######## memif_arbiter_flat ########
==> memif_arbiter_flat/layers.png <==
Only two layers are drawn.
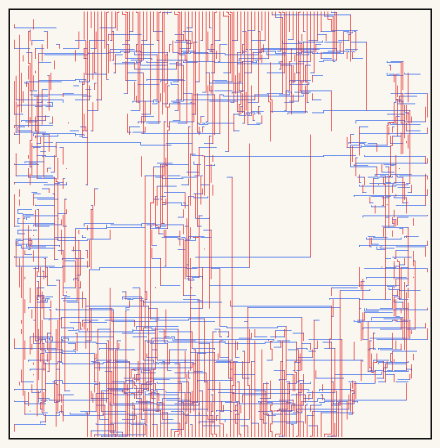

`config.mk`:
```
export PLATFORM = sky130hd
export DESIGN_NAME = memif_arbiter_flat
export DESIGN_NICKNAME = d
export VERILOG_FILES = /design/src/rtl/memif_arbiter_pkg.sv /design/src/rtl/memif_arbiter_if.sv /design/src/rtl/memif_arbiter_rr_picker.sv /design/src/rtl/memif_arbiter.sv /design/src/flat_wrapper.sv
export SDC_FILE = /design/constraint.sdc
export NUM_CORES = 1
export LEC_CHECK = 0
export CORE_AREA = 2 2 109 111
export DETAILED_ROUTE_END_ITERATION = 8
export DIE_AREA = 0 0 111 113
export SYNTH_ARGS = -nofsm -noshare
export SYNTH_HDL_FRONTEND = slang
export SYNTH_SLANG_ARGS = --single-unit
```
`constraint.sdc`:
```
create_clock -name clk_i -period 2.18 [get_ports clk_i]
set_clock_uncertainty 0.05 [all_clocks]
set_input_delay 0.436 -clock clk_i [delete_from_list [all_inputs] [get_ports clk_i]]
set_output_delay 0.436 -clock clk_i [all_outputs]
set_load 0.02 [all_outputs]
```
`src/rtl/memif_arbiter_pkg.sv`:
```
// memif_pkg: shared types for the memory-interface arbiter
package memif_pkg;
    typedef enum logic {IDLE, WAIT} memif_arb_state_e;
    localparam int MEMIF_AW = 32;
    localparam int MEMIF_DW = 32;
    localparam int MEMIF_SW = MEMIF_DW / 8;
    typedef struct packed {
        logic [MEMIF_AW-1:0] addr;
        logic                we;
        logic [MEMIF_DW-1:0] wdata;
        logic [MEMIF_SW-1:0] strb;
    } memif_req_t;
    function automatic int tmo_width(int t);
        return (t < 1) ? 1 : $clog2(t + 1);
    endfunction
endpackage

```
`src/rtl/memif_arbiter_if.sv`:
```
// memif_arbiter_if: initiator-side and target-side buses of the arbiter
interface memif_arbiter_if #(
    parameter int NUM_REQ = 2,
    parameter int ADDR_WIDTH = 32,
    parameter int DATA_WIDTH = 32
);
    logic [NUM_REQ-1:0]                     req_mreq_i;
    logic [NUM_REQ-1:0][ADDR_WIDTH-1:0]     req_maddr_i;
    logic [NUM_REQ-1:0]                     req_mwe_i;
    logic [NUM_REQ-1:0][DATA_WIDTH-1:0]     req_mwdata_i;
    logic [NUM_REQ-1:0][DATA_WIDTH/8-1:0]   req_mstrb_i;
    logic [NUM_REQ-1:0]                     req_mack_o;
    logic [DATA_WIDTH-1:0]                  req_mrdata_o;
    logic                                   req_mresp_o;
    logic                                   mreq_o;
    logic [ADDR_WIDTH-1:0]                  maddr_o;
    logic                                   mwe_o;
    logic [DATA_WIDTH-1:0]                  mwdata_o;
    logic [DATA_WIDTH/8-1:0]                mstrb_o;
    logic                                   mack_i;
    logic [DATA_WIDTH-1:0]                  mrdata_i;
    logic                                   mresp_i;
    modport slave (
        input  req_mreq_i, req_maddr_i, req_mwe_i, req_mwdata_i, req_mstrb_i,
        input  mack_i, mrdata_i, mresp_i,
        output req_mack_o, req_mrdata_o, req_mresp_o,
        output mreq_o, maddr_o, mwe_o, mwdata_o, mstrb_o
    );
    modport master (
        output req_mreq_i, req_maddr_i, req_mwe_i, req_mwdata_i, req_mstrb_i,
        output mack_i, mrdata_i, mresp_i,
        input  req_mack_o, req_mrdata_o, req_mresp_o,
        input  mreq_o, maddr_o, mwe_o, mwdata_o, mstrb_o
    );
endinterface

```
`src/rtl/memif_arbiter_rr_picker.sv`:
```
// rr_picker: combinational round-robin pick of the first pending bit at or after ptr
module rr_picker #(
    parameter int N = 2,
    localparam int IW = $clog2(N)
) (
    input  logic [N-1:0]  pending,
    input  logic [IW-1:0] ptr,
    output logic [N-1:0]  grant,
    output logic [IW-1:0] idx
);
    always_comb begin
        idx = '0;
        for (int j = N - 1; j >= 0; j--) begin
            if (pending[j]) idx = IW'(j);
        end
        // candidates at or after ptr override the wrapped-around choice
        for (int j = N - 1; j >= 0; j--) begin
            if (pending[j] && IW'(j) >= ptr) idx = IW'(j);
        end
        grant = (|pending) ? (N'(1) << idx) : '0;
    end
endmodule

```
`src/rtl/memif_arbiter.sv`:
```
// memif_arbiter: round-robin sharing of one memory-interface target among NUM_REQ initiators
module memif_arbiter
    import memif_pkg::*;
#(
    parameter int NUM_REQ = 2,
    parameter int ADDR_WIDTH = 32,
    parameter int DATA_WIDTH = 32,
    parameter int TIMEOUT_CYCLES = 0
) (
    input logic clk_i,
    input logic srst_i,
    memif_arbiter_if.slave bus
);
    localparam int IW = $clog2(NUM_REQ);
    localparam int TW = tmo_width(TIMEOUT_CYCLES);
    localparam logic [IW-1:0] LAST = IW'(NUM_REQ - 1);

    memif_arb_state_e state_q, state_d;
    logic [NUM_REQ-1:0] pending_q, pending_d, pick_oh, ack;
    logic [IW-1:0] ptr_q, ptr_d, grant_q, grant_d, pick_idx, sel;
    logic [TW-1:0] tmo_q, tmo_d;
    logic tmo_hit, drive, mreq, done, fwd;
    logic [ADDR_WIDTH-1:0] addr_mux;
    logic [DATA_WIDTH-1:0] wdata_mux;

    rr_picker #(.N(NUM_REQ)) u_pick (
        .pending(pending_q),
        .ptr(ptr_q),
        .grant(pick_oh),
        .idx(pick_idx)
    );

    assign tmo_hit = (TIMEOUT_CYCLES != 0) && (tmo_q == TW'(TIMEOUT_CYCLES - 1));

    always_comb begin
        state_d = state_q;
        grant_d = grant_q;
        tmo_d = '0;
        sel = grant_q;
        drive = 1'b0;
        mreq = 1'b0;
        done = 1'b0;
        fwd = 1'b0;
        if (state_q == IDLE) begin
            if (|pending_q) begin
                sel = pick_idx;
                grant_d = pick_idx;
                drive = 1'b1;
                mreq = 1'b1;
                done = bus.mack_i;
                fwd = bus.mack_i;
                state_d = bus.mack_i ? IDLE : WAIT;
            end
        end else begin
            drive = 1'b1;
            tmo_d = (tmo_q == '1) ? tmo_q : tmo_q + 1'b1;
            fwd = bus.mack_i;
            done = bus.mack_i || tmo_hit;
            if (done) begin
                state_d = IDLE;
                tmo_d = '0;
            end
        end
        ptr_d = done ? ((sel == LAST) ? '0 : sel + 1'b1) : ptr_q;
        ack = done ? (mreq ? pick_oh : (NUM_REQ'(1) << grant_q)) : '0;
        pending_d = (pending_q & ~ack) | bus.req_mreq_i;
    end

    always_ff @(posedge clk_i) begin
        if (srst_i) begin
            state_q <= IDLE;
            pending_q <= '0;
            ptr_q <= '0;
            grant_q <= '0;
            tmo_q <= '0;
        end else begin
            state_q <= state_d;
            pending_q <= pending_d;
            ptr_q <= ptr_d;
            grant_q <= grant_d;
            tmo_q <= tmo_d;
        end
    end

    assign addr_mux = drive ? bus.req_maddr_i[sel] : '0;
    assign wdata_mux = drive ? bus.req_mwdata_i[sel] : '0;
    assign bus.mreq_o = mreq;
    assign bus.maddr_o = addr_mux;
    assign bus.mwe_o = drive && bus.req_mwe_i[sel];
    assign bus.mwdata_o = wdata_mux;
    assign bus.mstrb_o = drive ? bus.req_mstrb_i[sel] : '0;
    assign bus.req_mack_o = ack;
    // a completion that is not a forwarded target ack is a timeout: forced error, zero data
    assign bus.req_mrdata_o = fwd ? bus.mrdata_i : '0;
    assign bus.req_mresp_o = fwd ? bus.mresp_i : done;
endmodule

```
`src/flat_wrapper.sv`:
```
// flat-port wrapper written by rule: the top's interface ports become plain ports
module memif_arbiter_flat import memif_pkg::*;
#(
    parameter int NUM_REQ = 2,
    parameter int ADDR_WIDTH = 32,
    parameter int DATA_WIDTH = 32,
    parameter int TIMEOUT_CYCLES = 0
)
  (clk_i, srst_i, bus_req_mreq_i, bus_req_maddr_i, bus_req_mwe_i, bus_req_mwdata_i, bus_req_mstrb_i, bus_mack_i, bus_mrdata_i, bus_mresp_i, bus_req_mack_o, bus_req_mrdata_o, bus_req_mresp_o, bus_mreq_o, bus_maddr_o, bus_mwe_o, bus_mwdata_o, bus_mstrb_o);
  memif_arbiter_if #(.NUM_REQ(NUM_REQ), .ADDR_WIDTH(ADDR_WIDTH), .DATA_WIDTH(DATA_WIDTH)) bus_i ();
  input logic clk_i;
  input logic srst_i;
  input wire logic [$bits(bus_i.req_mreq_i)-1:0] bus_req_mreq_i;
  input wire logic [$bits(bus_i.req_maddr_i)-1:0] bus_req_maddr_i;
  input wire logic [$bits(bus_i.req_mwe_i)-1:0] bus_req_mwe_i;
  input wire logic [$bits(bus_i.req_mwdata_i)-1:0] bus_req_mwdata_i;
  input wire logic [$bits(bus_i.req_mstrb_i)-1:0] bus_req_mstrb_i;
  input wire logic [$bits(bus_i.mack_i)-1:0] bus_mack_i;
  input wire logic [$bits(bus_i.mrdata_i)-1:0] bus_mrdata_i;
  input wire logic [$bits(bus_i.mresp_i)-1:0] bus_mresp_i;
  output wire logic [$bits(bus_i.req_mack_o)-1:0] bus_req_mack_o;
  output wire logic [$bits(bus_i.req_mrdata_o)-1:0] bus_req_mrdata_o;
  output wire logic [$bits(bus_i.req_mresp_o)-1:0] bus_req_mresp_o;
  output wire logic [$bits(bus_i.mreq_o)-1:0] bus_mreq_o;
  output wire logic [$bits(bus_i.maddr_o)-1:0] bus_maddr_o;
  output wire logic [$bits(bus_i.mwe_o)-1:0] bus_mwe_o;
  output wire logic [$bits(bus_i.mwdata_o)-1:0] bus_mwdata_o;
  output wire logic [$bits(bus_i.mstrb_o)-1:0] bus_mstrb_o;
  assign bus_i.req_mreq_i = bus_req_mreq_i;
  assign bus_i.req_maddr_i = bus_req_maddr_i;
  assign bus_i.req_mwe_i = bus_req_mwe_i;
  assign bus_i.req_mwdata_i = bus_req_mwdata_i;
  assign bus_i.req_mstrb_i = bus_req_mstrb_i;
  assign bus_i.mack_i = bus_mack_i;
  assign bus_i.mrdata_i = bus_mrdata_i;
  assign bus_i.mresp_i = bus_mresp_i;
  assign bus_req_mack_o = bus_i.req_mack_o;
  assign bus_req_mrdata_o = bus_i.req_mrdata_o;
  assign bus_req_mresp_o = bus_i.req_mresp_o;
  assign bus_mreq_o = bus_i.mreq_o;
  assign bus_maddr_o = bus_i.maddr_o;
  assign bus_mwe_o = bus_i.mwe_o;
  assign bus_mwdata_o = bus_i.mwdata_o;
  assign bus_mstrb_o = bus_i.mstrb_o;
  memif_arbiter #(.NUM_REQ(NUM_REQ), .ADDR_WIDTH(ADDR_WIDTH), .DATA_WIDTH(DATA_WIDTH), .TIMEOUT_CYCLES(TIMEOUT_CYCLES)) u_core (.clk_i(clk_i), .srst_i(srst_i), .bus(bus_i));
endmodule
```
######## store_queue_encoder ########
===== config.mk =====
export PLATFORM = sky130hd
export DESIGN_NAME = store_queue_encoder
export DESIGN_NICKNAME = d
export VERILOG_FILES = /design/src/rtl/store_queue_encoder.sv
export SDC_FILE = /design/constraint.sdc
export NUM_CORES = 1
export LEC_CHECK = 0
export CORE_MARGIN = 2
export CORE_UTILIZATION = 63
export CTS_CLUSTER_DIAMETER = 30
export DETAILED_ROUTE_END_ITERATION = 16
export PLACE_DENSITY = 0.86
export SLEW_MARGIN = 20
export SYNTH_ARGS = -nofsm -noshare
export SYNTH_HDL_FRONTEND = slang
export SYNTH_SLANG_ARGS = --single-unit

===== constraint.sdc =====
create_clock -name clk -period 10.1 [get_ports clk]
set_input_delay 1.515 -clock clk [delete_from_list [all_inputs] [get_ports clk]]
set_output_delay 1.515 -clock clk [all_outputs]
set_load 0.1 [all_outputs]

===== src/rtl/store_queue_encoder.sv =====
// Store path: encodes word/half/byte stores into word address, lane data and
// byte enables, queues them (optional same-word merge) and drains via valid/ready.
// Ports: clk, rst_n | in_valid/in_ready/in_addr/in_data/in_size (store request)
//        mem_valid/mem_ready/mem_addr/mem_data/mem_be (memory port)
//        misalign_err (1-cycle pulse), count (occupied entries)
module store_queue_encoder #(
  parameter int ADDR_W   = 32,
  parameter int DEPTH    = 4,
  parameter int MERGE_EN = 1
) (
  input  logic                       clk,
  input  logic                       rst_n,
  input  logic                       in_valid,
  output logic                       in_ready,
  input  logic [ADDR_W-1:0]          in_addr,
  input  logic [31:0]                in_data,
  input  logic [1:0]                 in_size,
  output logic                       mem_valid,
  input  logic                       mem_ready,
  output logic [ADDR_W-1:0]          mem_addr,
  output logic [31:0]                mem_data,
  output logic [3:0]                 mem_be,
  output logic                       misalign_err,
  output logic [$clog2(DEPTH+1)-1:0] count
);

  localparam int CW = $clog2(DEPTH+1);
  localparam int PW = $clog2(DEPTH);
  localparam int WW = ADDR_W - 2;
  localparam logic [CW-1:0] FULL = CW'(DEPTH);
  localparam logic [CW-1:0] ONE  = CW'(1);

  logic [WW-1:0] q_addr [DEPTH];
  logic [31:0]   q_data [DEPTH];
  logic [3:0]    q_be   [DEPTH];

  logic [PW-1:0] rptr;
  logic [PW-1:0] wptr;
  logic [PW-1:0] tail;
  logic [CW-1:0] cnt;
  logic          err_q;

  logic [1:0]    off;
  logic [31:0]   enc_data;
  logic [3:0]    enc_be;
  logic          enc_ok;

  logic          accept;
  logic          push;
  logic          pop;
  logic          merge;
  logic          alloc;

  assign off = in_addr[1:0];

  // Lane 0 is the most significant byte of the data bus.
  always_comb begin
    enc_data = '0;
    enc_be   = '0;
    enc_ok   = 1'b0;
    unique case (in_size)
      2'd0: begin
        if (off == 2'd0) begin
          enc_ok   = 1'b1;
          enc_data = in_data;
          enc_be   = 4'b1111;
        end
      end
      2'd1: begin
        if (!off[0]) begin
          enc_ok   = 1'b1;
          enc_data = off[1] ? {16'h0, in_data[15:0]}
                            : {in_data[15:0], 16'h0};
          enc_be   = off[1] ? 4'b1100 : 4'b0011;
        end
      end
      2'd2: begin
        enc_ok   = 1'b1;
        // shift by 8*(3-off); 3-off == ~off for 2 bits
        enc_data = {24'h0, in_data[7:0]} << {~off, 3'b000};
        enc_be   = 4'b0001 << off;
      end
      default: begin
        enc_ok = 1'b0;
      end
    endcase
  end

  assign in_ready  = (cnt != FULL);
  assign mem_valid = (cnt != '0);
  assign accept    = in_valid && in_ready;
  assign push      = accept && enc_ok;
  assign pop       = mem_valid && mem_ready;
  assign tail      = wptr - PW'(1);

  // A lone entry leaving this cycle must not absorb the new store.
  assign merge = (MERGE_EN != 0) && push && mem_valid
              && (q_addr[tail] == in_addr[ADDR_W-1:2])
              && !(cnt == ONE && pop);
  assign alloc = push && !merge;

  always_ff @(posedge clk or negedge rst_n) begin
    if (!rst_n) begin
      rptr  <= '0;
      wptr  <= '0;
      cnt   <= '0;
      err_q <= 1'b0;
    end else begin
      if (pop)
        rptr <= rptr + PW'(1);
      if (alloc)
        wptr <= wptr + PW'(1);
      if (alloc && !pop)
        cnt <= cnt + ONE;
      else if (pop && !alloc)
        cnt <= cnt - ONE;
      err_q <= accept && !enc_ok;
    end
  end

  always_ff @(posedge clk or negedge rst_n) begin
    if (!rst_n) begin
      for (int i = 0; i < DEPTH; i++) begin
        q_addr[i] <= '0;
        q_data[i] <= '0;
        q_be[i]   <= '0;
      end
    end else if (alloc) begin
      q_addr[wptr] <= in_addr[ADDR_W-1:2];
      q_data[wptr] <= enc_data;
      q_be[wptr]   <= enc_be;
    end else if (merge) begin
      for (int k = 0; k < 4; k++)
        if (enc_be[k])
          q_data[tail][31-8*k -: 8] <= enc_data[31-8*k -: 8];
      q_be[tail] <= q_be[tail] | enc_be;
    end
  end

  assign mem_addr     = mem_valid ? {q_addr[rptr], 2'b00} : '0;
  assign mem_data     = mem_valid ? q_data[rptr] : '0;
  assign mem_be       = mem_valid ? q_be[rptr] : '0;
  assign misalign_err = err_q;
  assign count        = cnt;

endmodule


######## mul_div_unit ########
### src/rtl/king_pkg.sv
// Shared definitions for the KingProcessor execute-stage blocks.
//   XLEN       : datapath width
//   REG_ADDR_W : register bank address width
//   op_e       : multiply/divide operation encodings
//   md_state_e : mul_div_unit FSM states
package king_pkg;

    localparam int XLEN       = 32;
    localparam int REG_ADDR_W = 5;

    typedef enum logic [1:0] {
        OP_MUL  = 2'b00,
        OP_MULH = 2'b01,
        OP_DIV  = 2'b10,
        OP_REM  = 2'b11
    } op_e;

    typedef enum logic [1:0] {
        ST_IDLE = 2'b00,
        ST_RUN  = 2'b01,
        ST_DONE = 2'b10
    } md_state_e;

endpackage

### src/rtl/mul_div_step.sv
// One iteration of the iterative multiply/divide datapath (combinational).
//   is_div : 0 = shift-add multiply step, 1 = restoring divide step
//   hi, lo : current 64-bit accumulator {hi, lo} ({rem, quo} for divide)
//   opnd   : multiplicand (multiply) or divisor (divide)
//   hi_nxt, lo_nxt : accumulator after this iteration
module mul_div_step #(
    parameter int WIDTH = 32
) (
    input  logic             is_div,
    input  logic [WIDTH-1:0] hi,
    input  logic [WIDTH-1:0] lo,
    input  logic [WIDTH-1:0] opnd,
    output logic [WIDTH-1:0] hi_nxt,
    output logic [WIDTH-1:0] lo_nxt
);

    logic [WIDTH:0]   sum;     // hi + multiplicand, carry kept
    logic [WIDTH:0]   shifted; // {rem, quo msb}, can exceed WIDTH bits
    logic [WIDTH+1:0] diff;    // trial subtraction, msb is the borrow

    always_comb begin
        sum     = {1'b0, hi} + (lo[0] ? {1'b0, opnd} : '0);
        shifted = {hi, lo[WIDTH-1]};
        diff    = {1'b0, shifted} - {2'b00, opnd};

        hi_nxt = '0;
        lo_nxt = '0;
        if (!is_div) begin
            hi_nxt = sum[WIDTH:1];
            lo_nxt = {sum[0], lo[WIDTH-1:1]};
        end else if (!diff[WIDTH+1]) begin
            // remainder is below the divisor, so the low WIDTH bits hold it
            hi_nxt = diff[WIDTH-1:0];
            lo_nxt = {lo[WIDTH-2:0], 1'b1};
        end else begin
            hi_nxt = shifted[WIDTH-1:0];
            lo_nxt = {lo[WIDTH-2:0], 1'b0};
        end
    end

endmodule

### src/rtl/mul_div_unit.sv
// Iterative 32-bit unsigned multiply/divide unit. Latches operands on start,
// runs 32 iterations, then writes the result to the register bank for one
// cycle.
//   clk, reset            : clock, synchronous active-high reset
//   start, op             : request and operation (MUL/MULH/DIV/REM)
//   operand_a, operand_b  : multiplicand/dividend, multiplier/divisor
//   dest_reg              : destination register number
//   busy                  : high while RUN or DONE
//   done, wr_en           : one-cycle result-valid / write enable
//   result, wr_addr       : write data (held until next done) and address
//   div_zero              : DIV/REM with zero divisor, valid with done
//
// state   | meaning
// --------+---------------------------------------------------
// ST_IDLE | waiting for start
// ST_RUN  | one datapath iteration per cycle, counter 0..ITER-1
// ST_DONE | result registered, write port active for one cycle
module mul_div_unit
    import king_pkg::*;
#(
    parameter int WIDTH = 32,
    parameter int ITER  = 32
) (
    input  logic                  clk,
    input  logic                  reset,
    input  logic                  start,
    input  logic [1:0]            op,
    input  logic [WIDTH-1:0]      operand_a,
    input  logic [WIDTH-1:0]      operand_b,
    input  logic [REG_ADDR_W-1:0] dest_reg,
    output logic                  busy,
    output logic                  done,
    output logic [WIDTH-1:0]      result,
    output logic                  wr_en,
    output logic [REG_ADDR_W-1:0] wr_addr,
    output logic                  div_zero
);

    localparam int CNT_W = $clog2(ITER);

    md_state_e        state;
    op_e              op_q;
    logic [CNT_W-1:0] cnt;
    logic [WIDTH-1:0] hi;
    logic [WIDTH-1:0] lo;
    logic [WIDTH-1:0] opnd_q;   // multiplicand for MUL*, divisor for DIV/REM
    logic [WIDTH-1:0] hi_nxt;
    logic [WIDTH-1:0] lo_nxt;

    mul_div_step #(.WIDTH(WIDTH)) u_step (
        .is_div (op_q[1]),
        .hi     (hi),
        .lo     (lo),
        .opnd   (opnd_q),
        .hi_nxt (hi_nxt),
        .lo_nxt (lo_nxt)
    );

    always_ff @(posedge clk) begin
        if (reset) begin
            state    <= ST_IDLE;
            op_q     <= OP_MUL;
            cnt      <= '0;
            hi       <= '0;
            lo       <= '0;
            opnd_q   <= '0;
            busy     <= 1'b0;
            done     <= 1'b0;
            wr_en    <= 1'b0;
            div_zero <= 1'b0;
            result   <= '0;
            wr_addr  <= '0;
        end else begin
            case (state)
                ST_IDLE: begin
                    done     <= 1'b0;
                    wr_en    <= 1'b0;
                    div_zero <= 1'b0;
                    if (start) begin
                        op_q    <= op_e'(op);
                        wr_addr <= dest_reg;
                        cnt     <= '0;
                        hi      <= '0;
                        busy    <= 1'b1;
                        // multiply: lo holds the multiplier; divide: lo holds the dividend
                        lo      <= op[1] ? operand_a : operand_b;
                        opnd_q  <= op[1] ? operand_b : operand_a;
                        if (op[1] && (operand_b == '0)) begin
                            state    <= ST_DONE;
                            done     <= 1'b1;
                            wr_en    <= 1'b1;
                            div_zero <= 1'b1;
                            result   <= op[0] ? operand_a : '1;
                        end else begin
                            state <= ST_RUN;
                        end
                    end
                end

                ST_RUN: begin
                    hi  <= hi_nxt;
                    lo  <= lo_nxt;
                    cnt <= cnt + CNT_W'(1);
                    if (cnt == CNT_W'(ITER - 1)) begin
                        state  <= ST_DONE;
                        done   <= 1'b1;
                        wr_en  <= 1'b1;
                        // MULH and REM take the upper half, MUL and DIV the lower
                        result <= op_q[0] ? hi_nxt : lo_nxt;
                    end
                end

                ST_DONE: begin
                    state    <= ST_IDLE;
                    busy     <= 1'b0;
                    done     <= 1'b0;
                    wr_en    <= 1'b0;
                    div_zero <= 1'b0;
                end

                default: begin
                    state <= ST_IDLE;
                    busy  <= 1'b0;
                end
            endcase
        end
    end

endmodule

### config.mk
export PLATFORM = sky130hd
export DESIGN_NAME = mul_div_unit
export DESIGN_NICKNAME = d
export VERILOG_FILES = /design/src/rtl/king_pkg.sv /design/src/rtl/mul_div_step.sv /design/src/rtl/mul_div_unit.sv
export SDC_FILE = /design/constraint.sdc
export NUM_CORES = 1
export LEC_CHECK = 0
export ABC_AREA = 1
export CORE_UTILIZATION = 49
export CTS_CLUSTER_DIAMETER = 100
export DETAILED_ROUTE_END_ITERATION = 10
export PLACE_DENSITY = 0.79
export SYNTH_ARGS = -nofsm -noshare
export SYNTH_HDL_FRONTEND = slang
export SYNTH_SLANG_ARGS = --single-unit
export TNS_END_PERCENT = 5
### constraint.sdc
create_clock -name clk -period 2.4 [get_ports clk]
set_input_delay 0.48 -clock clk [delete_from_list [all_inputs] [get_ports clk]]
set_output_delay 0.48 -clock clk [all_outputs]
set_load 0.05 [all_outputs]
######## usb_link_scheduler ########
[src/rtl/usb_link_pkg.sv]
// Shared opcodes, frame headers and FSM state types for the USB link scheduler.
package usb_link_pkg;

   localparam logic [7:0] OP_WRITE_CTRL = 8'h01;
   localparam logic [7:0] OP_READ_CTRL  = 8'h02;
   localparam logic [7:0] OP_START      = 8'h03;
   localparam logic [7:0] OP_STOP       = 8'h04;

   localparam logic [7:0] HDR_ACK    = 8'hA5;
   localparam logic [7:0] HDR_ERR    = 8'hEE;
   localparam logic [7:0] HDR_SAMPLE = 8'h5A;

   typedef enum logic {
      R_OPCODE,
      R_ARG
   } rx_state_t;

   typedef enum logic [1:0] {
      T_IDLE,
      T_RESP,
      T_SAMPLE
   } tx_state_t;

endpackage

[src/rtl/usb_cmd_parser.sv]
// RX command parser: turns opcode/argument byte pairs into control register
// writes and stream enables, and queues one 2-byte response for the TX side.
module usb_cmd_parser
   import usb_link_pkg::*;
#(
   parameter int unsigned TIMEOUT_CYCLES = 1_000_000,
   parameter logic [7:0]  CTRL_RESET     = 8'h00
) (
   input  logic       clk,
   input  logic       reset,
   input  logic [7:0] rx_byte,
   input  logic       rx_valid,
   input  logic       slot_load,
   output logic [7:0] control,
   output logic       stream_en,
   output logic       resp_overrun,
   output logic       slot_full,
   output logic [7:0] slot_hdr,
   output logic [7:0] slot_payload
);

   localparam int CNT_W = (TIMEOUT_CYCLES > 1) ? $clog2(TIMEOUT_CYCLES + 1) : 1;
   localparam logic [CNT_W-1:0] CNT_LAST = CNT_W'(TIMEOUT_CYCLES - 1);
   localparam logic [CNT_W-1:0] CNT_ONE  = CNT_W'(1);

   rx_state_t        state;
   rx_state_t        next_state;
   logic [7:0]       opcode;
   logic [CNT_W-1:0] cnt;
   logic             cmd_done;
   logic [7:0]       resp_hdr;
   logic [7:0]       resp_payload;

   // Parser state register
   always_ff @(posedge clk) begin
      if (!reset) state <= R_OPCODE;
      else        state <= next_state;
   end

   // Next-state decode, command completion strobe and response formatting
   always_comb begin
      next_state   = state;
      cmd_done     = 1'b0;
      resp_hdr     = HDR_ACK;
      resp_payload = 8'h00;
      case (state)
         R_OPCODE: if (rx_valid) next_state = R_ARG;
         R_ARG: begin
            if (rx_valid) begin
               next_state = R_OPCODE;
               cmd_done   = 1'b1;
            end else if (cnt == CNT_LAST) begin
               // Host went quiet after the opcode: drop the half command.
               next_state = R_OPCODE;
            end
         end
         default: next_state = R_OPCODE;
      endcase
      case (opcode)
         OP_WRITE_CTRL: resp_payload = rx_byte;
         OP_READ_CTRL:  resp_payload = control;
         OP_START:      resp_payload = OP_START;
         OP_STOP:       resp_payload = OP_STOP;
         default: begin
            resp_hdr     = HDR_ERR;
            resp_payload = opcode;
         end
      endcase
   end

   // Opcode latch, argument timeout, command execution and response slot
   always_ff @(posedge clk) begin
      if (!reset) begin
         opcode       <= 8'h00;
         cnt          <= '0;
         control      <= CTRL_RESET;
         stream_en    <= 1'b0;
         resp_overrun <= 1'b0;
         slot_full    <= 1'b0;
         slot_hdr     <= 8'h00;
         slot_payload <= 8'h00;
      end else begin
         if (state == R_OPCODE && rx_valid) begin
            opcode <= rx_byte;
            cnt    <= '0;
         end else if (state == R_ARG) begin
            cnt <= cnt + CNT_ONE;
         end

         // Commands always take effect, whether or not their response fits.
         if (cmd_done) begin
            case (opcode)
               OP_WRITE_CTRL: control   <= rx_byte;
               OP_START:      stream_en <= 1'b1;
               OP_STOP:       stream_en <= 1'b0;
               default: ;
            endcase
         end

         // A slot being unloaded this cycle counts as free for a new response.
         if (cmd_done && (!slot_full || slot_load)) begin
            slot_full    <= 1'b1;
            slot_hdr     <= resp_hdr;
            slot_payload <= resp_payload;
         end else begin
            if (slot_load) slot_full    <= 1'b0;
            if (cmd_done)  resp_overrun <= 1'b1;
         end
      end
   end

endmodule

[src/rtl/usb_link_scheduler.sv]
// Link scheduler top: command parser plus a TX arbiter that sends either a
// 2-byte response frame or a 5-byte sample frame, never interleaving frames.
module usb_link_scheduler
   import usb_link_pkg::*;
#(
   parameter int unsigned TIMEOUT_CYCLES = 1_000_000,
   parameter logic [7:0]  CTRL_RESET     = 8'h00
) (
   input  logic        clk,
   input  logic        reset,
   input  logic [7:0]  rx_byte,
   input  logic        rx_valid,
   output logic [7:0]  tx_byte,
   output logic        tx_valid,
   input  logic        tx_ready,
   input  logic [31:0] sample_data,
   input  logic        sample_valid,
   output logic        sample_ready,
   output logic [7:0]  control,
   output logic        stream_en,
   output logic        resp_overrun
);

   // Handshakes: a byte/word moves on a rising edge where valid && ready are
   // both high; the sender holds valid and data steady until that edge.

   tx_state_t   state;
   tx_state_t   next_state;
   logic        slot_load;
   logic        slot_full;
   logic [7:0]  slot_hdr;
   logic [7:0]  slot_payload;
   logic [39:0] frame;
   logic [2:0]  remain;

   usb_cmd_parser #(
      .TIMEOUT_CYCLES (TIMEOUT_CYCLES),
      .CTRL_RESET     (CTRL_RESET)
   ) u_parser (
      .clk          (clk),
      .reset        (reset),
      .rx_byte      (rx_byte),
      .rx_valid     (rx_valid),
      .slot_load    (slot_load),
      .control      (control),
      .stream_en    (stream_en),
      .resp_overrun (resp_overrun),
      .slot_full    (slot_full),
      .slot_hdr     (slot_hdr),
      .slot_payload (slot_payload)
   );

   // The outgoing byte is always the top of the frame shift register.
   assign tx_byte = frame[39:32];

   // TX state register
   always_ff @(posedge clk) begin
      if (!reset) state <= T_IDLE;
      else        state <= next_state;
   end

   // Arbitration in idle (responses win) and end-of-frame detection
   always_comb begin
      next_state   = state;
      slot_load    = 1'b0;
      sample_ready = 1'b0;
      tx_valid     = (state != T_IDLE);
      case (state)
         T_IDLE: begin
            sample_ready = stream_en && !slot_full;
            if (slot_full) begin
               slot_load  = 1'b1;
               next_state = T_RESP;
            end else if (sample_valid && sample_ready) begin
               next_state = T_SAMPLE;
            end
         end
         T_RESP, T_SAMPLE: begin
            if (tx_ready && remain == 3'd1) next_state = T_IDLE;
         end
         default: next_state = T_IDLE;
      endcase
   end

   // Frame load on arbitration, then shift one byte per accepted transfer
   always_ff @(posedge clk) begin
      if (!reset) begin
         frame  <= 40'h0;
         remain <= 3'd0;
      end else begin
         case (state)
            T_IDLE: begin
               if (slot_load) begin
                  frame  <= {slot_hdr, slot_payload, 24'h0};
                  remain <= 3'd2;
               end else if (next_state == T_SAMPLE) begin
                  frame  <= {HDR_SAMPLE, sample_data};
                  remain <= 3'd5;
               end
            end
            default: begin
               if (tx_ready) begin
                  frame  <= {frame[31:0], 8'h00};
                  remain <= remain - 3'd1;
               end
            end
         endcase
      end
   end

endmodule
[config.mk]
export PLATFORM = sky130hd
export DESIGN_NAME = usb_link_scheduler
export DESIGN_NICKNAME = d
export VERILOG_FILES = /design/src/rtl/usb_link_pkg.sv /design/src/rtl/usb_cmd_parser.sv /design/src/rtl/usb_link_scheduler.sv
export SDC_FILE = /design/constraint.sdc
export NUM_CORES = 1
export LEC_CHECK = 0
export CORE_MARGIN = 5
export CORE_UTILIZATION = 30
export DETAILED_ROUTE_END_ITERATION = 10
export SLEW_MARGIN = 20
export SYNTH_ARGS = -nofsm -noshare
export SYNTH_HDL_FRONTEND = slang
export SYNTH_HIERARCHICAL = 1
export SYNTH_SLANG_ARGS = --single-unit
[constraint.sdc]
create_clock -name clk -period 4.1 [get_ports clk]
set_input_delay 0.41 -clock clk [delete_from_list [all_inputs] [get_ports clk]]
set_output_delay 0.41 -clock clk [all_outputs]
set_load 0.01 [all_outputs]
==> usb_link_scheduler/m4.png <==
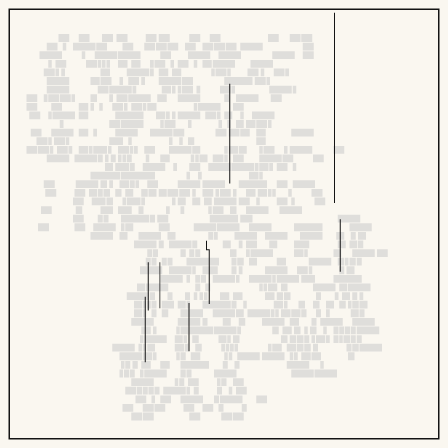
main direction = vertical
wire length on this layer = 193 µm

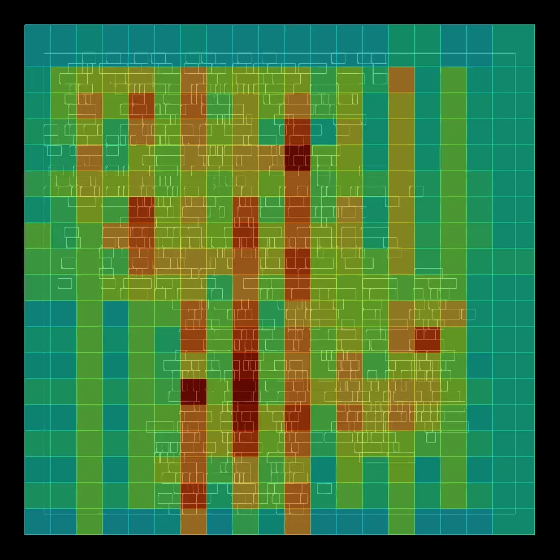
(usb_link_scheduler/congestion_map.png)
final cell utilization of the core: 0.371
most crowded layer after global routing: met2
average wire length per cell after detail routing: 13.8 µm
met2 layer usage reported by global route: 0.199
met3 layer usage reported by global route: 0.0305

==> impl_metrics.env, usb_link_scheduler <==
# implementation run metrics
export IMPL_outcome="finished, final reports clean"
export IMPL_cells_after_synth=551
export IMPL_syn_mean_instance_area_um2=8.55
export IMPL_yosysWarningCount=6
export IMPL_post_dp_cell_area_um2=5390
export IMPL_yosys_area_share_adder=0.0133
export IMPL_n_sequential_cell=96
export IMPL_timing_critical_path_required_ns=3.69
export IMPL_drt_pre_antenna_iters=6
export IMPL_global_route_wire_length_before_repair_mm=18.1
export IMPL_post_route_drc_count=0
export IMPL_max_slew_worst_pin_slew_ns=0.885
export IMPL_gr_total_overflow=0
export IMPL_root_buffer="clkbuf_16"
export IMPL_critical_path_cell_count=4
export IMPL_fp_nets=601
export IMPL_grt_setup_unrepaired="no"
export IMPL_netlist_logic_family_top="simple AND/OR/NAND/NOR gates"
export IMPL_placed_cells_incl_taps=782
export IMPL_synthDistinctLibCells=54
export IMPL_cts_root_to_sink_buffers=2
export IMPL_fmaxAchievable_ghz=0.343
export IMPL_critical_path_top_cell_by_count="inv_1"
export IMPL_critical_path_reg2reg_startpoint="state[0]$_SDFF_PN0_"
export IMPL_post_synth_instance_area_um2=4710
usb_link_scheduler: registers in the layout, indices dropped and copies added (netlist names):
name	cells
frame	40
u_parser/cnt	20
u_parser/control	8
u_parser/opcode	8
u_parser/slot_payload	8
remain	3
u_parser/slot_hdr	3
state	2
u_parser/resp_overrun	1
u_parser/slot_full	1
u_parser/state	1
u_parser/stream_en	1
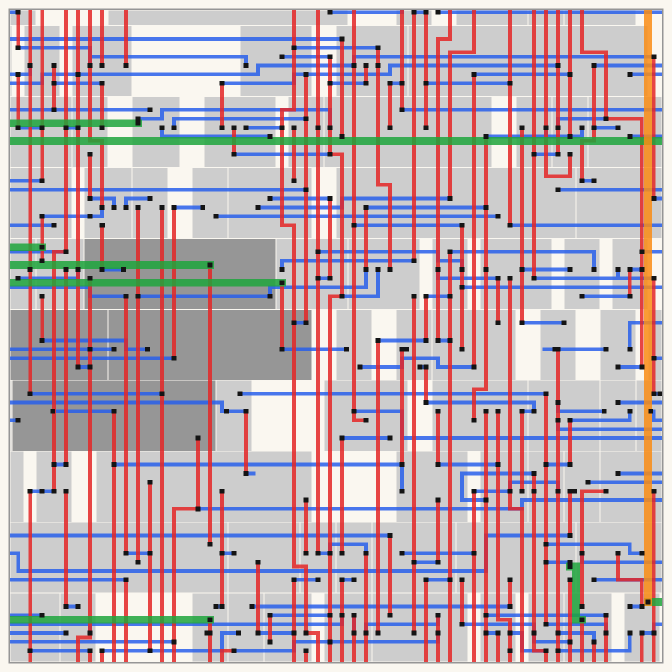
(mul_div_unit/closeup.png)
Window x 114 to 139, y 30 to 55 µm. Cells in gray, sequential cells in the stronger gray; small squares are vias.
red -> M2
orange -> M4
green -> M3
blue -> M1
cells with their middle in the window = 65
netlist names of flops here include = hi (3)
most frequent = nand2_1 (17), inv_1 (9), buf_4 (6)
sequential cells in the window = 3

==> impl_metrics.env, mul_div_unit <==
# implementation run metrics
export IMPL_clkLatencyLatePin_ns=0.45
export IMPL_dp_worst_setup_slack_ns=-0.273
export IMPL_outcome="complete, but fails checks"
export IMPL_global_route_usage_met1=0.506
export IMPL_r2r_end="result[20]$_SDFFE_PP0P_"
export IMPL_critical_path_cell_chain="clkbuf_16, nand2_1, inv_1, ha_4, buf_4, nand2_1, inv_1, nand2_2, inv_1, a21oi_1, nand2_1, nand2_1, nand3b_1, nand3_2, nand4_1, nand2_1, a21oi_2"
export IMPL_worst_slack_ns=-0.0856
export IMPL_placement_io_buffers=114
export IMPL_finalCriticalPeriod_ns=2.49
export IMPL_clkTransAtPathRegs_ns=0.07
export IMPL_reg2reg_setup_slack_ns=-0.09
export IMPL_finalNonFillerCells=3028
export IMPL_route_met2_wl_mm=23.6
export IMPL_root_buffer="clkbuf_16"
export IMPL_multiInputGateArea_um2=9690
export IMPL_slowest_stage="dfxtp_4"
export IMPL_whs_ns=0.474
export IMPL_final_period_utilization=1.04
export IMPL_failing_checks="negative setup slack"
export IMPL_n_sequential_cell=145
export IMPL_warnings=31
export IMPL_critPathArrivalTime_ns=2.82
export IMPL_setup_violations=19
export IMPL_ys_ff=145
export IMPL_combAreaFraction=0.529
export IMPL_cts_root_to_sink_buffers=2
export IMPL_num_io_pins=115
export IMPL_total_cell_area_reported_by_yosys_after_synthesis_um2=13500
export IMPL_setup_worst_path_class="flip-flop to flip-flop"
export IMPL_final_seq_area_um2=2980
export IMPL_postCtsResizedCells=78
export IMPL_numClockSinks=145
-- mul_div_unit: cell families (layout without fill, tap and decap cells) --
kind of cell	Yosys count	after routing	share of synthesized area
compound gates	378	378	0.152
flops	145	145	0.215
buf+inv	532	804	0.149
xor+xnor	23	23	0.0149
fa+ha+maj	72	72	0.0678
simple gates	1235	1235	0.379
mux	30	30	0.0222
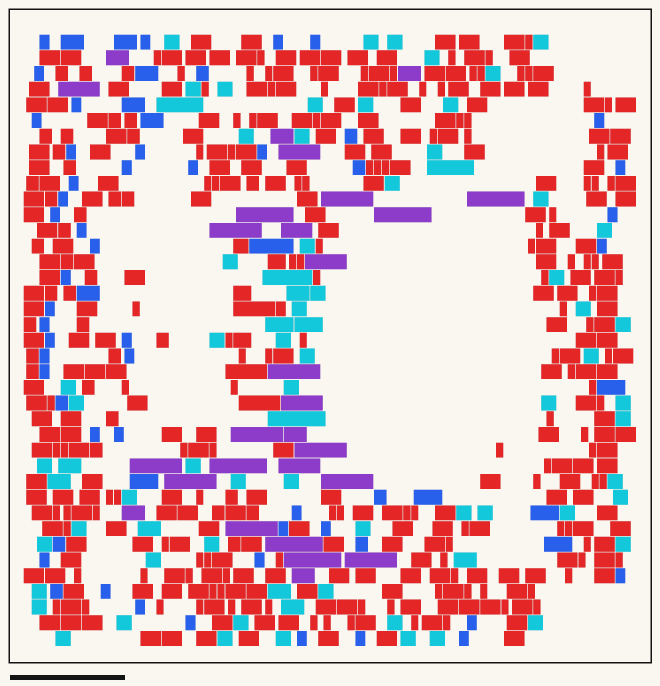
(memif_arbiter_flat/sizing.png)
Bar = 20 µm.
red -> x1 and smaller  # cells 415, share 71%, most used clkdlybuf4s50_1
blue -> x2  # cells 64, share 11%, most used buf_2
cyan -> x3 and x4  # cells 75, share 13%, most used buf_4
purple -> x6 and larger  # cells 28, share 4.8%, most used clkbuf_16
non-clock buffer instance count of the final layout: 313
final worst setup slack: -0.00815 ns
Layout area overhead: 169%
Final Instance Area: 5080 µm²

About memif_arbiter_flat/layers.png:
red -> M2  # wire length 5870 µm
blue -> M1  # wire length 4120 µm

==> impl_metrics.env, memif_arbiter_flat <==
# implementation run metrics
export IMPL_r2r_end="u_core.ptr_q$_SDFFE_PP0P_"
export IMPL_outcome="complete, but fails checks"
export IMPL_drt_pre_antenna_iters=5
export IMPL_gp_congestion=0.827
export IMPL_routedLengthMet1_mm=4.12
export IMPL_final_util=0.451
export IMPL_critPathMaxFanout=9
export IMPL_layout_nonclk_buf_frac=0.598
export IMPL_synth_cells_most_frequent="nand2_1 (138), mux2i_1 (69), and3_1 (35)"
export IMPL_setup_worst_path_class="flip-flop to primary output"
export IMPL_first_global_vias=3072
export IMPL_post_drt_wl_per_cell_um=15.1
export IMPL_cts_root_to_sink_buffers=2
export IMPL_critical_path_cell_count=6
export IMPL_drtIter0Drc=114
export IMPL_setup_violations=3
export IMPL_layout_filler_cells=1161
export IMPL_failing_checks="negative setup slack"
export IMPL_grt_setup_unrepaired="yes"
export IMPL_met2_layer_usage_reported_by_global_route=0.303
export IMPL_met3RoutedLength_um=856
export IMPL_num_tap_cells=143
export IMPL_floorplan_core_area_um2=11300
export IMPL_endpoint="bus_maddr_o[19]"
export IMPL_worst_slack_ns=-0.00815
export IMPL_num_nets_final=759
export IMPL_antenna_found_initial=0
export IMPL_clkLatencyLatePin_ns=0.23
export IMPL_kind_of_cell_with_the_highest_combined_delay_on_the_critical_path="buffers and inverters"
export IMPL_placement_io_buffers=280
export IMPL_dp_worst_setup_slack_ns=-0.336
export IMPL_yosys_area_share_aoi=0.0265
export IMPL_critPathArrivalTime_ns=1.70
export IMPL_synthTopCellsByArea="mux2i_1 (37%), nand2_1 (27%), and3_1 (12%), clkbuf_8 (6.6%), dfxtp_1 (5.3%)"
export IMPL_initial_utilization=0.168
export IMPL_die_height_um=113
export IMPL_numClockSinks=5
export IMPL_inverters_excl_clock=3
export IMPL_pin_count_of_the_biggest_net_entering_global_routing=50
export IMPL_slowest_delay_ns=0.30
export IMPL_clkCellAreaFrac=0.0155
[memif_arbiter_flat: per-stage QoR]
step | hold WS [ns] | TNS, ns
floorplan | 0.432 | 0
global placement | 0.466 | -25.47
detailed placement | 0.475 | -27.08
CTS | 0.485 | -0.159
global route | 0.542 | -1.98
finish | 0.483 | -0.0188
[memif_arbiter_flat: flip-flops by register name (all words and copies together) (netlist names)]
name	cells
u_core.state_q	1
u_core.pending_q	2
u_core.grant_q	1
u_core.ptr_q	1
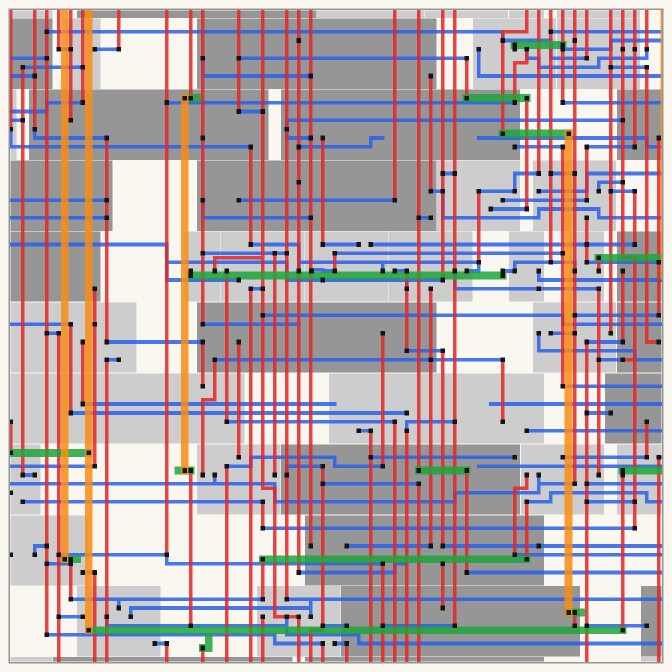
(store_queue_encoder/closeup.png)
Window x 106 to 131, y 27 to 52 µm. Cells in gray, sequential cells in the stronger gray; small squares are vias.
orange -> M4
green -> M3
blue -> M1
red -> M2
most frequent = o2bb2ai_1 (9), dfrtp_1 (8)
netlist names of flops here include = q_data (8)
cells with their middle in the window = 28
sequential cells in the window = 8

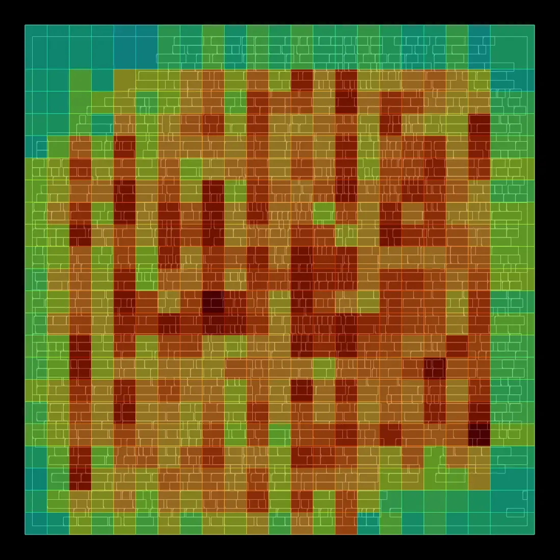
(store_queue_encoder/congestion_map.png)
met1 usage in global routing: 0.436
most crowded layer after global routing: met2
all-layer global routing usage: 0.340

==> impl_metrics.env, store_queue_encoder <==
# implementation run metrics
export IMPL_outcome="finished, final reports clean"
export IMPL_maxSlewHeadroom=0.301
export IMPL_numClockSinks=272
export IMPL_flop_cell="dfrtp_1"
export IMPL_drt_pre_antenna_iters=5
export IMPL_pin_count_of_the_biggest_net_entering_global_routing=103
export IMPL_final_util=0.791
export IMPL_holdPathEnd="q_data[53]$_DFFE_PN0P_"
export IMPL_setup_violations=0
export IMPL_clkTransAtPathRegs_ns=0.05
export IMPL_cts_htree_levels=2
export IMPL_async_flop_share=1.00
export IMPL_final_common_cell="dfrtp_1"
export IMPL_worstPathBufferInverterCount=4
export IMPL_die_w_um=159
export IMPL_routed_top_layer="met4"
export IMPL_reg2reg_setup_slack_ns=3.92
export IMPL_timing_hold_violations_final=0
export IMPL_yosysSeqAreaShare=0.452
export IMPL_worstHoldPathCells=1
export IMPL_via_count=10956
export IMPL_finalCriticalPeriod_ns=6.18
export IMPL_netlist_logic_family_top="multiplexers"
export IMPL_core_rowCount=56
export IMPL_root_buffer="clkbuf_16"
export IMPL_r2r_worst_path_cells=13
-- store_queue_encoder: layout make-up --
| cell class | instances | area [µm²] |
|---|---|---|
| flip-flops and latches | 272 | 6820 |
| multi-input cells | 782 | 7880 |
| inverters | 12 | 45.0 |
| repair buffers | 160 | 1580 |
| fillers | 1271 | 4910 |
| clock buffers | 63 | 1470 |
| well taps | 319 | 399 |
| clock inverters | 34 | 384 |
-- store_queue_encoder: registers in the layout (all words and copies together) (netlist names) --
register	flops
q_addr	120
q_data	128
count	3
misalign_err	1
q_be	16
rptr	2
wptr	2

######## fracn_divider_ctrl ########
==> fracn_divider_ctrl/closeup.png <==
Window x 63 to 88, y 13 to 38 µm. Cells in gray, sequential cells in the stronger gray; small squares are vias.
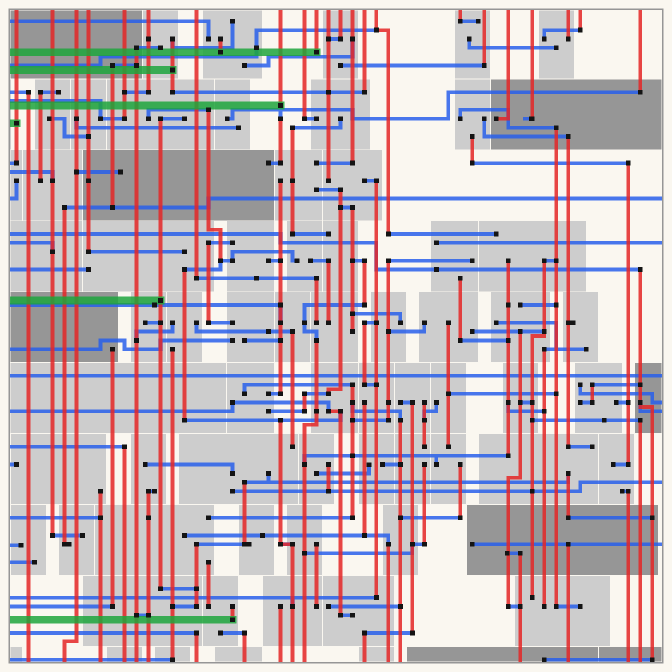

## src/rtl/fracn_divider_ctrl.sv

```systemverilog
// rtl/fracn_divider_ctrl.sv - fractional-N ratio sequencer for the PLL feedback divider
module fracn_divider_ctrl #(
    parameter int INT_WIDTH  = 8,
    parameter int FRAC_WIDTH = 16,
    parameter int MIN_RATIO  = 2
) (
    input  logic                  input_clk_digital,
    input  logic                  reset,
    input  logic                  enable,
    input  logic                  cfg_valid,
    output logic                  cfg_ready,
    input  logic [INT_WIDTH-1:0]  cfg_int,
    input  logic [FRAC_WIDTH-1:0] cfg_frac,
    output logic                  cfg_err,
    input  logic                  div_wrap,
    output logic [INT_WIDTH:0]    div_ratio,
    output logic                  div_load,
    output logic                  active
);

    typedef enum logic [1:0] {IDLE, RUN, PENDING} state_t;

    state_t                state;
    state_t                state_nxt;
    logic                  loaded;
    logic [INT_WIDTH-1:0]  act_int;
    logic [FRAC_WIDTH-1:0] act_frac;
    logic [INT_WIDTH-1:0]  pend_int;
    logic [FRAC_WIDTH-1:0] pend_frac;
    logic [FRAC_WIDTH-1:0] acc;
    logic [FRAC_WIDTH:0]   sum;
    logic                  xfer;
    logic                  cfg_good;
    logic                  cfg_bad;

    assign xfer     = cfg_valid && cfg_ready;
    assign cfg_good = xfer && (cfg_int >= INT_WIDTH'(MIN_RATIO));
    assign cfg_bad  = xfer && (cfg_int <  INT_WIDTH'(MIN_RATIO));
    assign sum      = {1'b0, acc} + {1'b0, act_frac};

    always_ff @(posedge input_clk_digital) begin
        if (reset) begin
            state <= IDLE;
        end else begin
            state <= state_nxt;
        end
    end

    always_comb begin
        state_nxt = state;
        case (state)
            IDLE:    if (enable && (loaded || cfg_good)) state_nxt = RUN;
            RUN:     if (!enable) state_nxt = IDLE;
                     else if (cfg_good) state_nxt = PENDING;
            PENDING: if (!enable) state_nxt = IDLE;
                     else if (div_wrap) state_nxt = RUN;
            default: state_nxt = IDLE;
        endcase
    end

    // Handshake outputs are registered from the next state so they line up with it.
    always_ff @(posedge input_clk_digital) begin
        if (reset) begin
            loaded    <= 1'b0;
            acc       <= '0;
            act_int   <= '0;
            act_frac  <= '0;
            pend_int  <= '0;
            pend_frac <= '0;
            div_ratio <= (INT_WIDTH+1)'(MIN_RATIO);
            div_load  <= 1'b0;
            cfg_err   <= 1'b0;
            cfg_ready <= 1'b0;
            active    <= 1'b0;
        end else begin
            div_load  <= 1'b0;
            cfg_err   <= cfg_bad;
            cfg_ready <= (state_nxt != PENDING);
            active    <= (state_nxt != IDLE);
            case (state)
                IDLE: begin
                    if (cfg_good) begin
                        act_int  <= cfg_int;
                        act_frac <= cfg_frac;
                        loaded   <= 1'b1;
                    end
                    if (state_nxt == RUN) begin
                        div_ratio <= {1'b0, cfg_good ? cfg_int : act_int};
                        acc       <= '0;
                        div_load  <= 1'b1;
                    end
                end
                RUN: begin
                    if (!enable) begin
                        acc <= '0;
                        if (cfg_good) begin
                            act_int  <= cfg_int;
                            act_frac <= cfg_frac;
                        end
                    end else begin
                        if (div_wrap) begin
                            acc       <= sum[FRAC_WIDTH-1:0];
                            div_ratio <= {1'b0, act_int} + (INT_WIDTH+1)'(sum[FRAC_WIDTH]);
                        end
                        if (cfg_good) begin
                            pend_int  <= cfg_int;
                            pend_frac <= cfg_frac;
                        end
                    end
                end
                PENDING: begin
                    if (!enable || div_wrap) begin
                        act_int  <= pend_int;
                        act_frac <= pend_frac;
                        acc      <= '0;
                        if (enable) begin
                            div_ratio <= {1'b0, pend_int};
                            div_load  <= 1'b1;
                        end
                    end
                end
                default: ;
            endcase
        end
    end

endmodule
```

## config.mk

```make
export PLATFORM = sky130hd
export DESIGN_NAME = fracn_divider_ctrl
export DESIGN_NICKNAME = d
export VERILOG_FILES = /design/src/rtl/fracn_divider_ctrl.sv
export SDC_FILE = /design/constraint.sdc
export NUM_CORES = 1
export LEC_CHECK = 0
export ABC_AREA = 1
export CORE_MARGIN = 4
export CORE_UTILIZATION = 55
export CTS_BUF_LIST = sky130_fd_sc_hd__clkbuf_4 sky130_fd_sc_hd__clkbuf_8
export DETAILED_ROUTE_END_ITERATION = 10
export PLACE_DENSITY = 0.84
export SLEW_MARGIN = 20
export SYNTH_ARGS = -nofsm -noshare
export SYNTH_HDL_FRONTEND = slang
export SYNTH_SLANG_ARGS = --single-unit
```

## constraint.sdc

```tcl
create_clock -name input_clk_digital -period 4.2 [get_ports input_clk_digital]
set_input_delay 0.63 -clock input_clk_digital [delete_from_list [all_inputs] [get_ports input_clk_digital]]
set_output_delay 0.63 -clock input_clk_digital [all_outputs]
set_load 0.005 [all_outputs]
```

######## lapido_instr_encoder ########
## config.mk

```make
export PLATFORM = sky130hd
export DESIGN_NAME = lapido_instr_encoder
export DESIGN_NICKNAME = d
export VERILOG_FILES = /design/src/rtl/lapido_instr_encoder.sv
export SDC_FILE = /design/constraint.sdc
export NUM_CORES = 1
export LEC_CHECK = 0
export ABC_AREA = 1
export CAP_MARGIN = 10
export CORE_ASPECT_RATIO = 1.2
export CORE_MARGIN = 3
export CORE_UTILIZATION = 46
export CTS_BUF_LIST = sky130_fd_sc_hd__clkbuf_2 sky130_fd_sc_hd__clkbuf_4 sky130_fd_sc_hd__clkbuf_8
export CTS_CLUSTER_SIZE = 30
export DETAILED_ROUTE_END_ITERATION = 10
export GPL_TIMING_DRIVEN = 0
export PLACE_DENSITY = 0.83
export SYNTH_ARGS = -nofsm -noshare
export SYNTH_HDL_FRONTEND = slang
export SYNTH_SLANG_ARGS = --single-unit
```

## constraint.sdc

```tcl
create_clock -name clock -period 1.95 [get_ports clock]
set_input_delay 0.39 -clock clock [delete_from_list [all_inputs] [get_ports clock]]
set_output_delay 0.39 -clock clock [all_outputs]
set_load 0.1 [all_outputs]
```

## src/rtl/lapido_instr_encoder.sv

```systemverilog
// Packs field-level encode requests into 32-bit Lapido instruction words and writes the
// legal ones to instruction memory at consecutive addresses via a we/ack handshake.
module lapido_instr_encoder #(
  parameter int ADDR_WIDTH = 8,
  parameter int BASE_ADDR  = 0
) (
  input  logic                  clock,
  input  logic                  reset_n,
  input  logic                  start,
  input  logic                  in_valid,
  output logic                  in_ready,
  input  logic [2:0]            in_class,
  input  logic [4:0]            in_func,
  input  logic [3:0]            in_rc,
  input  logic [3:0]            in_ra,
  input  logic [3:0]            in_rb,
  input  logic [15:0]           in_imm,
  output logic                  mem_we,
  output logic [ADDR_WIDTH-1:0] mem_addr,
  output logic [31:0]           mem_wdata,
  input  logic                  mem_ack,
  output logic                  illegal,
  output logic                  full,
  output logic [ADDR_WIDTH:0]   word_count
);

  typedef enum logic [1:0] {
    IDLE  = 2'd0,
    WRITE = 2'd1,
    FULL  = 2'd2
  } state_e;

  localparam logic [ADDR_WIDTH-1:0] BASE = ADDR_WIDTH'(BASE_ADDR);
  localparam logic [ADDR_WIDTH-1:0] LAST = '1;
  localparam logic [ADDR_WIDTH:0]   ONE  = (ADDR_WIDTH+1)'(1);

  state_e                state_q, state_d;
  logic [ADDR_WIDTH-1:0] addr_q, addr_d;
  logic [31:0]           wdata_q, wdata_d;
  logic                  illegal_q, illegal_d;
  logic [ADDR_WIDTH:0]   count_q, count_d;

  logic        enc_legal;
  logic [4:0]  enc_f;
  logic [31:0] enc_word;
  logic        accept;

  // Encoder: decides legality and builds the word; nop forces an all-zero word.
  always_comb begin
    enc_legal = 1'b0;
    enc_f     = 5'd0;
    enc_word  = 32'd0;
    case (in_class)
      3'b000: enc_legal = 1'b1;
      3'b001: begin
        enc_legal = in_func[4] |
                    (in_func inside {5'b00000, 5'b00001, 5'b00011, 5'b00100,
                                     5'b00101, 5'b00110, 5'b01000, 5'b01001});
        enc_f     = in_func;
      end
      3'b100: begin
        enc_legal = (in_func[4:1] == 4'd0);
        enc_f     = {4'b0000, in_func[0]};
      end
      3'b010: begin
        enc_legal = (in_func[4:2] == 3'd0) && (in_func[1:0] != 2'b11);
        enc_f     = {3'b000, in_func[1:0]};
      end
      3'b101: begin
        enc_legal = (in_func < 5'd5);
        enc_f     = {in_func[2:0], 2'b00};
      end
      default: enc_legal = 1'b0;
    endcase
    if (in_class != 3'b000) begin
      enc_word = {in_class, enc_f, in_rc, in_ra,
                  (in_class == 3'b001) ? {in_rb, 12'h000} : in_imm};
    end
  end

  assign in_ready = (state_q == IDLE) & ~start;
  assign accept   = in_valid & in_ready;

  // start overrides everything, including an ack arriving in the same cycle.
  always_comb begin
    state_d   = state_q;
    addr_d    = addr_q;
    wdata_d   = wdata_q;
    count_d   = count_q;
    illegal_d = 1'b0;
    if (start) begin
      state_d = IDLE;
      addr_d  = BASE;
      count_d = '0;
    end else begin
      case (state_q)
        IDLE: begin
          if (accept) begin
            if (enc_legal) begin
              wdata_d = enc_word;
              state_d = WRITE;
            end else begin
              illegal_d = 1'b1;
            end
          end
        end
        WRITE: begin
          if (mem_ack) begin
            count_d = count_q + ONE;
            if (addr_q == LAST) begin
              state_d = FULL;
            end else begin
              addr_d  = addr_q + 1'b1;
              state_d = IDLE;
            end
          end
        end
        FULL:    state_d = FULL;
        default: state_d = IDLE;
      endcase
    end
  end

  always_ff @(posedge clock) begin
    if (!reset_n) begin
      state_q   <= IDLE;
      addr_q    <= BASE;
      wdata_q   <= 32'd0;
      illegal_q <= 1'b0;
      count_q   <= '0;
    end else begin
      state_q   <= state_d;
      addr_q    <= addr_d;
      wdata_q   <= wdata_d;
      illegal_q <= illegal_d;
      count_q   <= count_d;
    end
  end

  assign mem_we     = (state_q == WRITE);
  assign mem_addr   = addr_q;
  assign mem_wdata  = wdata_q;
  assign illegal    = illegal_q;
  assign full       = (state_q == FULL);
  assign word_count = count_q;

endmodule

```

==> fracn_divider_ctrl/layers.png <==
Only two layers are drawn.
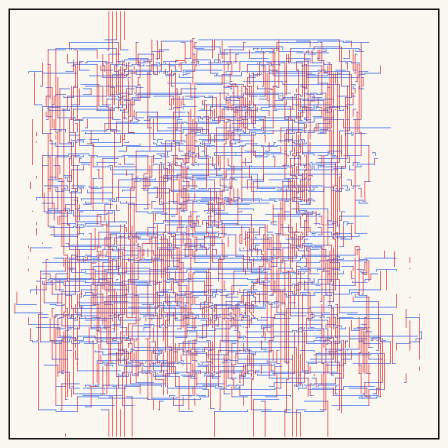
blue -> M1  # wire length 5750 µm
red -> M2  # wire length 5720 µm

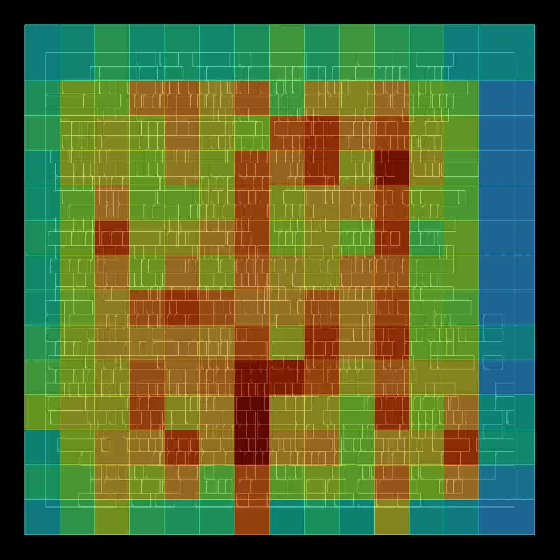
(fracn_divider_ctrl/congestion_map.png)
met2 layer usage reported by global route: 0.401
met1 usage in global routing: 0.374
average wire length per cell after detail routing: 15.0 µm
final cell utilization of the core: 0.649

Notes on fracn_divider_ctrl/closeup.png above:
blue -> M1
green -> M3
red -> M2
sequential cells in the window = 5
cells with their middle in the window = 63
netlist names of flops here include = div_ratio (4), state (1)
most frequent = nand2_1 (14), inv_1 (12), dfxtp_1 (5)

==> impl_metrics.env, fracn_divider_ctrl <==
# implementation run metrics
export IMPL_outcome="finished, final reports clean"
export IMPL_finalWirelength_mm=12.7
export IMPL_r2r_end="div_ratio[7]$_SDFFE_PP0P_"
export IMPL_startpoint="act_frac[0]$_SDFFE_PP0P_"
export IMPL_timing_hold_violations_final=0
export IMPL_cts_htree_levels=3
export IMPL_cts_tree="built"
export IMPL_yosys_area_top_type_share=0.339
export IMPL_antenna_cells=0
export IMPL_enable_flop_cells=0
export IMPL_p_total_mw=2.01
export IMPL_power_leakage_nw=2.46
export IMPL_finalNonFillerCells=849
export IMPL_cells_after_synth=713
export IMPL_whs_ns=0.467
export IMPL_critical_path_cell_count=20
export IMPL_hold_start="div_ratio[1]$_SDFFE_PP1P_"
export IMPL_synthTopCellsByArea="dfxtp_1 (34%), nand2_1 (15%), inv_1 (6.4%), ha_1 (6.1%), nand3_1 (5.4%)"
fracn_divider_ctrl: area by class of cell:
cell class / instances / share of cell area
inverters: 83 / 0.0583
multi-input cells: 516 / 0.490
flip-flops and latches: 80 / 0.298
clock inverters: 7 / 0.0188
repair buffers: 49 / 0.0874
well taps: 105 / 0.0244
clock buffers: 9 / 0.0230
fracn_divider_ctrl: tightest hold or removal path, cell delays in order, from the launching register on:
cell	delay, ns
dfxtp_1	0.34
nand2_1	0.05
nand3_1	0.05
fracn_divider_ctrl: power breakdown:
group	switching [mW]	internal, mW
combinational	0.292	0.191
clock	0.319	0.341
sequential	0.0447	0.821
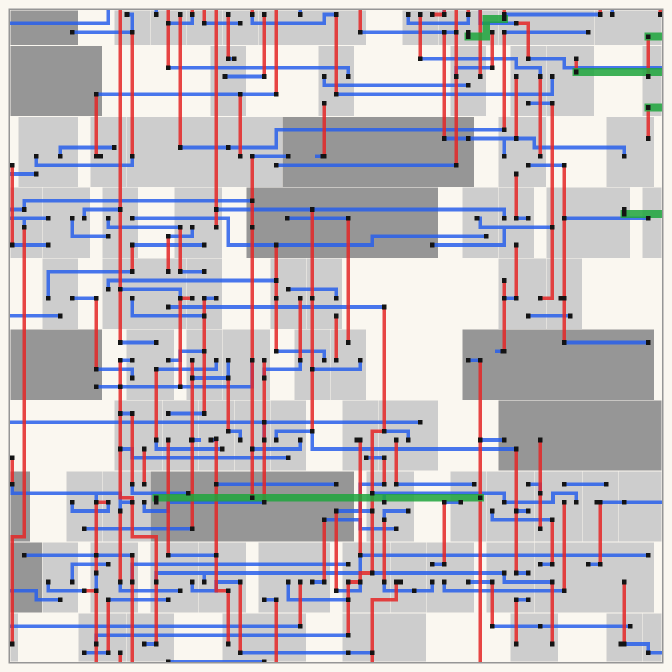
(lapido_instr_encoder/closeup.png)
Window x 42 to 67, y 9 to 34 µm. Cells in gray, sequential cells in the stronger gray; small squares are vias.
red -> M2
green -> M3
blue -> M1
netlist names of flops here include = mem_addr (3), word_count (2)
cells with their middle in the window = 64
sequential cells in the window = 5
most frequent = inv_1 (10), nand2_1 (10), nor2_1 (7)

==> impl_metrics.env, lapido_instr_encoder <==
# implementation run metrics
export IMPL_cts_htree_levels=2
export IMPL_warnings=28
export IMPL_design_die_area_um2=6360
export IMPL_finalCriticalPeriod_ns=1.91
export IMPL_max_vdd_ir_drop_uv=378
export IMPL_power_frac_seq=0.506
export IMPL_total_cell_area_reported_by_yosys_after_synthesis_um2=2500
export IMPL_yosysSeqAreaShare=0.417
export IMPL_design_area_um2=3570
export IMPL_cts_hold_repair_buffers=0
export IMPL_r2r_worst_path_cells=10
export IMPL_antenna_violating_nets_post_route=0
export IMPL_power_share_combinational=0.218
export IMPL_pin_count_of_the_biggest_net_entering_global_routing=16
export IMPL_xor_area_frac=0.00701
export IMPL_place_detailed_hpwl_mm=5.00
export IMPL_netlist_logic_family_top="simple AND/OR/NAND/NOR gates"
export IMPL_ys_cells=364
export IMPL_outcome="finished, final reports clean"
export IMPL_yosys_area_top_type_share=0.417
export IMPL_internal_power_mw=1.48
export IMPL_critical_path_reg2reg_startpoint="mem_addr[0]$_SDFFE_PP0P_"
export IMPL_fraction_of_final_layout_cells_with_drive_strength_greater_than_1=0.110
export IMPL_pwr_group_combinational_uw=468
export IMPL_power_clock_fraction=0.276
export IMPL_timing_critical_path_required_ns=1.56
export IMPL_root_buffer="clkbuf_8"
export IMPL_met2_layer_usage_reported_by_global_route=0.369
export IMPL_postCtsResizedCells=69
export IMPL_enable_flop_cells=0
export IMPL_worst_slack_ns=0.0431
export IMPL_finalClockSkew_ns=0.00341
export IMPL_endpoint_kind="primary output"
export IMPL_whs_ns=0.463
export IMPL_fp_nets=407
export IMPL_fmaxAchievable_ghz=0.524
export IMPL_slowest_delay_ns=0.84
export IMPL_power_clock_uw=592
export IMPL_yosys_area_share_adder=0.0100
export IMPL_final_common_cell="nand2_1"
export IMPL_antenna_cells=0
export IMPL_largest_power_group="registers"
-- lapido_instr_encoder: worst register-to-register path: stages (launching register included) --
cell     delay [ns]
dfxtp_4        0.35
ha_1           0.20
nand3_1        0.09
nor2_1         0.13
nand2_1        0.11
o21ai_2        0.32
nor2_2         0.11
nand3_1        0.10
nand2_1        0.05
nand2_1        0.05
nor2_1         0.04
-- lapido_instr_encoder: area by class of cell --
type	count	area [µm²]
flip-flops and latches	52	1060
inverters	30	113
clock inverters	3	13.8
plain buffers	17	113
repair buffers	93	857
fillers	466	1510
well taps	60	75.1
clock buffers	5	68.8
multi-input cells	265	1280

######## seq_detector_param ########
==> seq_detector_param/floorplan.png <==
Bar = 20 µm. Pins as bars on the die edge. Tap cells in gray.
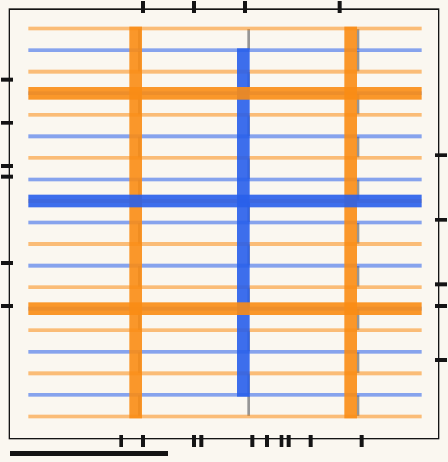

File: src/rtl/seq_detector_param.sv
// Parametrised serial bit-pattern detector with runtime-loadable pattern/mask,
// selectable overlapping detection and a saturating match counter.
module seq_detector_param #(
  parameter int unsigned      PAT_W   = 4,
  parameter logic [PAT_W-1:0] PATTERN = PAT_W'(4'b1010),
  parameter int unsigned      CNT_W   = 8
) (
  input  logic             clk,
  input  logic             reset,
  input  logic             in_valid,
  input  logic             in,
  input  logic             overlap_en,
  input  logic             cfg_load,
  input  logic [PAT_W-1:0] cfg_pattern,
  input  logic [PAT_W-1:0] cfg_mask,
  input  logic             cnt_clr,
  output logic             match,
  output logic [CNT_W-1:0] match_cnt,
  output logic             cnt_sat
);

  localparam int unsigned       FILL_W   = $clog2(PAT_W + 1);
  localparam logic [FILL_W-1:0] FillFull = FILL_W'(PAT_W);
  localparam logic [CNT_W-1:0]  CntMax   = '1;

  logic [PAT_W-1:0]  pat_q, pat_d;
  logic [PAT_W-1:0]  mask_q, mask_d;
  logic [PAT_W-1:0]  hist_q, hist_d;
  logic [FILL_W-1:0] fill_q, fill_d;   // FILLING while < FillFull, ARMED at FillFull
  logic              match_q, match_d;
  logic [CNT_W-1:0]  cnt_q, cnt_d;
  logic              sat_q, sat_d;

  logic [PAT_W-1:0]  hist_nxt;
  logic [FILL_W-1:0] fill_inc;
  logic              hit;

  // State register: all state returns to reset values asynchronously.
  always_ff @(posedge clk or posedge reset) begin
    if (reset) begin
      pat_q   <= PATTERN;
      mask_q  <= '1;
      hist_q  <= '0;
      fill_q  <= '0;
      match_q <= 1'b0;
      cnt_q   <= '0;
      sat_q   <= 1'b0;
    end else begin
      pat_q   <= pat_d;
      mask_q  <= mask_d;
      hist_q  <= hist_d;
      fill_q  <= fill_d;
      match_q <= match_d;
      cnt_q   <= cnt_d;
      sat_q   <= sat_d;
    end
  end

  // Next-state: history shift, fill tracking, hit detection and counter update.
  always_comb begin
    hist_nxt = {hist_q[PAT_W-2:0], in};
    fill_inc = (fill_q == FillFull) ? FillFull : fill_q + FILL_W'(1);
    hit      = in_valid && !cfg_load && (fill_inc == FillFull) &&
               (((hist_nxt ^ pat_q) & mask_q) == '0);

    pat_d   = pat_q;
    mask_d  = mask_q;
    hist_d  = hist_q;
    fill_d  = fill_q;
    match_d = hit;
    cnt_d   = cnt_q;
    sat_d   = sat_q;

    if (cfg_load) begin
      // Reconfiguration flushes history; a coincident serial bit is dropped.
      pat_d  = cfg_pattern;
      mask_d = cfg_mask;
      hist_d = '0;
      fill_d = '0;
    end else if (in_valid) begin
      hist_d = hist_nxt;
      fill_d = (hit && !overlap_en) ? '0 : fill_inc;
    end

    // Clear beats a coincident hit; the pulse itself is still emitted.
    if (cnt_clr) begin
      cnt_d = '0;
      sat_d = 1'b0;
    end else if (hit && (cnt_q != CntMax)) begin
      cnt_d = cnt_q + CNT_W'(1);
      if (cnt_d == CntMax) begin
        sat_d = 1'b1;
      end
    end
  end

  // Outputs are driven straight from registers.
  always_comb begin
    match     = match_q;
    match_cnt = cnt_q;
    cnt_sat   = sat_q;
  end

endmodule

File: config.mk
export PLATFORM = sky130hd
export DESIGN_NAME = seq_detector_param
export DESIGN_NICKNAME = d
export VERILOG_FILES = /design/src/rtl/seq_detector_param.sv
export SDC_FILE = /design/constraint.sdc
export NUM_CORES = 1
export LEC_CHECK = 0
export ABC_AREA = 0
export CORE_MARGIN = 2
export CORE_UTILIZATION = 50
export CTS_CLUSTER_SIZE = 12
export DETAILED_ROUTE_END_ITERATION = 10
export PLACE_DENSITY_LB_ADDON = 0.15
export SYNTH_ARGS = -nofsm -noshare
export SYNTH_HDL_FRONTEND = slang
export SYNTH_SLANG_ARGS = --single-unit
File: constraint.sdc
create_clock -name clk -period 6.15 [get_ports clk]
set_clock_uncertainty 0.2 [all_clocks]
set_input_delay 1.23 -clock clk [delete_from_list [all_inputs] [get_ports clk]]
set_output_delay 1.23 -clock clk [all_outputs]
set_load 0.01 [all_outputs]
######## time_setter ########
[config.mk]
export PLATFORM = sky130hd
export DESIGN_NAME = time_setter
export DESIGN_NICKNAME = d
export VERILOG_FILES = /design/src/rtl/time_setter.sv
export SDC_FILE = /design/constraint.sdc
export NUM_CORES = 1
export LEC_CHECK = 0
export CORE_MARGIN = 5
export CORE_UTILIZATION = 50
export CTS_CLUSTER_DIAMETER = 200
export DETAILED_ROUTE_END_ITERATION = 10
export PLACE_DENSITY = 0.75
export SETUP_SLACK_MARGIN = 0.3
export SLEW_MARGIN = 20
export SYNTH_ARGS = -nofsm -noshare
export SYNTH_HDL_FRONTEND = slang
export SYNTH_SLANG_ARGS = --single-unit
[constraint.sdc]
create_clock -name clk -period 3.2 [get_ports clk]
set_input_delay 0.64 -clock clk [delete_from_list [all_inputs] [get_ports clk]]
set_output_delay 0.64 -clock clk [all_outputs]
set_load 0.01 [all_outputs]
[src/rtl/time_setter.sv]
// Countdown-timer front end: BCD digit entry, load handshake to the counter
// chain, run gating and alarm acknowledge, all as registered Moore outputs.
module time_setter #(
    parameter int unsigned MIN_TENS_MAX = 9,
    parameter int unsigned DIGIT_W      = 4
) (
    input  logic               clk,
    input  logic               reset,
    input  logic               btn_next,
    input  logic               btn_up,
    input  logic               btn_down,
    input  logic               btn_start,
    input  logic               btn_clear,
    input  logic               timer_done,
    output logic [DIGIT_W-1:0] sec_ones,
    output logic [DIGIT_W-1:0] sec_tens,
    output logic [DIGIT_W-1:0] min_ones,
    output logic [DIGIT_W-1:0] min_tens,
    output logic               load,
    output logic               run_enable,
    output logic [1:0]         edit_sel,
    output logic               editing,
    output logic               alarm
);

    typedef enum logic [1:0] {
        ST_EDIT,
        ST_LOAD,
        ST_RUN,
        ST_ALARM
    } state_t;

    state_t             state_q, state_d;
    logic [DIGIT_W-1:0] digit_q [4];
    logic [DIGIT_W-1:0] digit_d [4];
    logic [1:0]         sel_q, sel_d;
    logic               load_q, run_q, editing_q, alarm_q;

    function automatic logic [DIGIT_W-1:0] digit_max(input logic [1:0] idx);
        case (idx)
            2'd1:    digit_max = DIGIT_W'(5);
            2'd3:    digit_max = DIGIT_W'(MIN_TENS_MAX);
            default: digit_max = DIGIT_W'(9);
        endcase
    endfunction

    logic any_nonzero;
    always_comb begin
        any_nonzero = 1'b0;
        for (int unsigned i = 0; i < 4; i++) begin
            if (digit_q[i] != '0) any_nonzero = 1'b1;
        end
    end

    always_comb begin
        state_d = state_q;
        sel_d   = sel_q;
        for (int unsigned i = 0; i < 4; i++) digit_d[i] = digit_q[i];

        case (state_q)
            ST_EDIT: begin
                // Fixed priority: clear > start > up > down > next.
                if (btn_clear) begin
                    for (int unsigned i = 0; i < 4; i++) digit_d[i] = '0;
                    sel_d = '0;
                end else if (btn_start) begin
                    if (any_nonzero) state_d = ST_LOAD;
                end else if (btn_up) begin
                    digit_d[sel_q] = (digit_q[sel_q] >= digit_max(sel_q)) ? '0
                                   : digit_q[sel_q] + DIGIT_W'(1);
                end else if (btn_down) begin
                    digit_d[sel_q] = (digit_q[sel_q] == '0) ? digit_max(sel_q)
                                   : digit_q[sel_q] - DIGIT_W'(1);
                end else if (btn_next) begin
                    sel_d = sel_q + 2'd1;
                end
            end
            ST_LOAD:  state_d = ST_RUN;
            ST_RUN: begin
                if (btn_clear)       state_d = ST_EDIT;
                else if (timer_done) state_d = ST_ALARM;
            end
            ST_ALARM: begin
                if (btn_start || btn_clear) state_d = ST_EDIT;
            end
            default:  state_d = ST_EDIT;
        endcase
    end

    // Output flags are registered from the next state so they stay Moore.
    always_ff @(posedge clk) begin
        if (!reset) begin
            state_q   <= ST_EDIT;
            sel_q     <= '0;
            for (int unsigned i = 0; i < 4; i++) digit_q[i] <= '0;
            load_q    <= 1'b0;
            run_q     <= 1'b0;
            editing_q <= 1'b1;
            alarm_q   <= 1'b0;
        end else begin
            state_q   <= state_d;
            sel_q     <= sel_d;
            for (int unsigned i = 0; i < 4; i++) digit_q[i] <= digit_d[i];
            load_q    <= (state_d == ST_LOAD);
            run_q     <= (state_d == ST_RUN);
            editing_q <= (state_d == ST_EDIT);
            alarm_q   <= (state_d == ST_ALARM);
        end
    end

    assign sec_ones   = digit_q[0];
    assign sec_tens   = digit_q[1];
    assign min_ones   = digit_q[2];
    assign min_tens   = digit_q[3];
    assign edit_sel   = sel_q;
    assign load       = load_q;
    assign run_enable = run_q;
    assign editing    = editing_q;
    assign alarm      = alarm_q;

endmodule

######## simd_dispatch ########
[src/rtl/simd_dispatch.sv]
// Issues requests to a fixed-latency SIMD unit and returns the results with their tags, in order, through a DEPTH-entry FIFO.
// Results appear LAT+1 cycles after the issue strobe. A credit count covers the FIFO plus in-flight work, so req_rdy never over-commits the FIFO.
module simd_dispatch #(
  parameter int LAT   = 2,
  parameter int DEPTH = 4,
  parameter int TW    = 6
) (
  input  logic          clk,
  input  logic          rst,
  input  logic          req_vld,
  output logic          req_rdy,
  input  logic [12:0]   req_op,
  input  logic [67:0]   req_A,
  input  logic [67:0]   req_B,
  input  logic [TW-1:0] req_tag,
  input  logic          flush,
  output logic          simd_en,
  output logic [12:0]   simd_op,
  output logic [67:0]   simd_A,
  output logic [67:0]   simd_B,
  input  logic [67:0]   simd_res,
  output logic          out_vld,
  input  logic          out_rdy,
  output logic [67:0]   out_res,
  output logic [TW-1:0] out_tag,
  output logic          err
);

  localparam int AW = $clog2(DEPTH);
  localparam int CW = $clog2(DEPTH + 1);
  localparam logic [CW-1:0] FULL = CW'(DEPTH);

  logic [CW-1:0] fifo_cnt;
  logic [CW-1:0] infl_cnt;
  logic [AW-1:0] wr_ptr;
  logic [AW-1:0] rd_ptr;
  logic [67:0]   mem_res [DEPTH];
  logic [TW-1:0] mem_tag [DEPTH];
  logic [TW-1:0] iss_tag;
  logic [LAT-1:0] pipe_vld;
  logic [TW-1:0] pipe_tag [LAT];
  logic accept;
  logic cap;
  logic full;
  logic push;
  logic pop;

  // Credits span acceptance through pop, so a capture can never find the FIFO full.
  assign full    = (fifo_cnt == FULL);
  assign req_rdy = rst & (({1'b0, fifo_cnt} + {1'b0, infl_cnt}) < {1'b0, FULL});
  assign accept  = req_vld & req_rdy & ~flush;
  assign cap     = pipe_vld[LAT-1];
  assign push    = cap & ~full & ~flush;
  assign out_vld = (fifo_cnt != '0);
  assign pop     = out_vld & out_rdy & ~flush;
  assign out_res = mem_res[rd_ptr];
  assign out_tag = mem_tag[rd_ptr];

  always_ff @(posedge clk or negedge rst) begin
    if (!rst) begin
      simd_en <= 1'b0;
      simd_op <= '0;
      simd_A  <= '0;
      simd_B  <= '0;
      iss_tag <= '0;
    end else begin
      simd_en <= accept;
      if (accept) begin
        simd_op <= req_op;
        simd_A  <= req_A;
        simd_B  <= req_B;
        iss_tag <= req_tag;
      end
    end
  end

  // Tag pipeline mirrors the execution unit's latency; it never stalls.
  always_ff @(posedge clk or negedge rst) begin
    if (!rst) begin
      pipe_vld <= '0;
      for (int i = 0; i < LAT; i++) pipe_tag[i] <= '0;
    end else begin
      pipe_vld[0] <= simd_en & ~flush;
      pipe_tag[0] <= iss_tag;
      for (int i = 1; i < LAT; i++) begin
        pipe_vld[i] <= pipe_vld[i-1] & ~flush;
        pipe_tag[i] <= pipe_tag[i-1];
      end
    end
  end

  always_ff @(posedge clk or negedge rst) begin
    if (!rst) begin
      wr_ptr   <= '0;
      rd_ptr   <= '0;
      fifo_cnt <= '0;
      for (int i = 0; i < DEPTH; i++) begin
        mem_res[i] <= '0;
        mem_tag[i] <= '0;
      end
    end else if (flush) begin
      wr_ptr   <= '0;
      rd_ptr   <= '0;
      fifo_cnt <= '0;
    end else begin
      if (push) begin
        mem_res[wr_ptr] <= simd_res;
        mem_tag[wr_ptr] <= pipe_tag[LAT-1];
        wr_ptr          <= wr_ptr + AW'(1);
      end
      if (pop) rd_ptr <= rd_ptr + AW'(1);
      fifo_cnt <= fifo_cnt + CW'(push) - CW'(pop);
    end
  end

  always_ff @(posedge clk or negedge rst) begin
    if (!rst) begin
      infl_cnt <= '0;
      err      <= 1'b0;
    end else begin
      infl_cnt <= flush ? '0 : (infl_cnt + CW'(accept) - CW'(cap));
      err      <= err | (cap & full & ~flush) | (out_rdy & ~out_vld);
    end
  end

endmodule

[config.mk]
export PLATFORM = sky130hd
export DESIGN_NAME = simd_dispatch
export DESIGN_NICKNAME = d
export VERILOG_FILES = /design/src/rtl/simd_dispatch.sv
export SDC_FILE = /design/constraint.sdc
export NUM_CORES = 1
export LEC_CHECK = 0
export ABC_CLOCK_PERIOD_IN_PS = 3000
export CAP_MARGIN = 10
export CORE_ASPECT_RATIO = 0.75
export CORE_MARGIN = 2
export CORE_UTILIZATION = 40
export DETAILED_ROUTE_END_ITERATION = 16
export GPL_TIMING_DRIVEN = 0
export PLACE_DENSITY = 0.72
export RECOVER_POWER = 25
export SLEW_MARGIN = 20
export SYNTH_ARGS = -nofsm -noshare
export SYNTH_HDL_FRONTEND = slang
export SYNTH_SLANG_ARGS = --single-unit
[constraint.sdc]
create_clock -name clk -period 3 [get_ports clk]
set_input_delay 0.6 -clock clk [delete_from_list [all_inputs] [get_ports clk]]
set_output_delay 0.6 -clock clk [all_outputs]
set_load 0.02 [all_outputs]
==> seq_detector_param/congestion_map.png <==
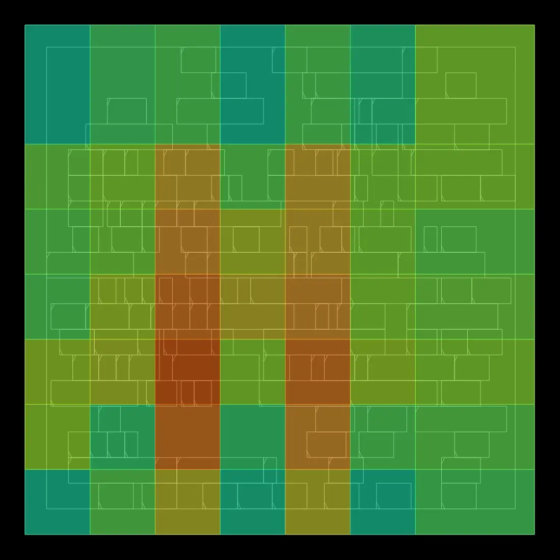
met3 layer usage reported by global route: 0.0278
met2 layer usage reported by global route: 0.321

About seq_detector_param/floorplan.png:
blue -> VDD
orange -> VSS
met5 straps = 3
met1 rails = 19
rows = 18
tap cells = 30

==> impl_metrics.env, seq_detector_param <==
# implementation run metrics
export IMPL_maxSlewHeadroom=0.397
export IMPL_whs_ns=0.333
export IMPL_ys_ff=24
export IMPL_async_flop_share=1.00
export IMPL_most_common_cell="dfrtp_1"
export IMPL_die_height_um=54.0
export IMPL_signal_buffers=24
export IMPL_post_route_drc_count=0
export IMPL_endpoint_kind="flip-flop"
export IMPL_num_tap_cells=30
export IMPL_netlist_logic_family_top="simple AND/OR/NAND/NOR gates"
export IMPL_xor_area_frac=0.0420
export IMPL_post_synth_top_area_cell="dfrtp_1"
export IMPL_power_leakage_nw=0.685
export IMPL_final_seq_area_um2=608
export IMPL_post_drt_wl_per_cell_um=13.2
export IMPL_r2r_worst_path_cells=7
export IMPL_pwr_group_combinational_uw=33.5
export IMPL_outcome="finished, final reports clean"
export IMPL_num_io_pins=25
export IMPL_grt_use_total=0.177
export IMPL_switchingPower_uw=63.0
export IMPL_clkLatencyLatePin_ns=0.30
export IMPL_synthesized_area_fraction_occupied_by_and_or_nand_nor_cells=0.191
export IMPL_power_clock_fraction=0.245
export IMPL_fmaxAchievable_ghz=0.287
export IMPL_antenna_violating_nets_post_route=0
export IMPL_ys_cells=118
export IMPL_slowest_delay_ns=0.72
export IMPL_worstPathBufferInverterCount=1
export IMPL_p_seq_uw=172
==> seq_detector_param: routing by layer <==
layer  vias to the layer above  routed length, µm  track usage
li1                        455                  -            -
met1                       437                988        0.210
met2                        13               1180        0.321
met3                         2                 65       0.0278
met4                         0                 13       0.0625
met5                         -                  0            0
==> seq_detector_param: stage by stage <==
stage | util | total power, mW | cells
after floorplan | - | 0.195 | 118
after detailed placement | 0.617 | 0.209 | 167
after global placement | 0.617 | 0.208 | 167
final | 0.627 | 0.273 | 170
after CTS | 0.627 | 0.278 | 170
after global routing | 0.627 | 0.287 | 170
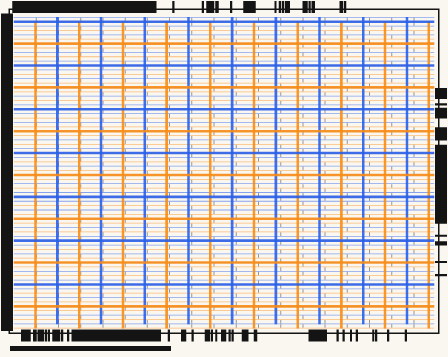
(simd_dispatch/floorplan.png)
Bar = 100 µm. Pins as bars on the die edge. Tap cells in gray.
orange -> VSS
blue -> VDD
met4 straps = 19
tap cells = 657
signal pins = 455
rows = 71
met5 straps = 14

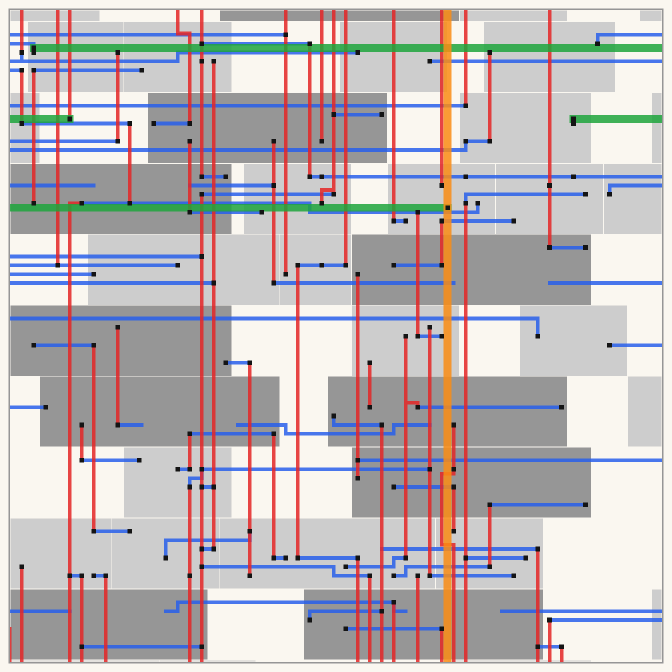
(simd_dispatch/closeup.png)
Window x 187 to 212, y 38 to 63 µm. Cells in gray, sequential cells in the stronger gray; small squares are vias.
green -> M3
blue -> M1
orange -> M4
red -> M2
netlist names of flops here include = mem_res (9)
most frequent = dfrtp_1 (9), mux2_2 (8)
sequential cells in the window = 9
cells with their middle in the window = 26

==> impl_metrics.env, simd_dispatch <==
# implementation run metrics
export IMPL_critPathMaxFanout=10
export IMPL_grt_setup_unrepaired="yes"
export IMPL_die_w_um=266
export IMPL_mostFrequentLayoutCells="dfrtp_1 (474), clkdlybuf4s50_1 (381), mux2_2 (233), mux2_4 (188), mux4_2 (74)"
export IMPL_globalRoute_busiestLayer="met2"
export IMPL_timing_hold_violations_final=0
export IMPL_drv_slew=170
export IMPL_outcome="complete, but fails checks"
export IMPL_worstPathBufferInverterCount=2
export IMPL_failing_checks="max-capacitance violations, max-slew violations"
export IMPL_n_sequential_cell=477
export IMPL_slowest_delay_ns=0.55
export IMPL_use_met3=0.0615
export IMPL_route_met2_wl_mm=26.7
export IMPL_cts_htree_levels=2
export IMPL_p_total_mw=24.3
export IMPL_timing_max_cap_violations=3
export IMPL_r2r_worst_path_cells=12
export IMPL_largest_reg_flops=272
[simd_dispatch: where the power goes]
group | internal (mW) | switching [mW]
combinational | 4.77 | 4.18
sequential | 7.97 | 0.909
clock | 3.87 | 2.62
[simd_dispatch: timing repair]
item | CTS | global route
endpoints found under the hold margin | 46 | 0
gates resized | 120 | 13
cloned | 4 | 0
setup buffers | 1 | 5
pin swaps | 0 | 1
hold buffers | 3 | 0
endpoints found under the setup margin | 88 | 43
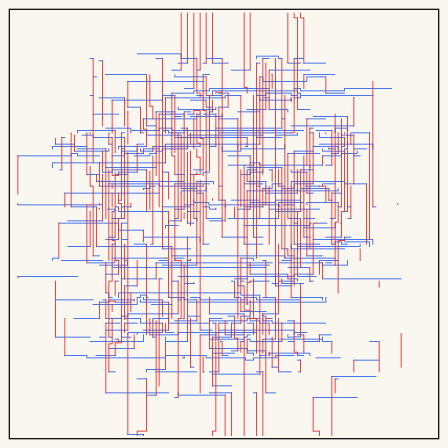
(time_setter/layers.png)
Only two layers are drawn.
red -> M2  # wire length 1850 µm
blue -> M1  # wire length 1590 µm
average wire length per cell after detail routing: 18.8 µm
Via Count: 1242

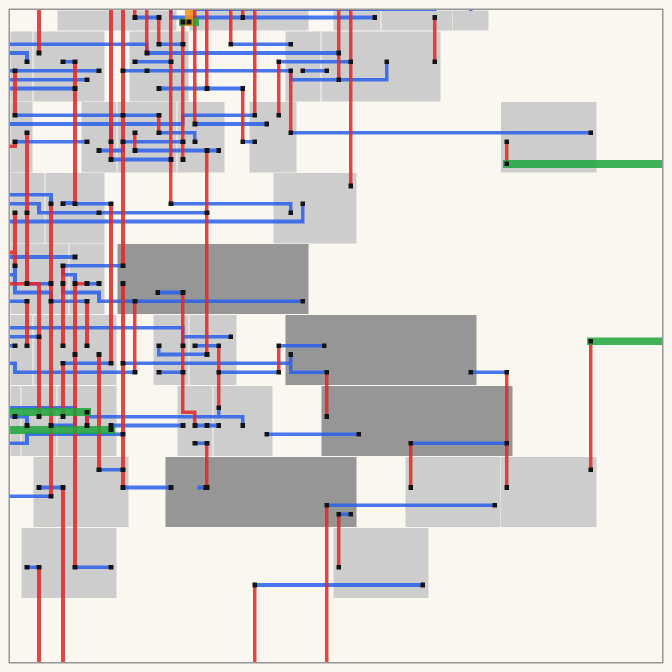
(time_setter/closeup.png)
Window x 35 to 60, y 3 to 28 µm. Cells in gray, sequential cells in the stronger gray; small squares are vias.
red -> M2
orange -> M4
green -> M3
blue -> M1
cells with their middle in the window = 30
most frequent = clkdlybuf4s50_1 (6), nor2_1 (5), dfxtp_1 (4)
sequential cells in the window = 4

==> impl_metrics.env, time_setter <==
# implementation run metrics
export IMPL_core_rowCount=19
export IMPL_numClockSinks=26
export IMPL_syn_mean_instance_area_um2=10.2
export IMPL_num_nets_final=186
export IMPL_cts_root_to_sink_buffers=2
export IMPL_endpoint_kind="flip-flop"
export IMPL_final_util=0.648
export IMPL_setup_worst_path_class="flip-flop to flip-flop"
export IMPL_worst_hold_path_type="flip-flop to flip-flop"
export IMPL_initial_utilization=0.512
export IMPL_cts_hold_repair_buffers=0
export IMPL_timing_critical_path_required_ns=3.40
export IMPL_dp_worst_setup_slack_ns=0.616
export IMPL_finalNonFillerCells=198
export IMPL_finalCriticalPeriod_ns=2.65
export IMPL_slowest_delay_ns=0.64
export IMPL_switching_share=0.250
export IMPL_setup_tns_ns=0
export IMPL_whs_ns=0.522
export IMPL_flop_cell="dfxtp_1"
export IMPL_maxSlewHeadroom=0.569
export IMPL_die_w_um=62.7
export IMPL_power_share_combinational=0.169
export IMPL_max_vdd_ir_drop_uv=291
export IMPL_synthDistinctLibCells=42
export IMPL_first_global_vias=1238
export IMPL_power_clock_uw=226
export IMPL_placed_cells_incl_taps=194
export IMPL_powerDensity_nw_per_um2=386
export IMPL_gr_total_overflow=0
export IMPL_max_slew_worst_pin_slew_ns=0.640
export IMPL_r2r_worst_path_cells=6
export IMPL_worst_slack_ns=0.551
export IMPL_setup_violations=0
export IMPL_most_common_cell="dfxtp_1"
export IMPL_critPathMaxFanout=8
export IMPL_clkTransAtPathRegs_ns=0.14
export IMPL_power_clock_fraction=0.334
export IMPL_outcome="finished, final reports clean"
export IMPL_worstPathBufferInverterCount=0
export IMPL_route_met2_wl_mm=1.85
export IMPL_pwr_group_combinational_uw=114
export IMPL_largest_power_group="registers"
export IMPL_design_area_um2=1760
export IMPL_grt_setup_unrepaired="no"
-- time_setter: final cells by class --
type	count	area, µm²
Clock inverter	1	30.0
Sequential cell	26	520
Inverter	8	30.0
Fill cell	214	955
Timing Repair Buffer	30	298
Tap cell	31	38.8
Multi-Input combinational cell	99	816
Clock buffer	3	22.5
-- time_setter: cell families (layout without fill, tap and decap cells) --
group,after synthesis,count (layout),synth area share
flip-flops,26,26,0.375
multiplexers,5,5,0.0721
adder cells (fa/ha/maj),10,10,0.0902
AND-OR/OR-AND,42,42,0.259
AND/OR/NAND/NOR,40,40,0.154
buffers and inverters,11,42,0.0370
XOR/XNOR,2,2,0.0126

######## ex_hazard_ctrl ########
==> ex_hazard_ctrl/ff_map.png <==
Other sequential cells in the stronger gray, the rest of the logic in the fainter gray.
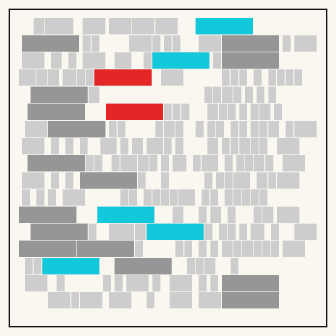

## src/rtl/ex_hazard_ctrl.sv

```systemverilog
// ex_hazard_ctrl: EX-stage hazard controller.
//   Tracks the destinations of instructions in flight past ID, inserts
//   load-use bubbles, squashes wrong-path instructions on a taken branch and
//   produces registered forwarding selects for the EX operand muxes.
//
// Parameters
//   RA_W          register address width
//   LOAD_BUBBLES  bubbles inserted on a load-use hazard (legal 1..3)
//   CNT_W         perf counter width (present only with HAZ_PERF_CNT_EN)
//
// Ports
//   clk, rst_n                 clock, async active-low reset
//   id_valid                   ID holds a real instruction
//   id_rs1/id_rs2              ID source addresses
//   id_use_rs1/id_use_rs2      ID instruction reads rs1/rs2
//   id_wa, id_regWrite         ID destination address / writes regfile
//   id_is_load                 ID instruction is a load
//   ex_br_taken                branch in EX redirects this cycle
//   stall                      hold PC and IF/ID (combinational)
//   flush_id                   clear IF/ID at next edge (combinational)
//   flush_ex                   bubble into ID/EX at next edge (combinational)
//   rs1_sel/rs2_sel            forward select: 0 reg, 1 mem_wd, 2 wb_wd (registered)
//   perf_stall/perf_flush      stall-cycle / taken-branch counters
//
// Build option
//   HAZ_PERF_CNT_EN  adds CNT_W and the perf_stall/perf_flush counters.
module ex_hazard_ctrl #(
  parameter int unsigned RA_W         = 5,
  parameter int unsigned LOAD_BUBBLES = 1
`ifdef HAZ_PERF_CNT_EN
  , parameter int unsigned CNT_W      = 32
`endif
) (
  input  logic            clk,
  input  logic            rst_n,
  input  logic            id_valid,
  input  logic [RA_W-1:0] id_rs1,
  input  logic [RA_W-1:0] id_rs2,
  input  logic            id_use_rs1,
  input  logic            id_use_rs2,
  input  logic [RA_W-1:0] id_wa,
  input  logic            id_regWrite,
  input  logic            id_is_load,
  input  logic            ex_br_taken,
  output logic            stall,
  output logic            flush_id,
  output logic            flush_ex,
  output logic [1:0]      rs1_sel,
  output logic [1:0]      rs2_sel
`ifdef HAZ_PERF_CNT_EN
  , output logic [CNT_W-1:0] perf_stall
  , output logic [CNT_W-1:0] perf_flush
`endif
);

  localparam int unsigned BUB_W = 2;

  typedef enum logic [0:0] {
    ST_RUN      = 1'b0,
    ST_LD_STALL = 1'b1
  } state_e;

  state_e             state_q, state_d;
  logic [BUB_W-1:0]   bub_cnt_q, bub_cnt_d;

  // EX shadow entry {v, wa, wr, ld}
  logic               ex_v_q, ex_v_d;
  logic [RA_W-1:0]    ex_wa_q, ex_wa_d;
  logic               ex_wr_q, ex_wr_d;
  logic               ex_ld_q, ex_ld_d;

  // MEM shadow entry. The load flag is not kept because a load in MEM forwards
  // like any other writer, and no WB entry is kept because an entry leaving
  // MEM has already had its only visible effect (select 2) decided.
  logic               mem_v_q;
  logic [RA_W-1:0]    mem_wa_q;
  logic               mem_wr_q;

  logic [1:0]         rs1_sel_q, rs1_sel_d;
  logic [1:0]         rs2_sel_q, rs2_sel_d;

  logic               writer_ex;
  logic               writer_mem;
  logic               fwd_ex_ok;
  logic               hit_ld;

`ifdef HAZ_PERF_CNT_EN
  logic [CNT_W-1:0]   perf_stall_q, perf_stall_d;
  logic [CNT_W-1:0]   perf_flush_q, perf_flush_d;
`endif

  // Hazard detection against the in-flight entries; x0 never hazards.
  always_comb begin
    writer_ex  = ex_v_q & ex_wr_q & (ex_wa_q != '0);
    writer_mem = mem_v_q & mem_wr_q & (mem_wa_q != '0);
    fwd_ex_ok  = writer_ex & ~ex_ld_q;
    hit_ld     = id_valid & ex_ld_q & writer_ex &
                 ((id_use_rs1 & (id_rs1 == ex_wa_q)) |
                  (id_use_rs2 & (id_rs2 == ex_wa_q)));
  end

  // Next state and pipeline-control outputs; a taken branch beats load-use.
  always_comb begin
    state_d   = state_q;
    bub_cnt_d = bub_cnt_q;
    stall     = 1'b0;
    flush_id  = 1'b0;
    flush_ex  = 1'b0;
    case (state_q)
      ST_RUN: begin
        if (ex_br_taken) begin
          flush_id = 1'b1;
          flush_ex = 1'b1;
        end else if (hit_ld) begin
          stall    = 1'b1;
          flush_ex = 1'b1;
          if (LOAD_BUBBLES > 1) begin
            state_d   = ST_LD_STALL;
            bub_cnt_d = BUB_W'(LOAD_BUBBLES - 1);
          end
        end
      end
      ST_LD_STALL: begin
        if (ex_br_taken) begin
          flush_id  = 1'b1;
          flush_ex  = 1'b1;
          state_d   = ST_RUN;
          bub_cnt_d = '0;
        end else begin
          stall     = 1'b1;
          flush_ex  = 1'b1;
          bub_cnt_d = bub_cnt_q - BUB_W'(1);
          if (bub_cnt_q == BUB_W'(1)) begin
            state_d = ST_RUN;
          end
        end
      end
      default: begin
        state_d   = ST_RUN;
        bub_cnt_d = '0;
      end
    endcase
  end

  // Next EX entry and forward selects for the instruction now in ID.
  always_comb begin
    ex_v_d  = id_valid & ~flush_ex;
    ex_wa_d = flush_ex ? '0 : id_wa;
    ex_wr_d = id_regWrite & ~flush_ex;
    ex_ld_d = id_is_load & ~flush_ex;

    rs1_sel_d = 2'd0;
    rs2_sel_d = 2'd0;
    if (!flush_ex) begin
      if (id_use_rs1 & fwd_ex_ok & (id_rs1 == ex_wa_q)) begin
        rs1_sel_d = 2'd1;
      end else if (id_use_rs1 & writer_mem & (id_rs1 == mem_wa_q)) begin
        rs1_sel_d = 2'd2;
      end
      if (id_use_rs2 & fwd_ex_ok & (id_rs2 == ex_wa_q)) begin
        rs2_sel_d = 2'd1;
      end else if (id_use_rs2 & writer_mem & (id_rs2 == mem_wa_q)) begin
        rs2_sel_d = 2'd2;
      end
    end
  end

`ifdef HAZ_PERF_CNT_EN
  // Event counters, wrapping naturally at 2^CNT_W.
  always_comb begin
    perf_stall_d = perf_stall_q + CNT_W'(stall);
    perf_flush_d = perf_flush_q + CNT_W'(ex_br_taken);
  end
`endif

  always_ff @(posedge clk or negedge rst_n) begin
    if (!rst_n) begin
      state_q      <= ST_RUN;
      bub_cnt_q    <= '0;
      ex_v_q       <= 1'b0;
      ex_wa_q      <= '0;
      ex_wr_q      <= 1'b0;
      ex_ld_q      <= 1'b0;
      mem_v_q      <= 1'b0;
      mem_wa_q     <= '0;
      mem_wr_q     <= 1'b0;
      rs1_sel_q    <= 2'd0;
      rs2_sel_q    <= 2'd0;
`ifdef HAZ_PERF_CNT_EN
      perf_stall_q <= '0;
      perf_flush_q <= '0;
`endif
    end else begin
      state_q      <= state_d;
      bub_cnt_q    <= bub_cnt_d;
      ex_v_q       <= ex_v_d;
      ex_wa_q      <= ex_wa_d;
      ex_wr_q      <= ex_wr_d;
      ex_ld_q      <= ex_ld_d;
      mem_v_q      <= ex_v_q;
      mem_wa_q     <= ex_wa_q;
      mem_wr_q     <= ex_wr_q;
      rs1_sel_q    <= rs1_sel_d;
      rs2_sel_q    <= rs2_sel_d;
`ifdef HAZ_PERF_CNT_EN
      perf_stall_q <= perf_stall_d;
      perf_flush_q <= perf_flush_d;
`endif
    end
  end

  assign rs1_sel = rs1_sel_q;
  assign rs2_sel = rs2_sel_q;
`ifdef HAZ_PERF_CNT_EN
  assign perf_stall = perf_stall_q;
  assign perf_flush = perf_flush_q;
`endif

endmodule

```

## config.mk

```make
export PLATFORM = sky130hd
export DESIGN_NAME = ex_hazard_ctrl
export DESIGN_NICKNAME = d
export VERILOG_FILES = /design/src/rtl/ex_hazard_ctrl.sv
export SDC_FILE = /design/constraint.sdc
export NUM_CORES = 1
export LEC_CHECK = 0
export ABC_AREA = 1
export CAP_MARGIN = 10
export CORE_MARGIN = 1
export CORE_UTILIZATION = 52
export DETAILED_ROUTE_END_ITERATION = 6
export PLACE_DENSITY = 0.8
export SLEW_MARGIN = 15
export SYNTH_ARGS = -nofsm -noshare
export SYNTH_HDL_FRONTEND = slang
export SYNTH_SLANG_ARGS = --single-unit
```

## constraint.sdc

```tcl
create_clock -name clk -period 2.7 [get_ports clk]
set_input_delay 0.27 -clock clk [delete_from_list [all_inputs] [get_ports clk]]
set_output_delay 0.27 -clock clk [all_outputs]
set_load 0.01 [all_outputs]
```

######## nvdla_glb_csb_req_bridge_flat ########
==> src/rtl/nvdla_glb_csb_pkg.sv <==
// Shared field positions, widths and response encodings for the CSB-to-GLB request bridge.
package nvdla_glb_csb_pkg;

    localparam int unsigned REQ_PD_W  = 63;
    localparam int unsigned RESP_PD_W = 34;

    localparam int unsigned ADDR_LSB     = 0;
    localparam int unsigned ADDR_MSB     = 21;
    localparam int unsigned ADDR_SEL_LSB = 10;
    localparam int unsigned WDAT_LSB     = 22;
    localparam int unsigned WDAT_MSB     = 53;
    localparam int unsigned WRITE_BIT    = 54;
    localparam int unsigned NPOSTED_BIT  = 55;
    localparam int unsigned WRBE_LSB     = 57;
    localparam int unsigned WRBE_MSB     = 60;

    localparam logic RESP_TYPE_RD = 1'b0;
    localparam logic RESP_TYPE_WR = 1'b1;

    typedef struct packed {
        logic        resp_type;
        logic        error;
        logic [31:0] rdata;
    } resp_pd_t;

endpackage

==> src/rtl/nvdla_glb_csb_req_bridge_if.sv <==
// CSB request/response channel between the fabric (master) and the GLB bridge (slave).
interface nvdla_glb_csb_req_bridge_if;
    import nvdla_glb_csb_pkg::*;

    logic                 csb2glb_req_pvld;
    logic                 csb2glb_req_prdy;
    logic [REQ_PD_W-1:0]  csb2glb_req_pd;
    logic                 glb2csb_resp_valid;
    logic                 glb2csb_resp_ready;
    logic [RESP_PD_W-1:0] glb2csb_resp_pd;

    modport master (
        output csb2glb_req_pvld, csb2glb_req_pd, glb2csb_resp_ready,
        input  csb2glb_req_prdy, glb2csb_resp_valid, glb2csb_resp_pd
    );

    modport slave (
        input  csb2glb_req_pvld, csb2glb_req_pd, glb2csb_resp_ready,
        output csb2glb_req_prdy, glb2csb_resp_valid, glb2csb_resp_pd
    );

endinterface

==> src/rtl/nvdla_glb_csb_resp_fifo.sv <==
// Flop-based in-order response buffer; a push into a full buffer is legal only alongside a pop.
module nvdla_glb_csb_resp_fifo
    import nvdla_glb_csb_pkg::*;
#(
    parameter  int unsigned Depth = 2,
    localparam int unsigned PtrW  = $clog2(Depth),
    localparam int unsigned CntW  = $clog2(Depth + 1)
) (
    input  logic            nvdla_core_clk,
    input  logic            nvdla_core_rstn,
    input  logic            push_i,
    input  logic            pop_i,
    input  resp_pd_t        wdata_i,
    output resp_pd_t        rdata_o,
    output logic [CntW-1:0] count_o,
    output logic            empty_o
);

    resp_pd_t        mem_q [Depth];
    logic [PtrW-1:0] rd_ptr_q, wr_ptr_q;
    logic [CntW-1:0] cnt_q;
    logic            do_pop;

    function automatic logic [PtrW-1:0] ptr_inc(input logic [PtrW-1:0] p);
        return (p == PtrW'(Depth - 1)) ? '0 : p + 1'b1;
    endfunction

    assign do_pop = pop_i & (cnt_q != '0);

    always_ff @(posedge nvdla_core_clk or negedge nvdla_core_rstn) begin
        if (!nvdla_core_rstn) begin
            for (int unsigned i = 0; i < Depth; i++) begin
                mem_q[i] <= '0;
            end
            rd_ptr_q <= '0;
            wr_ptr_q <= '0;
            cnt_q    <= '0;
        end else begin
            if (push_i) begin
                mem_q[wr_ptr_q] <= wdata_i;
                wr_ptr_q        <= ptr_inc(wr_ptr_q);
            end
            if (do_pop) begin
                rd_ptr_q <= ptr_inc(rd_ptr_q);
            end
            cnt_q <= cnt_q + CntW'(push_i) - CntW'(do_pop);
        end
    end

    assign rdata_o = mem_q[rd_ptr_q];
    assign count_o = cnt_q;
    assign empty_o = (cnt_q == '0);

endmodule

==> src/rtl/nvdla_glb_csb_req_bridge.sv <==
// CSB request to GLB register-port bridge: one-entry access stage, block decode,
// buffered read/non-posted-write responses with credit-based request flow control.
module nvdla_glb_csb_req_bridge
    import nvdla_glb_csb_pkg::*;
#(
    parameter logic [11:0] BLK_BASE         = 12'h000,
    parameter bit          RESP_ERR_ON_MISS = 1'b1,
    parameter int unsigned RESP_DEPTH       = 2
) (
    input  logic                      nvdla_core_clk,
    input  logic                      nvdla_core_rstn,
    nvdla_glb_csb_req_bridge_if.slave csb,
    output logic [11:0]               reg_offset,
    output logic [31:0]               reg_wr_data,
    output logic                      reg_wr_en,
    input  logic [31:0]               reg_rd_data
);

    localparam int unsigned CntW       = $clog2(RESP_DEPTH + 1);
    localparam logic [CntW:0] RespDepthW = (CntW + 1)'(RESP_DEPTH);

    logic [REQ_PD_W-1:0] req_pd;
    logic                req_acc;
    logic                unused_req_bits;

    logic        stage_vld_q, stage_write_q, stage_nposted_q, stage_hit_q;
    logic        stage_needs_resp;
    logic [11:0] reg_offset_q;
    logic [31:0] reg_wr_data_q;

    logic            resp_push, resp_pop, resp_empty;
    logic [CntW-1:0] resp_cnt;
    logic [CntW:0]   resp_used;
    resp_pd_t        resp_wdata, resp_rdata;

    assign req_pd          = csb.csb2glb_req_pd;
    assign unused_req_bits = ^req_pd[REQ_PD_W-1:NPOSTED_BIT+1];
    assign req_acc         = csb.csb2glb_req_pvld & csb.csb2glb_req_prdy;

    always_ff @(posedge nvdla_core_clk or negedge nvdla_core_rstn) begin
        if (!nvdla_core_rstn) begin
            stage_vld_q     <= 1'b0;
            stage_write_q   <= 1'b0;
            stage_nposted_q <= 1'b0;
            stage_hit_q     <= 1'b0;
            reg_offset_q    <= '0;
            reg_wr_data_q   <= '0;
        end else begin
            stage_vld_q <= req_acc;
            if (req_acc) begin
                stage_write_q   <= req_pd[WRITE_BIT];
                stage_nposted_q <= req_pd[NPOSTED_BIT];
                stage_hit_q     <= (req_pd[ADDR_MSB:ADDR_SEL_LSB] == BLK_BASE);
                reg_offset_q    <= {req_pd[ADDR_SEL_LSB-1:ADDR_LSB], 2'b00};
                reg_wr_data_q   <= req_pd[WDAT_MSB:WDAT_LSB];
            end
        end
    end

    assign reg_offset  = reg_offset_q;
    assign reg_wr_data = reg_wr_data_q;
    assign reg_wr_en   = stage_vld_q & stage_write_q & stage_hit_q;

    // Read data is captured into the buffer at the end of the access cycle.
    always_comb begin
        resp_wdata = '0;
        if (stage_write_q) begin
            resp_wdata.resp_type = RESP_TYPE_WR;
        end else begin
            resp_wdata.resp_type = RESP_TYPE_RD;
            resp_wdata.error     = ~stage_hit_q & RESP_ERR_ON_MISS;
            resp_wdata.rdata     = stage_hit_q ? reg_rd_data : 32'h0;
        end
    end

    assign stage_needs_resp = ~stage_write_q | stage_nposted_q;
    assign resp_push        = stage_vld_q & stage_needs_resp;
    assign resp_pop         = ~resp_empty & csb.glb2csb_resp_ready;

    nvdla_glb_csb_resp_fifo #(
        .Depth (RESP_DEPTH)
    ) u_resp_fifo (
        .nvdla_core_clk  (nvdla_core_clk),
        .nvdla_core_rstn (nvdla_core_rstn),
        .push_i          (resp_push),
        .pop_i           (resp_pop),
        .wdata_i         (resp_wdata),
        .rdata_o         (resp_rdata),
        .count_o         (resp_cnt),
        .empty_o         (resp_empty)
    );

    // Slots committed to responses; ready whenever at least one slot is free (credit != 0).
    assign resp_used = {1'b0, resp_cnt} + {{CntW{1'b0}}, resp_push}
                       - {{CntW{1'b0}}, resp_pop};

    assign csb.csb2glb_req_prdy   = (resp_used < RespDepthW);
    assign csb.glb2csb_resp_valid = ~resp_empty;
    assign csb.glb2csb_resp_pd    = resp_rdata;

endmodule
==> src/flat_wrapper.sv <==
// flat-port wrapper written by rule: the top's interface ports become plain ports
module nvdla_glb_csb_req_bridge_flat import nvdla_glb_csb_pkg::*;
#(
    parameter logic [11:0] BLK_BASE         = 12'h000,
    parameter bit          RESP_ERR_ON_MISS = 1'b1,
    parameter int unsigned RESP_DEPTH       = 2
)
  (nvdla_core_clk, nvdla_core_rstn, reg_offset, reg_wr_data, reg_wr_en, reg_rd_data, csb_csb2glb_req_pvld, csb_csb2glb_req_pd, csb_glb2csb_resp_ready, csb_csb2glb_req_prdy, csb_glb2csb_resp_valid, csb_glb2csb_resp_pd);
  nvdla_glb_csb_req_bridge_if csb_i ();
  input  logic nvdla_core_clk;
  input  logic nvdla_core_rstn;
  output logic [11:0] reg_offset;
  output logic [31:0] reg_wr_data;
  output logic reg_wr_en;
  input  logic [31:0] reg_rd_data;
  input wire logic [$bits(csb_i.csb2glb_req_pvld)-1:0] csb_csb2glb_req_pvld;
  input wire logic [$bits(csb_i.csb2glb_req_pd)-1:0] csb_csb2glb_req_pd;
  input wire logic [$bits(csb_i.glb2csb_resp_ready)-1:0] csb_glb2csb_resp_ready;
  output wire logic [$bits(csb_i.csb2glb_req_prdy)-1:0] csb_csb2glb_req_prdy;
  output wire logic [$bits(csb_i.glb2csb_resp_valid)-1:0] csb_glb2csb_resp_valid;
  output wire logic [$bits(csb_i.glb2csb_resp_pd)-1:0] csb_glb2csb_resp_pd;
  assign csb_i.csb2glb_req_pvld = csb_csb2glb_req_pvld;
  assign csb_i.csb2glb_req_pd = csb_csb2glb_req_pd;
  assign csb_i.glb2csb_resp_ready = csb_glb2csb_resp_ready;
  assign csb_csb2glb_req_prdy = csb_i.csb2glb_req_prdy;
  assign csb_glb2csb_resp_valid = csb_i.glb2csb_resp_valid;
  assign csb_glb2csb_resp_pd = csb_i.glb2csb_resp_pd;
  nvdla_glb_csb_req_bridge #(.BLK_BASE(BLK_BASE), .RESP_ERR_ON_MISS(RESP_ERR_ON_MISS), .RESP_DEPTH(RESP_DEPTH)) u_core (.nvdla_core_clk(nvdla_core_clk), .nvdla_core_rstn(nvdla_core_rstn), .csb(csb_i), .reg_offset(reg_offset), .reg_wr_data(reg_wr_data), .reg_wr_en(reg_wr_en), .reg_rd_data(reg_rd_data));
endmodule
==> config.mk <==
export PLATFORM = sky130hd
export DESIGN_NAME = nvdla_glb_csb_req_bridge_flat
export DESIGN_NICKNAME = d
export VERILOG_FILES = /design/src/rtl/nvdla_glb_csb_pkg.sv /design/src/rtl/nvdla_glb_csb_req_bridge_if.sv /design/src/rtl/nvdla_glb_csb_resp_fifo.sv /design/src/rtl/nvdla_glb_csb_req_bridge.sv /design/src/flat_wrapper.sv
export SDC_FILE = /design/constraint.sdc
export NUM_CORES = 1
export LEC_CHECK = 0
export CAP_MARGIN = 20
export CORE_UTILIZATION = 50
export CTS_CLUSTER_DIAMETER = 80
export DETAILED_ROUTE_END_ITERATION = 6
export DONT_BUFFER_PORTS = 1
export HOLD_SLACK_MARGIN = 0.03
export PLACE_DENSITY_LB_ADDON = 0.05
export SLEW_MARGIN = 5
export SYNTH_ARGS = -nofsm -noshare
export SYNTH_HDL_FRONTEND = slang
export SYNTH_SLANG_ARGS = --single-unit
==> constraint.sdc <==
create_clock -name nvdla_core_clk -period 3.9 [get_ports nvdla_core_clk]
set_input_delay 0.78 -clock nvdla_core_clk [delete_from_list [all_inputs] [get_ports nvdla_core_clk]]
set_output_delay 0.78 -clock nvdla_core_clk [all_outputs]
set_load 0.1 [all_outputs]
==> ex_hazard_ctrl/floorplan.png <==
Bar = 20 µm. Pins as bars on the die edge. Tap cells in gray.
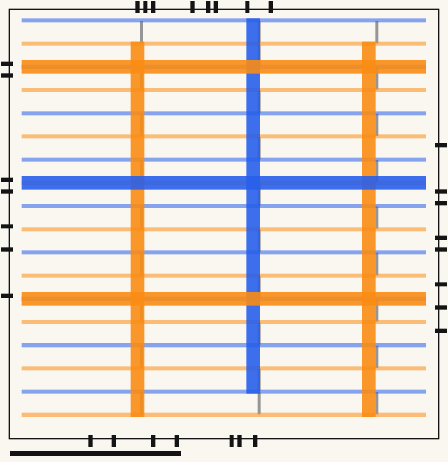
blue -> VDD
orange -> VSS
signal pins = 30
tap cells = 28
rows = 17
met5 straps = 3
met1 rails = 18
Die Height: 50.2 µm
Std-Cell Core Area: 2190 µm²
x dimension of the die: 50.2 µm

## Picture notes: ex_hazard_ctrl/ff_map.png
red -> rs1_sel  # flops 2
cyan -> ex_wa_q  # flops 5
not colored = 15
final cell utilization of the core: 0.705
combined flip-flop and latch cell area: 551 µm²
Seq/total area: 0.357

==> impl_metrics.env, ex_hazard_ctrl <==
# implementation run metrics
export IMPL_endpoint="flush_ex"
export IMPL_most_common_cell="nand2_1"
export IMPL_critPathArrivalTime_ns=1.95
export IMPL_placed_cells_incl_taps=232
export IMPL_drtIter0Drc=41
export IMPL_outcome="finished, final reports clean"
export IMPL_numClockSinks=22
export IMPL_drt_pre_antenna_iters=4
export IMPL_first_global_vias=1105
export IMPL_tritoncts_num_buffers=3
export IMPL_critical_path_cell_chain="clkdlybuf4s50_1, inv_1, nand2_1, nand2_1, nor2_1, nand3_1, nand2_1, nand2_1, nand2_2, clkdlybuf4s50_1"
export IMPL_maxSlewHeadroom=0.370
export IMPL_worstPathBufferInverterCount=3
export IMPL_layout_filler_cells=197
export IMPL_pin_count_of_the_biggest_net_entering_global_routing=23
export IMPL_cts_root_to_sink_buffers=2
export IMPL_core_rowCount=17
export IMPL_gr_total_overflow=0
export IMPL_worst_slack_ns=0.476
export IMPL_endpoint_kind="primary output"
export IMPL_hold_start="ex_v_q$_DFF_PN0_"
export IMPL_setup_tns_ns=0
export IMPL_grt_use_total=0.238
export IMPL_post_drt_wl_per_cell_um=11.3
export IMPL_clkLatencyLatePin_ns=0.29
export IMPL_n_multi_input_combinational_cell=121
export IMPL_cts_setup_buffers=0
export IMPL_yosys_area_top_type_share=0.456
export IMPL_setup_violations=0
export IMPL_reg_largest_list="ex_wa_q x5, mem_wa_q x5"
export IMPL_cts_hold_repair_buffers=0
export IMPL_warnings=26
export IMPL_slowest_stage="clkdlybuf4s50_1"
## ex_hazard_ctrl: metal layers
metal,GRT usage,share of wire
met3,0.0212,0.041
met4,0.119,0.021
met2,0.400,0.48
met1,0.306,0.45
met5,0,0
## ex_hazard_ctrl: kinds of logic (layout without fill, tap and decap cells)
family / count (synthesis) / in the layout / share of synthesized area
AND/OR/NAND/NOR: 106 / 106 / 0.354
flip-flops: 22 / 22 / 0.456
buffers and inverters: 33 / 64 / 0.112
adder cells (fa/ha/maj): 1 / 1 / 0.0104
AND-OR/OR-AND: 14 / 14 / 0.0674
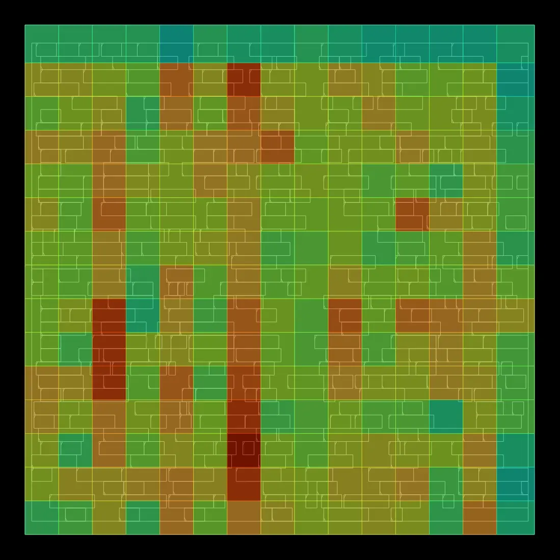
(nvdla_glb_csb_req_bridge_flat/congestion_map.png)
met3 layer usage reported by global route: 0.0802
most crowded layer after global routing: met2

==> impl_metrics.env, nvdla_glb_csb_req_bridge_flat <==
# implementation run metrics
export IMPL_cts_hold_repair_buffers=1
export IMPL_core_rowCount=36
export IMPL_setup_violations=0
export IMPL_drt_pre_antenna_iters=4
export IMPL_critPathArrivalTime_ns=2.90
export IMPL_combAreaFraction=0.353
export IMPL_detailed_route_vias_per_instance=5.50
export IMPL_max_slew_worst_pin_slew_ns=1.03
export IMPL_slowest_delay_ns=0.42
export IMPL_cts_root_to_sink_buffers=2
export IMPL_synthDistinctLibCells=23
export IMPL_routed_top_layer="met4"
export IMPL_outcome="finished, final reports clean"
export IMPL_yosysSeqAreaShare=0.564
export IMPL_floorplan_core_area_um2=9950
export IMPL_initial_utilization=0.526
export IMPL_num_io_pins=180
export IMPL_drv_slew=0
export IMPL_cells_after_synth=344
export IMPL_gp_congestion=0.736
export IMPL_num_nets_final=452
export IMPL_postCtsResizedCells=0
export IMPL_root_buffer="clkbuf_8"
export IMPL_n_sequential_cell=118
export IMPL_ys_cells=344
export IMPL_critical_path_cell_chain="or2_2, and2_1, ha_1, inv_1, ha_1, inv_1, fa_1, xnor2_1, and2_1, buf_12"
export IMPL_largest_reg_flops=68
export IMPL_critical_path_reg2reg_startpoint="u_core.u_resp_fifo.count_o[1]$_DFF_PN0_"
export IMPL_global_route_wire_length_before_repair_mm=15.9
export IMPL_dp_worst_setup_slack_ns=0.748
export IMPL_r2r_end="u_core.reg_wr_data[26]$_DFFE_PN0P_"
export IMPL_final_common_cell="mux2_2"
export IMPL_startpoint="u_core.u_resp_fifo.count_o[1]$_DFF_PN0_"
export IMPL_layout_nonclk_buf_frac=0.0184
export IMPL_signal_buffers=7
-- nvdla_glb_csb_req_bridge_flat: cell usage after synthesis (all sizes together) --
cell type,instances
or2,1
nor4,3
dfrtp,118
and3,3
o211ai,1
o21ai,1
clkbuf,4
and2,34
mux2,147
buf,17
xor2,1
and2b,1
xnor2,2
ha,2
nor2,1
fa,1
conb,1
inv,5
o211a,1

==> gallery <==
Wiring by layer.
Only two layers are drawn.
picture 1
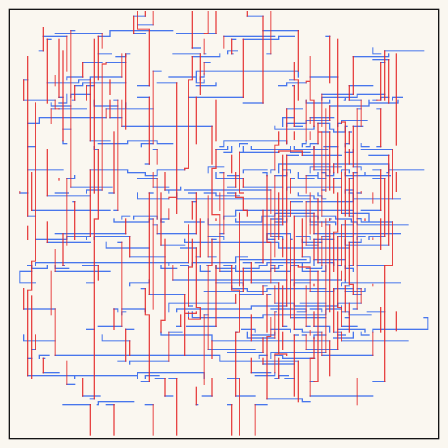
picture 2
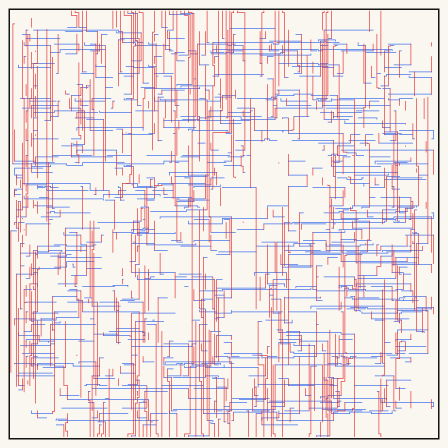
- nvdla_glb_csb_req_bridge_flat = picture 2
- ex_hazard_ctrl = picture 1
The one with the most wire is picture 2.



==> notes/layouts.md <==
Pictures saved along the way, in no particular order.

Supply network.
shot_01.png
Bar = 20 µm. Pins as bars on the die edge. Tap cells in gray.
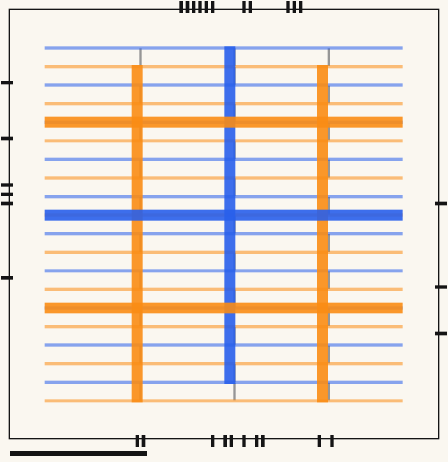
shot_02.png
Bar = 50 µm. Pins as bars on the die edge. Tap cells in gray.
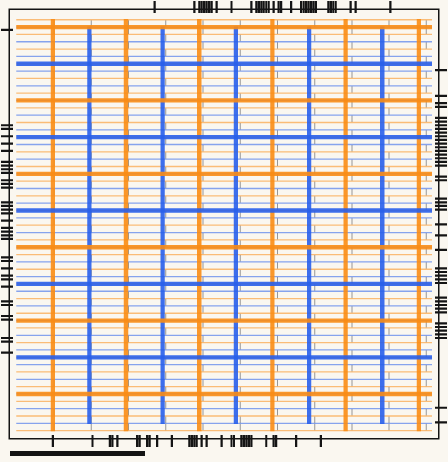
shot_03.png
Bar = 20 µm. Pins as bars on the die edge. Tap cells in gray.
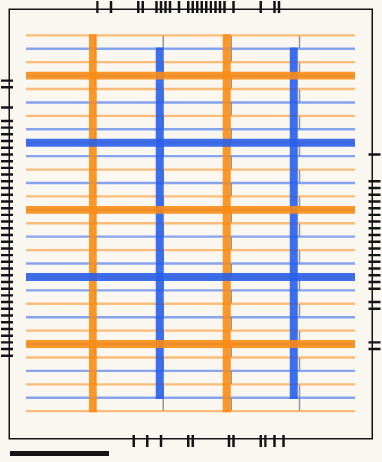
shot_04.png
Bar = 50 µm. Pins as bars on the die edge. Tap cells in gray.
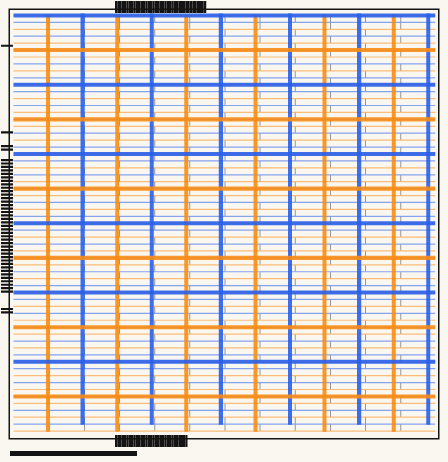
shot_05.png
Bar = 20 µm. Pins as bars on the die edge. Tap cells in gray.
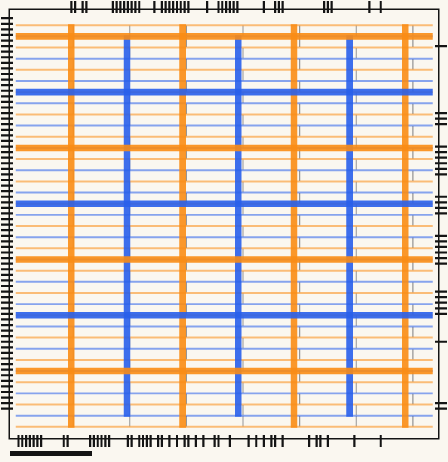
shot_06.png
Bar = 20 µm. Pins as bars on the die edge. Tap cells in gray.
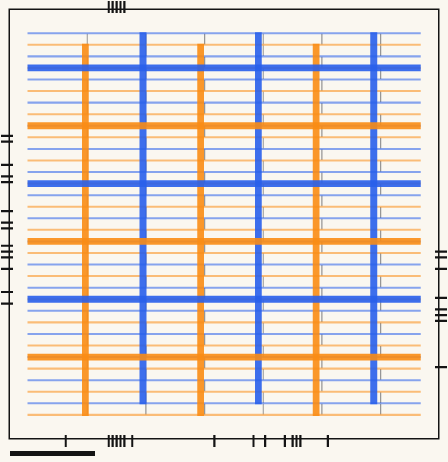
| from | picture |
|---|---|
| fracn_divider_ctrl | shot_06.png |
| lapido_instr_encoder | shot_03.png |
| store_queue_encoder | shot_02.png |
| nvdla_glb_csb_req_bridge_flat | shot_05.png |
| time_setter | shot_01.png |
| mul_div_unit | shot_04.png |
Of these, most pins: shot_05.png

Key to shot_04.png:
blue -> VDD
orange -> VSS
met1 rails = 61
signal pins = 115
tap cells = 341


==> notes/layouts.md <==
Pictures saved along the way, in no particular order.

Layout detail.
image #1
Window x 28 to 53, y 1 to 26 µm. Cells in gray, sequential cells in the stronger gray; small squares are vias.
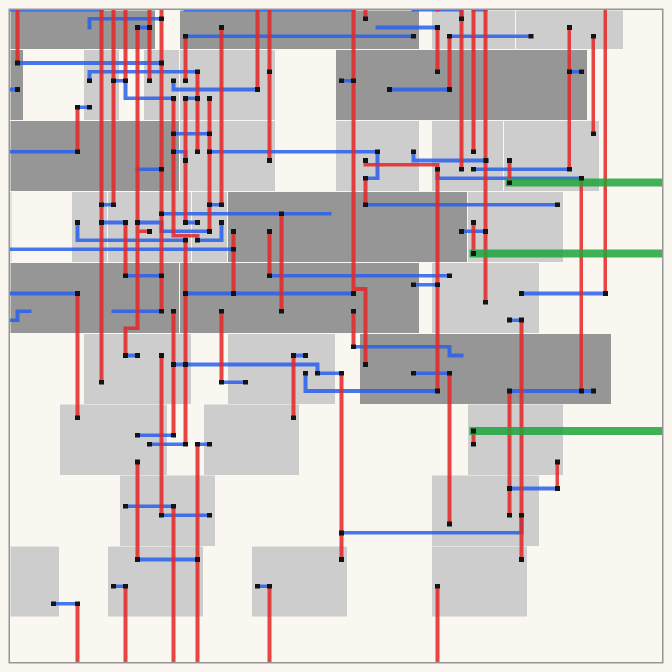
image #2
Window x 71 to 96, y 16 to 41 µm. Cells in gray, sequential cells in the stronger gray; small squares are vias.
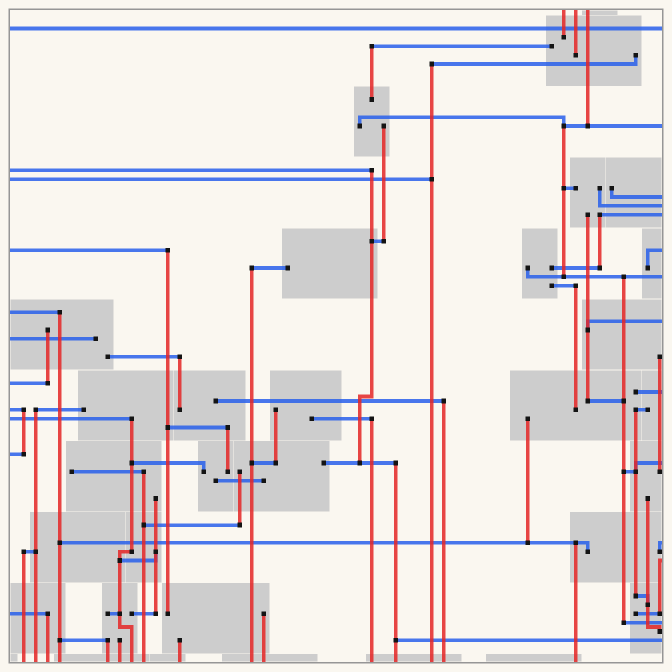
image #3
Window x 25 to 50, y 0 to 25 µm. Cells in gray, sequential cells in the stronger gray; small squares are vias.
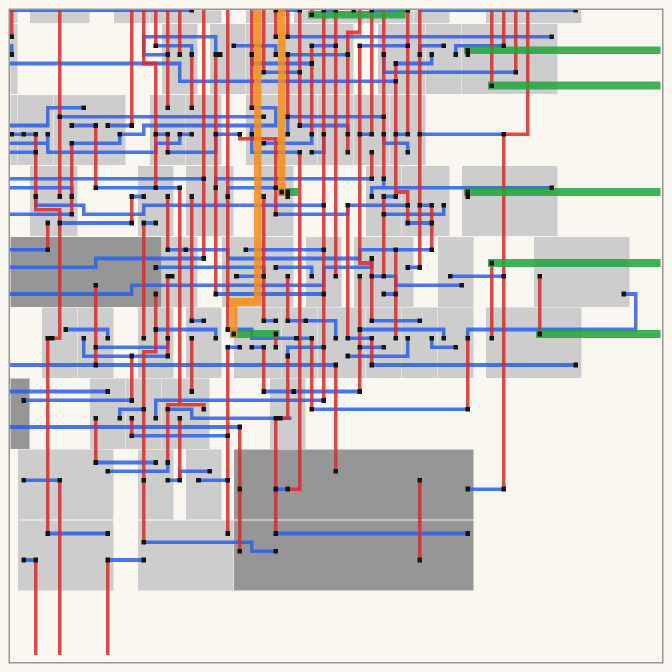
image #4
Window x 66 to 91, y 14 to 39 µm. Cells in gray, sequential cells in the stronger gray; small squares are vias.
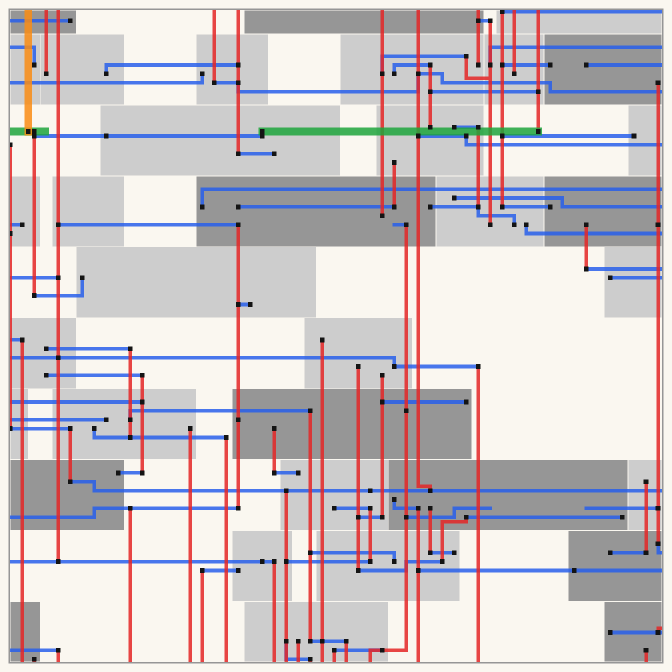
image #5
Window x 89 to 114, y 21 to 46 µm. Cells in gray, sequential cells in the stronger gray; small squares are vias.
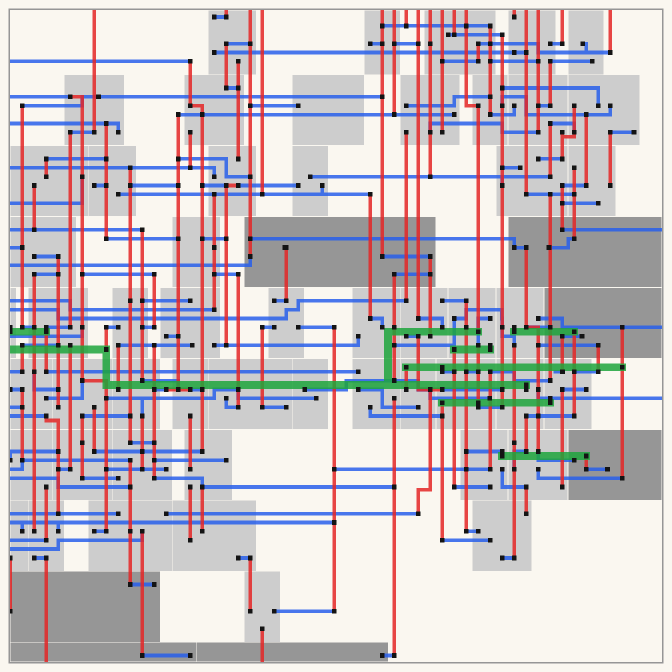
Image #1 comes from seq_detector_param.
Image #3 comes from ex_hazard_ctrl.
Image #2 comes from memif_arbiter_flat.
Image #5 comes from usb_link_scheduler.
Image #4 comes from nvdla_glb_csb_req_bridge_flat.

Key to image #1:
green -> M3
blue -> M1
red -> M2
sequential cells in the window = 8
most frequent = clkdlybuf4s50_1 (9), mux2_2 (6)
netlist names of flops here include = mask_q (3), pat_q (3), hist_q (2)
cells with their middle in the window = 33

Power figures rest on the tool's default switching activity, not on a simulated workload.
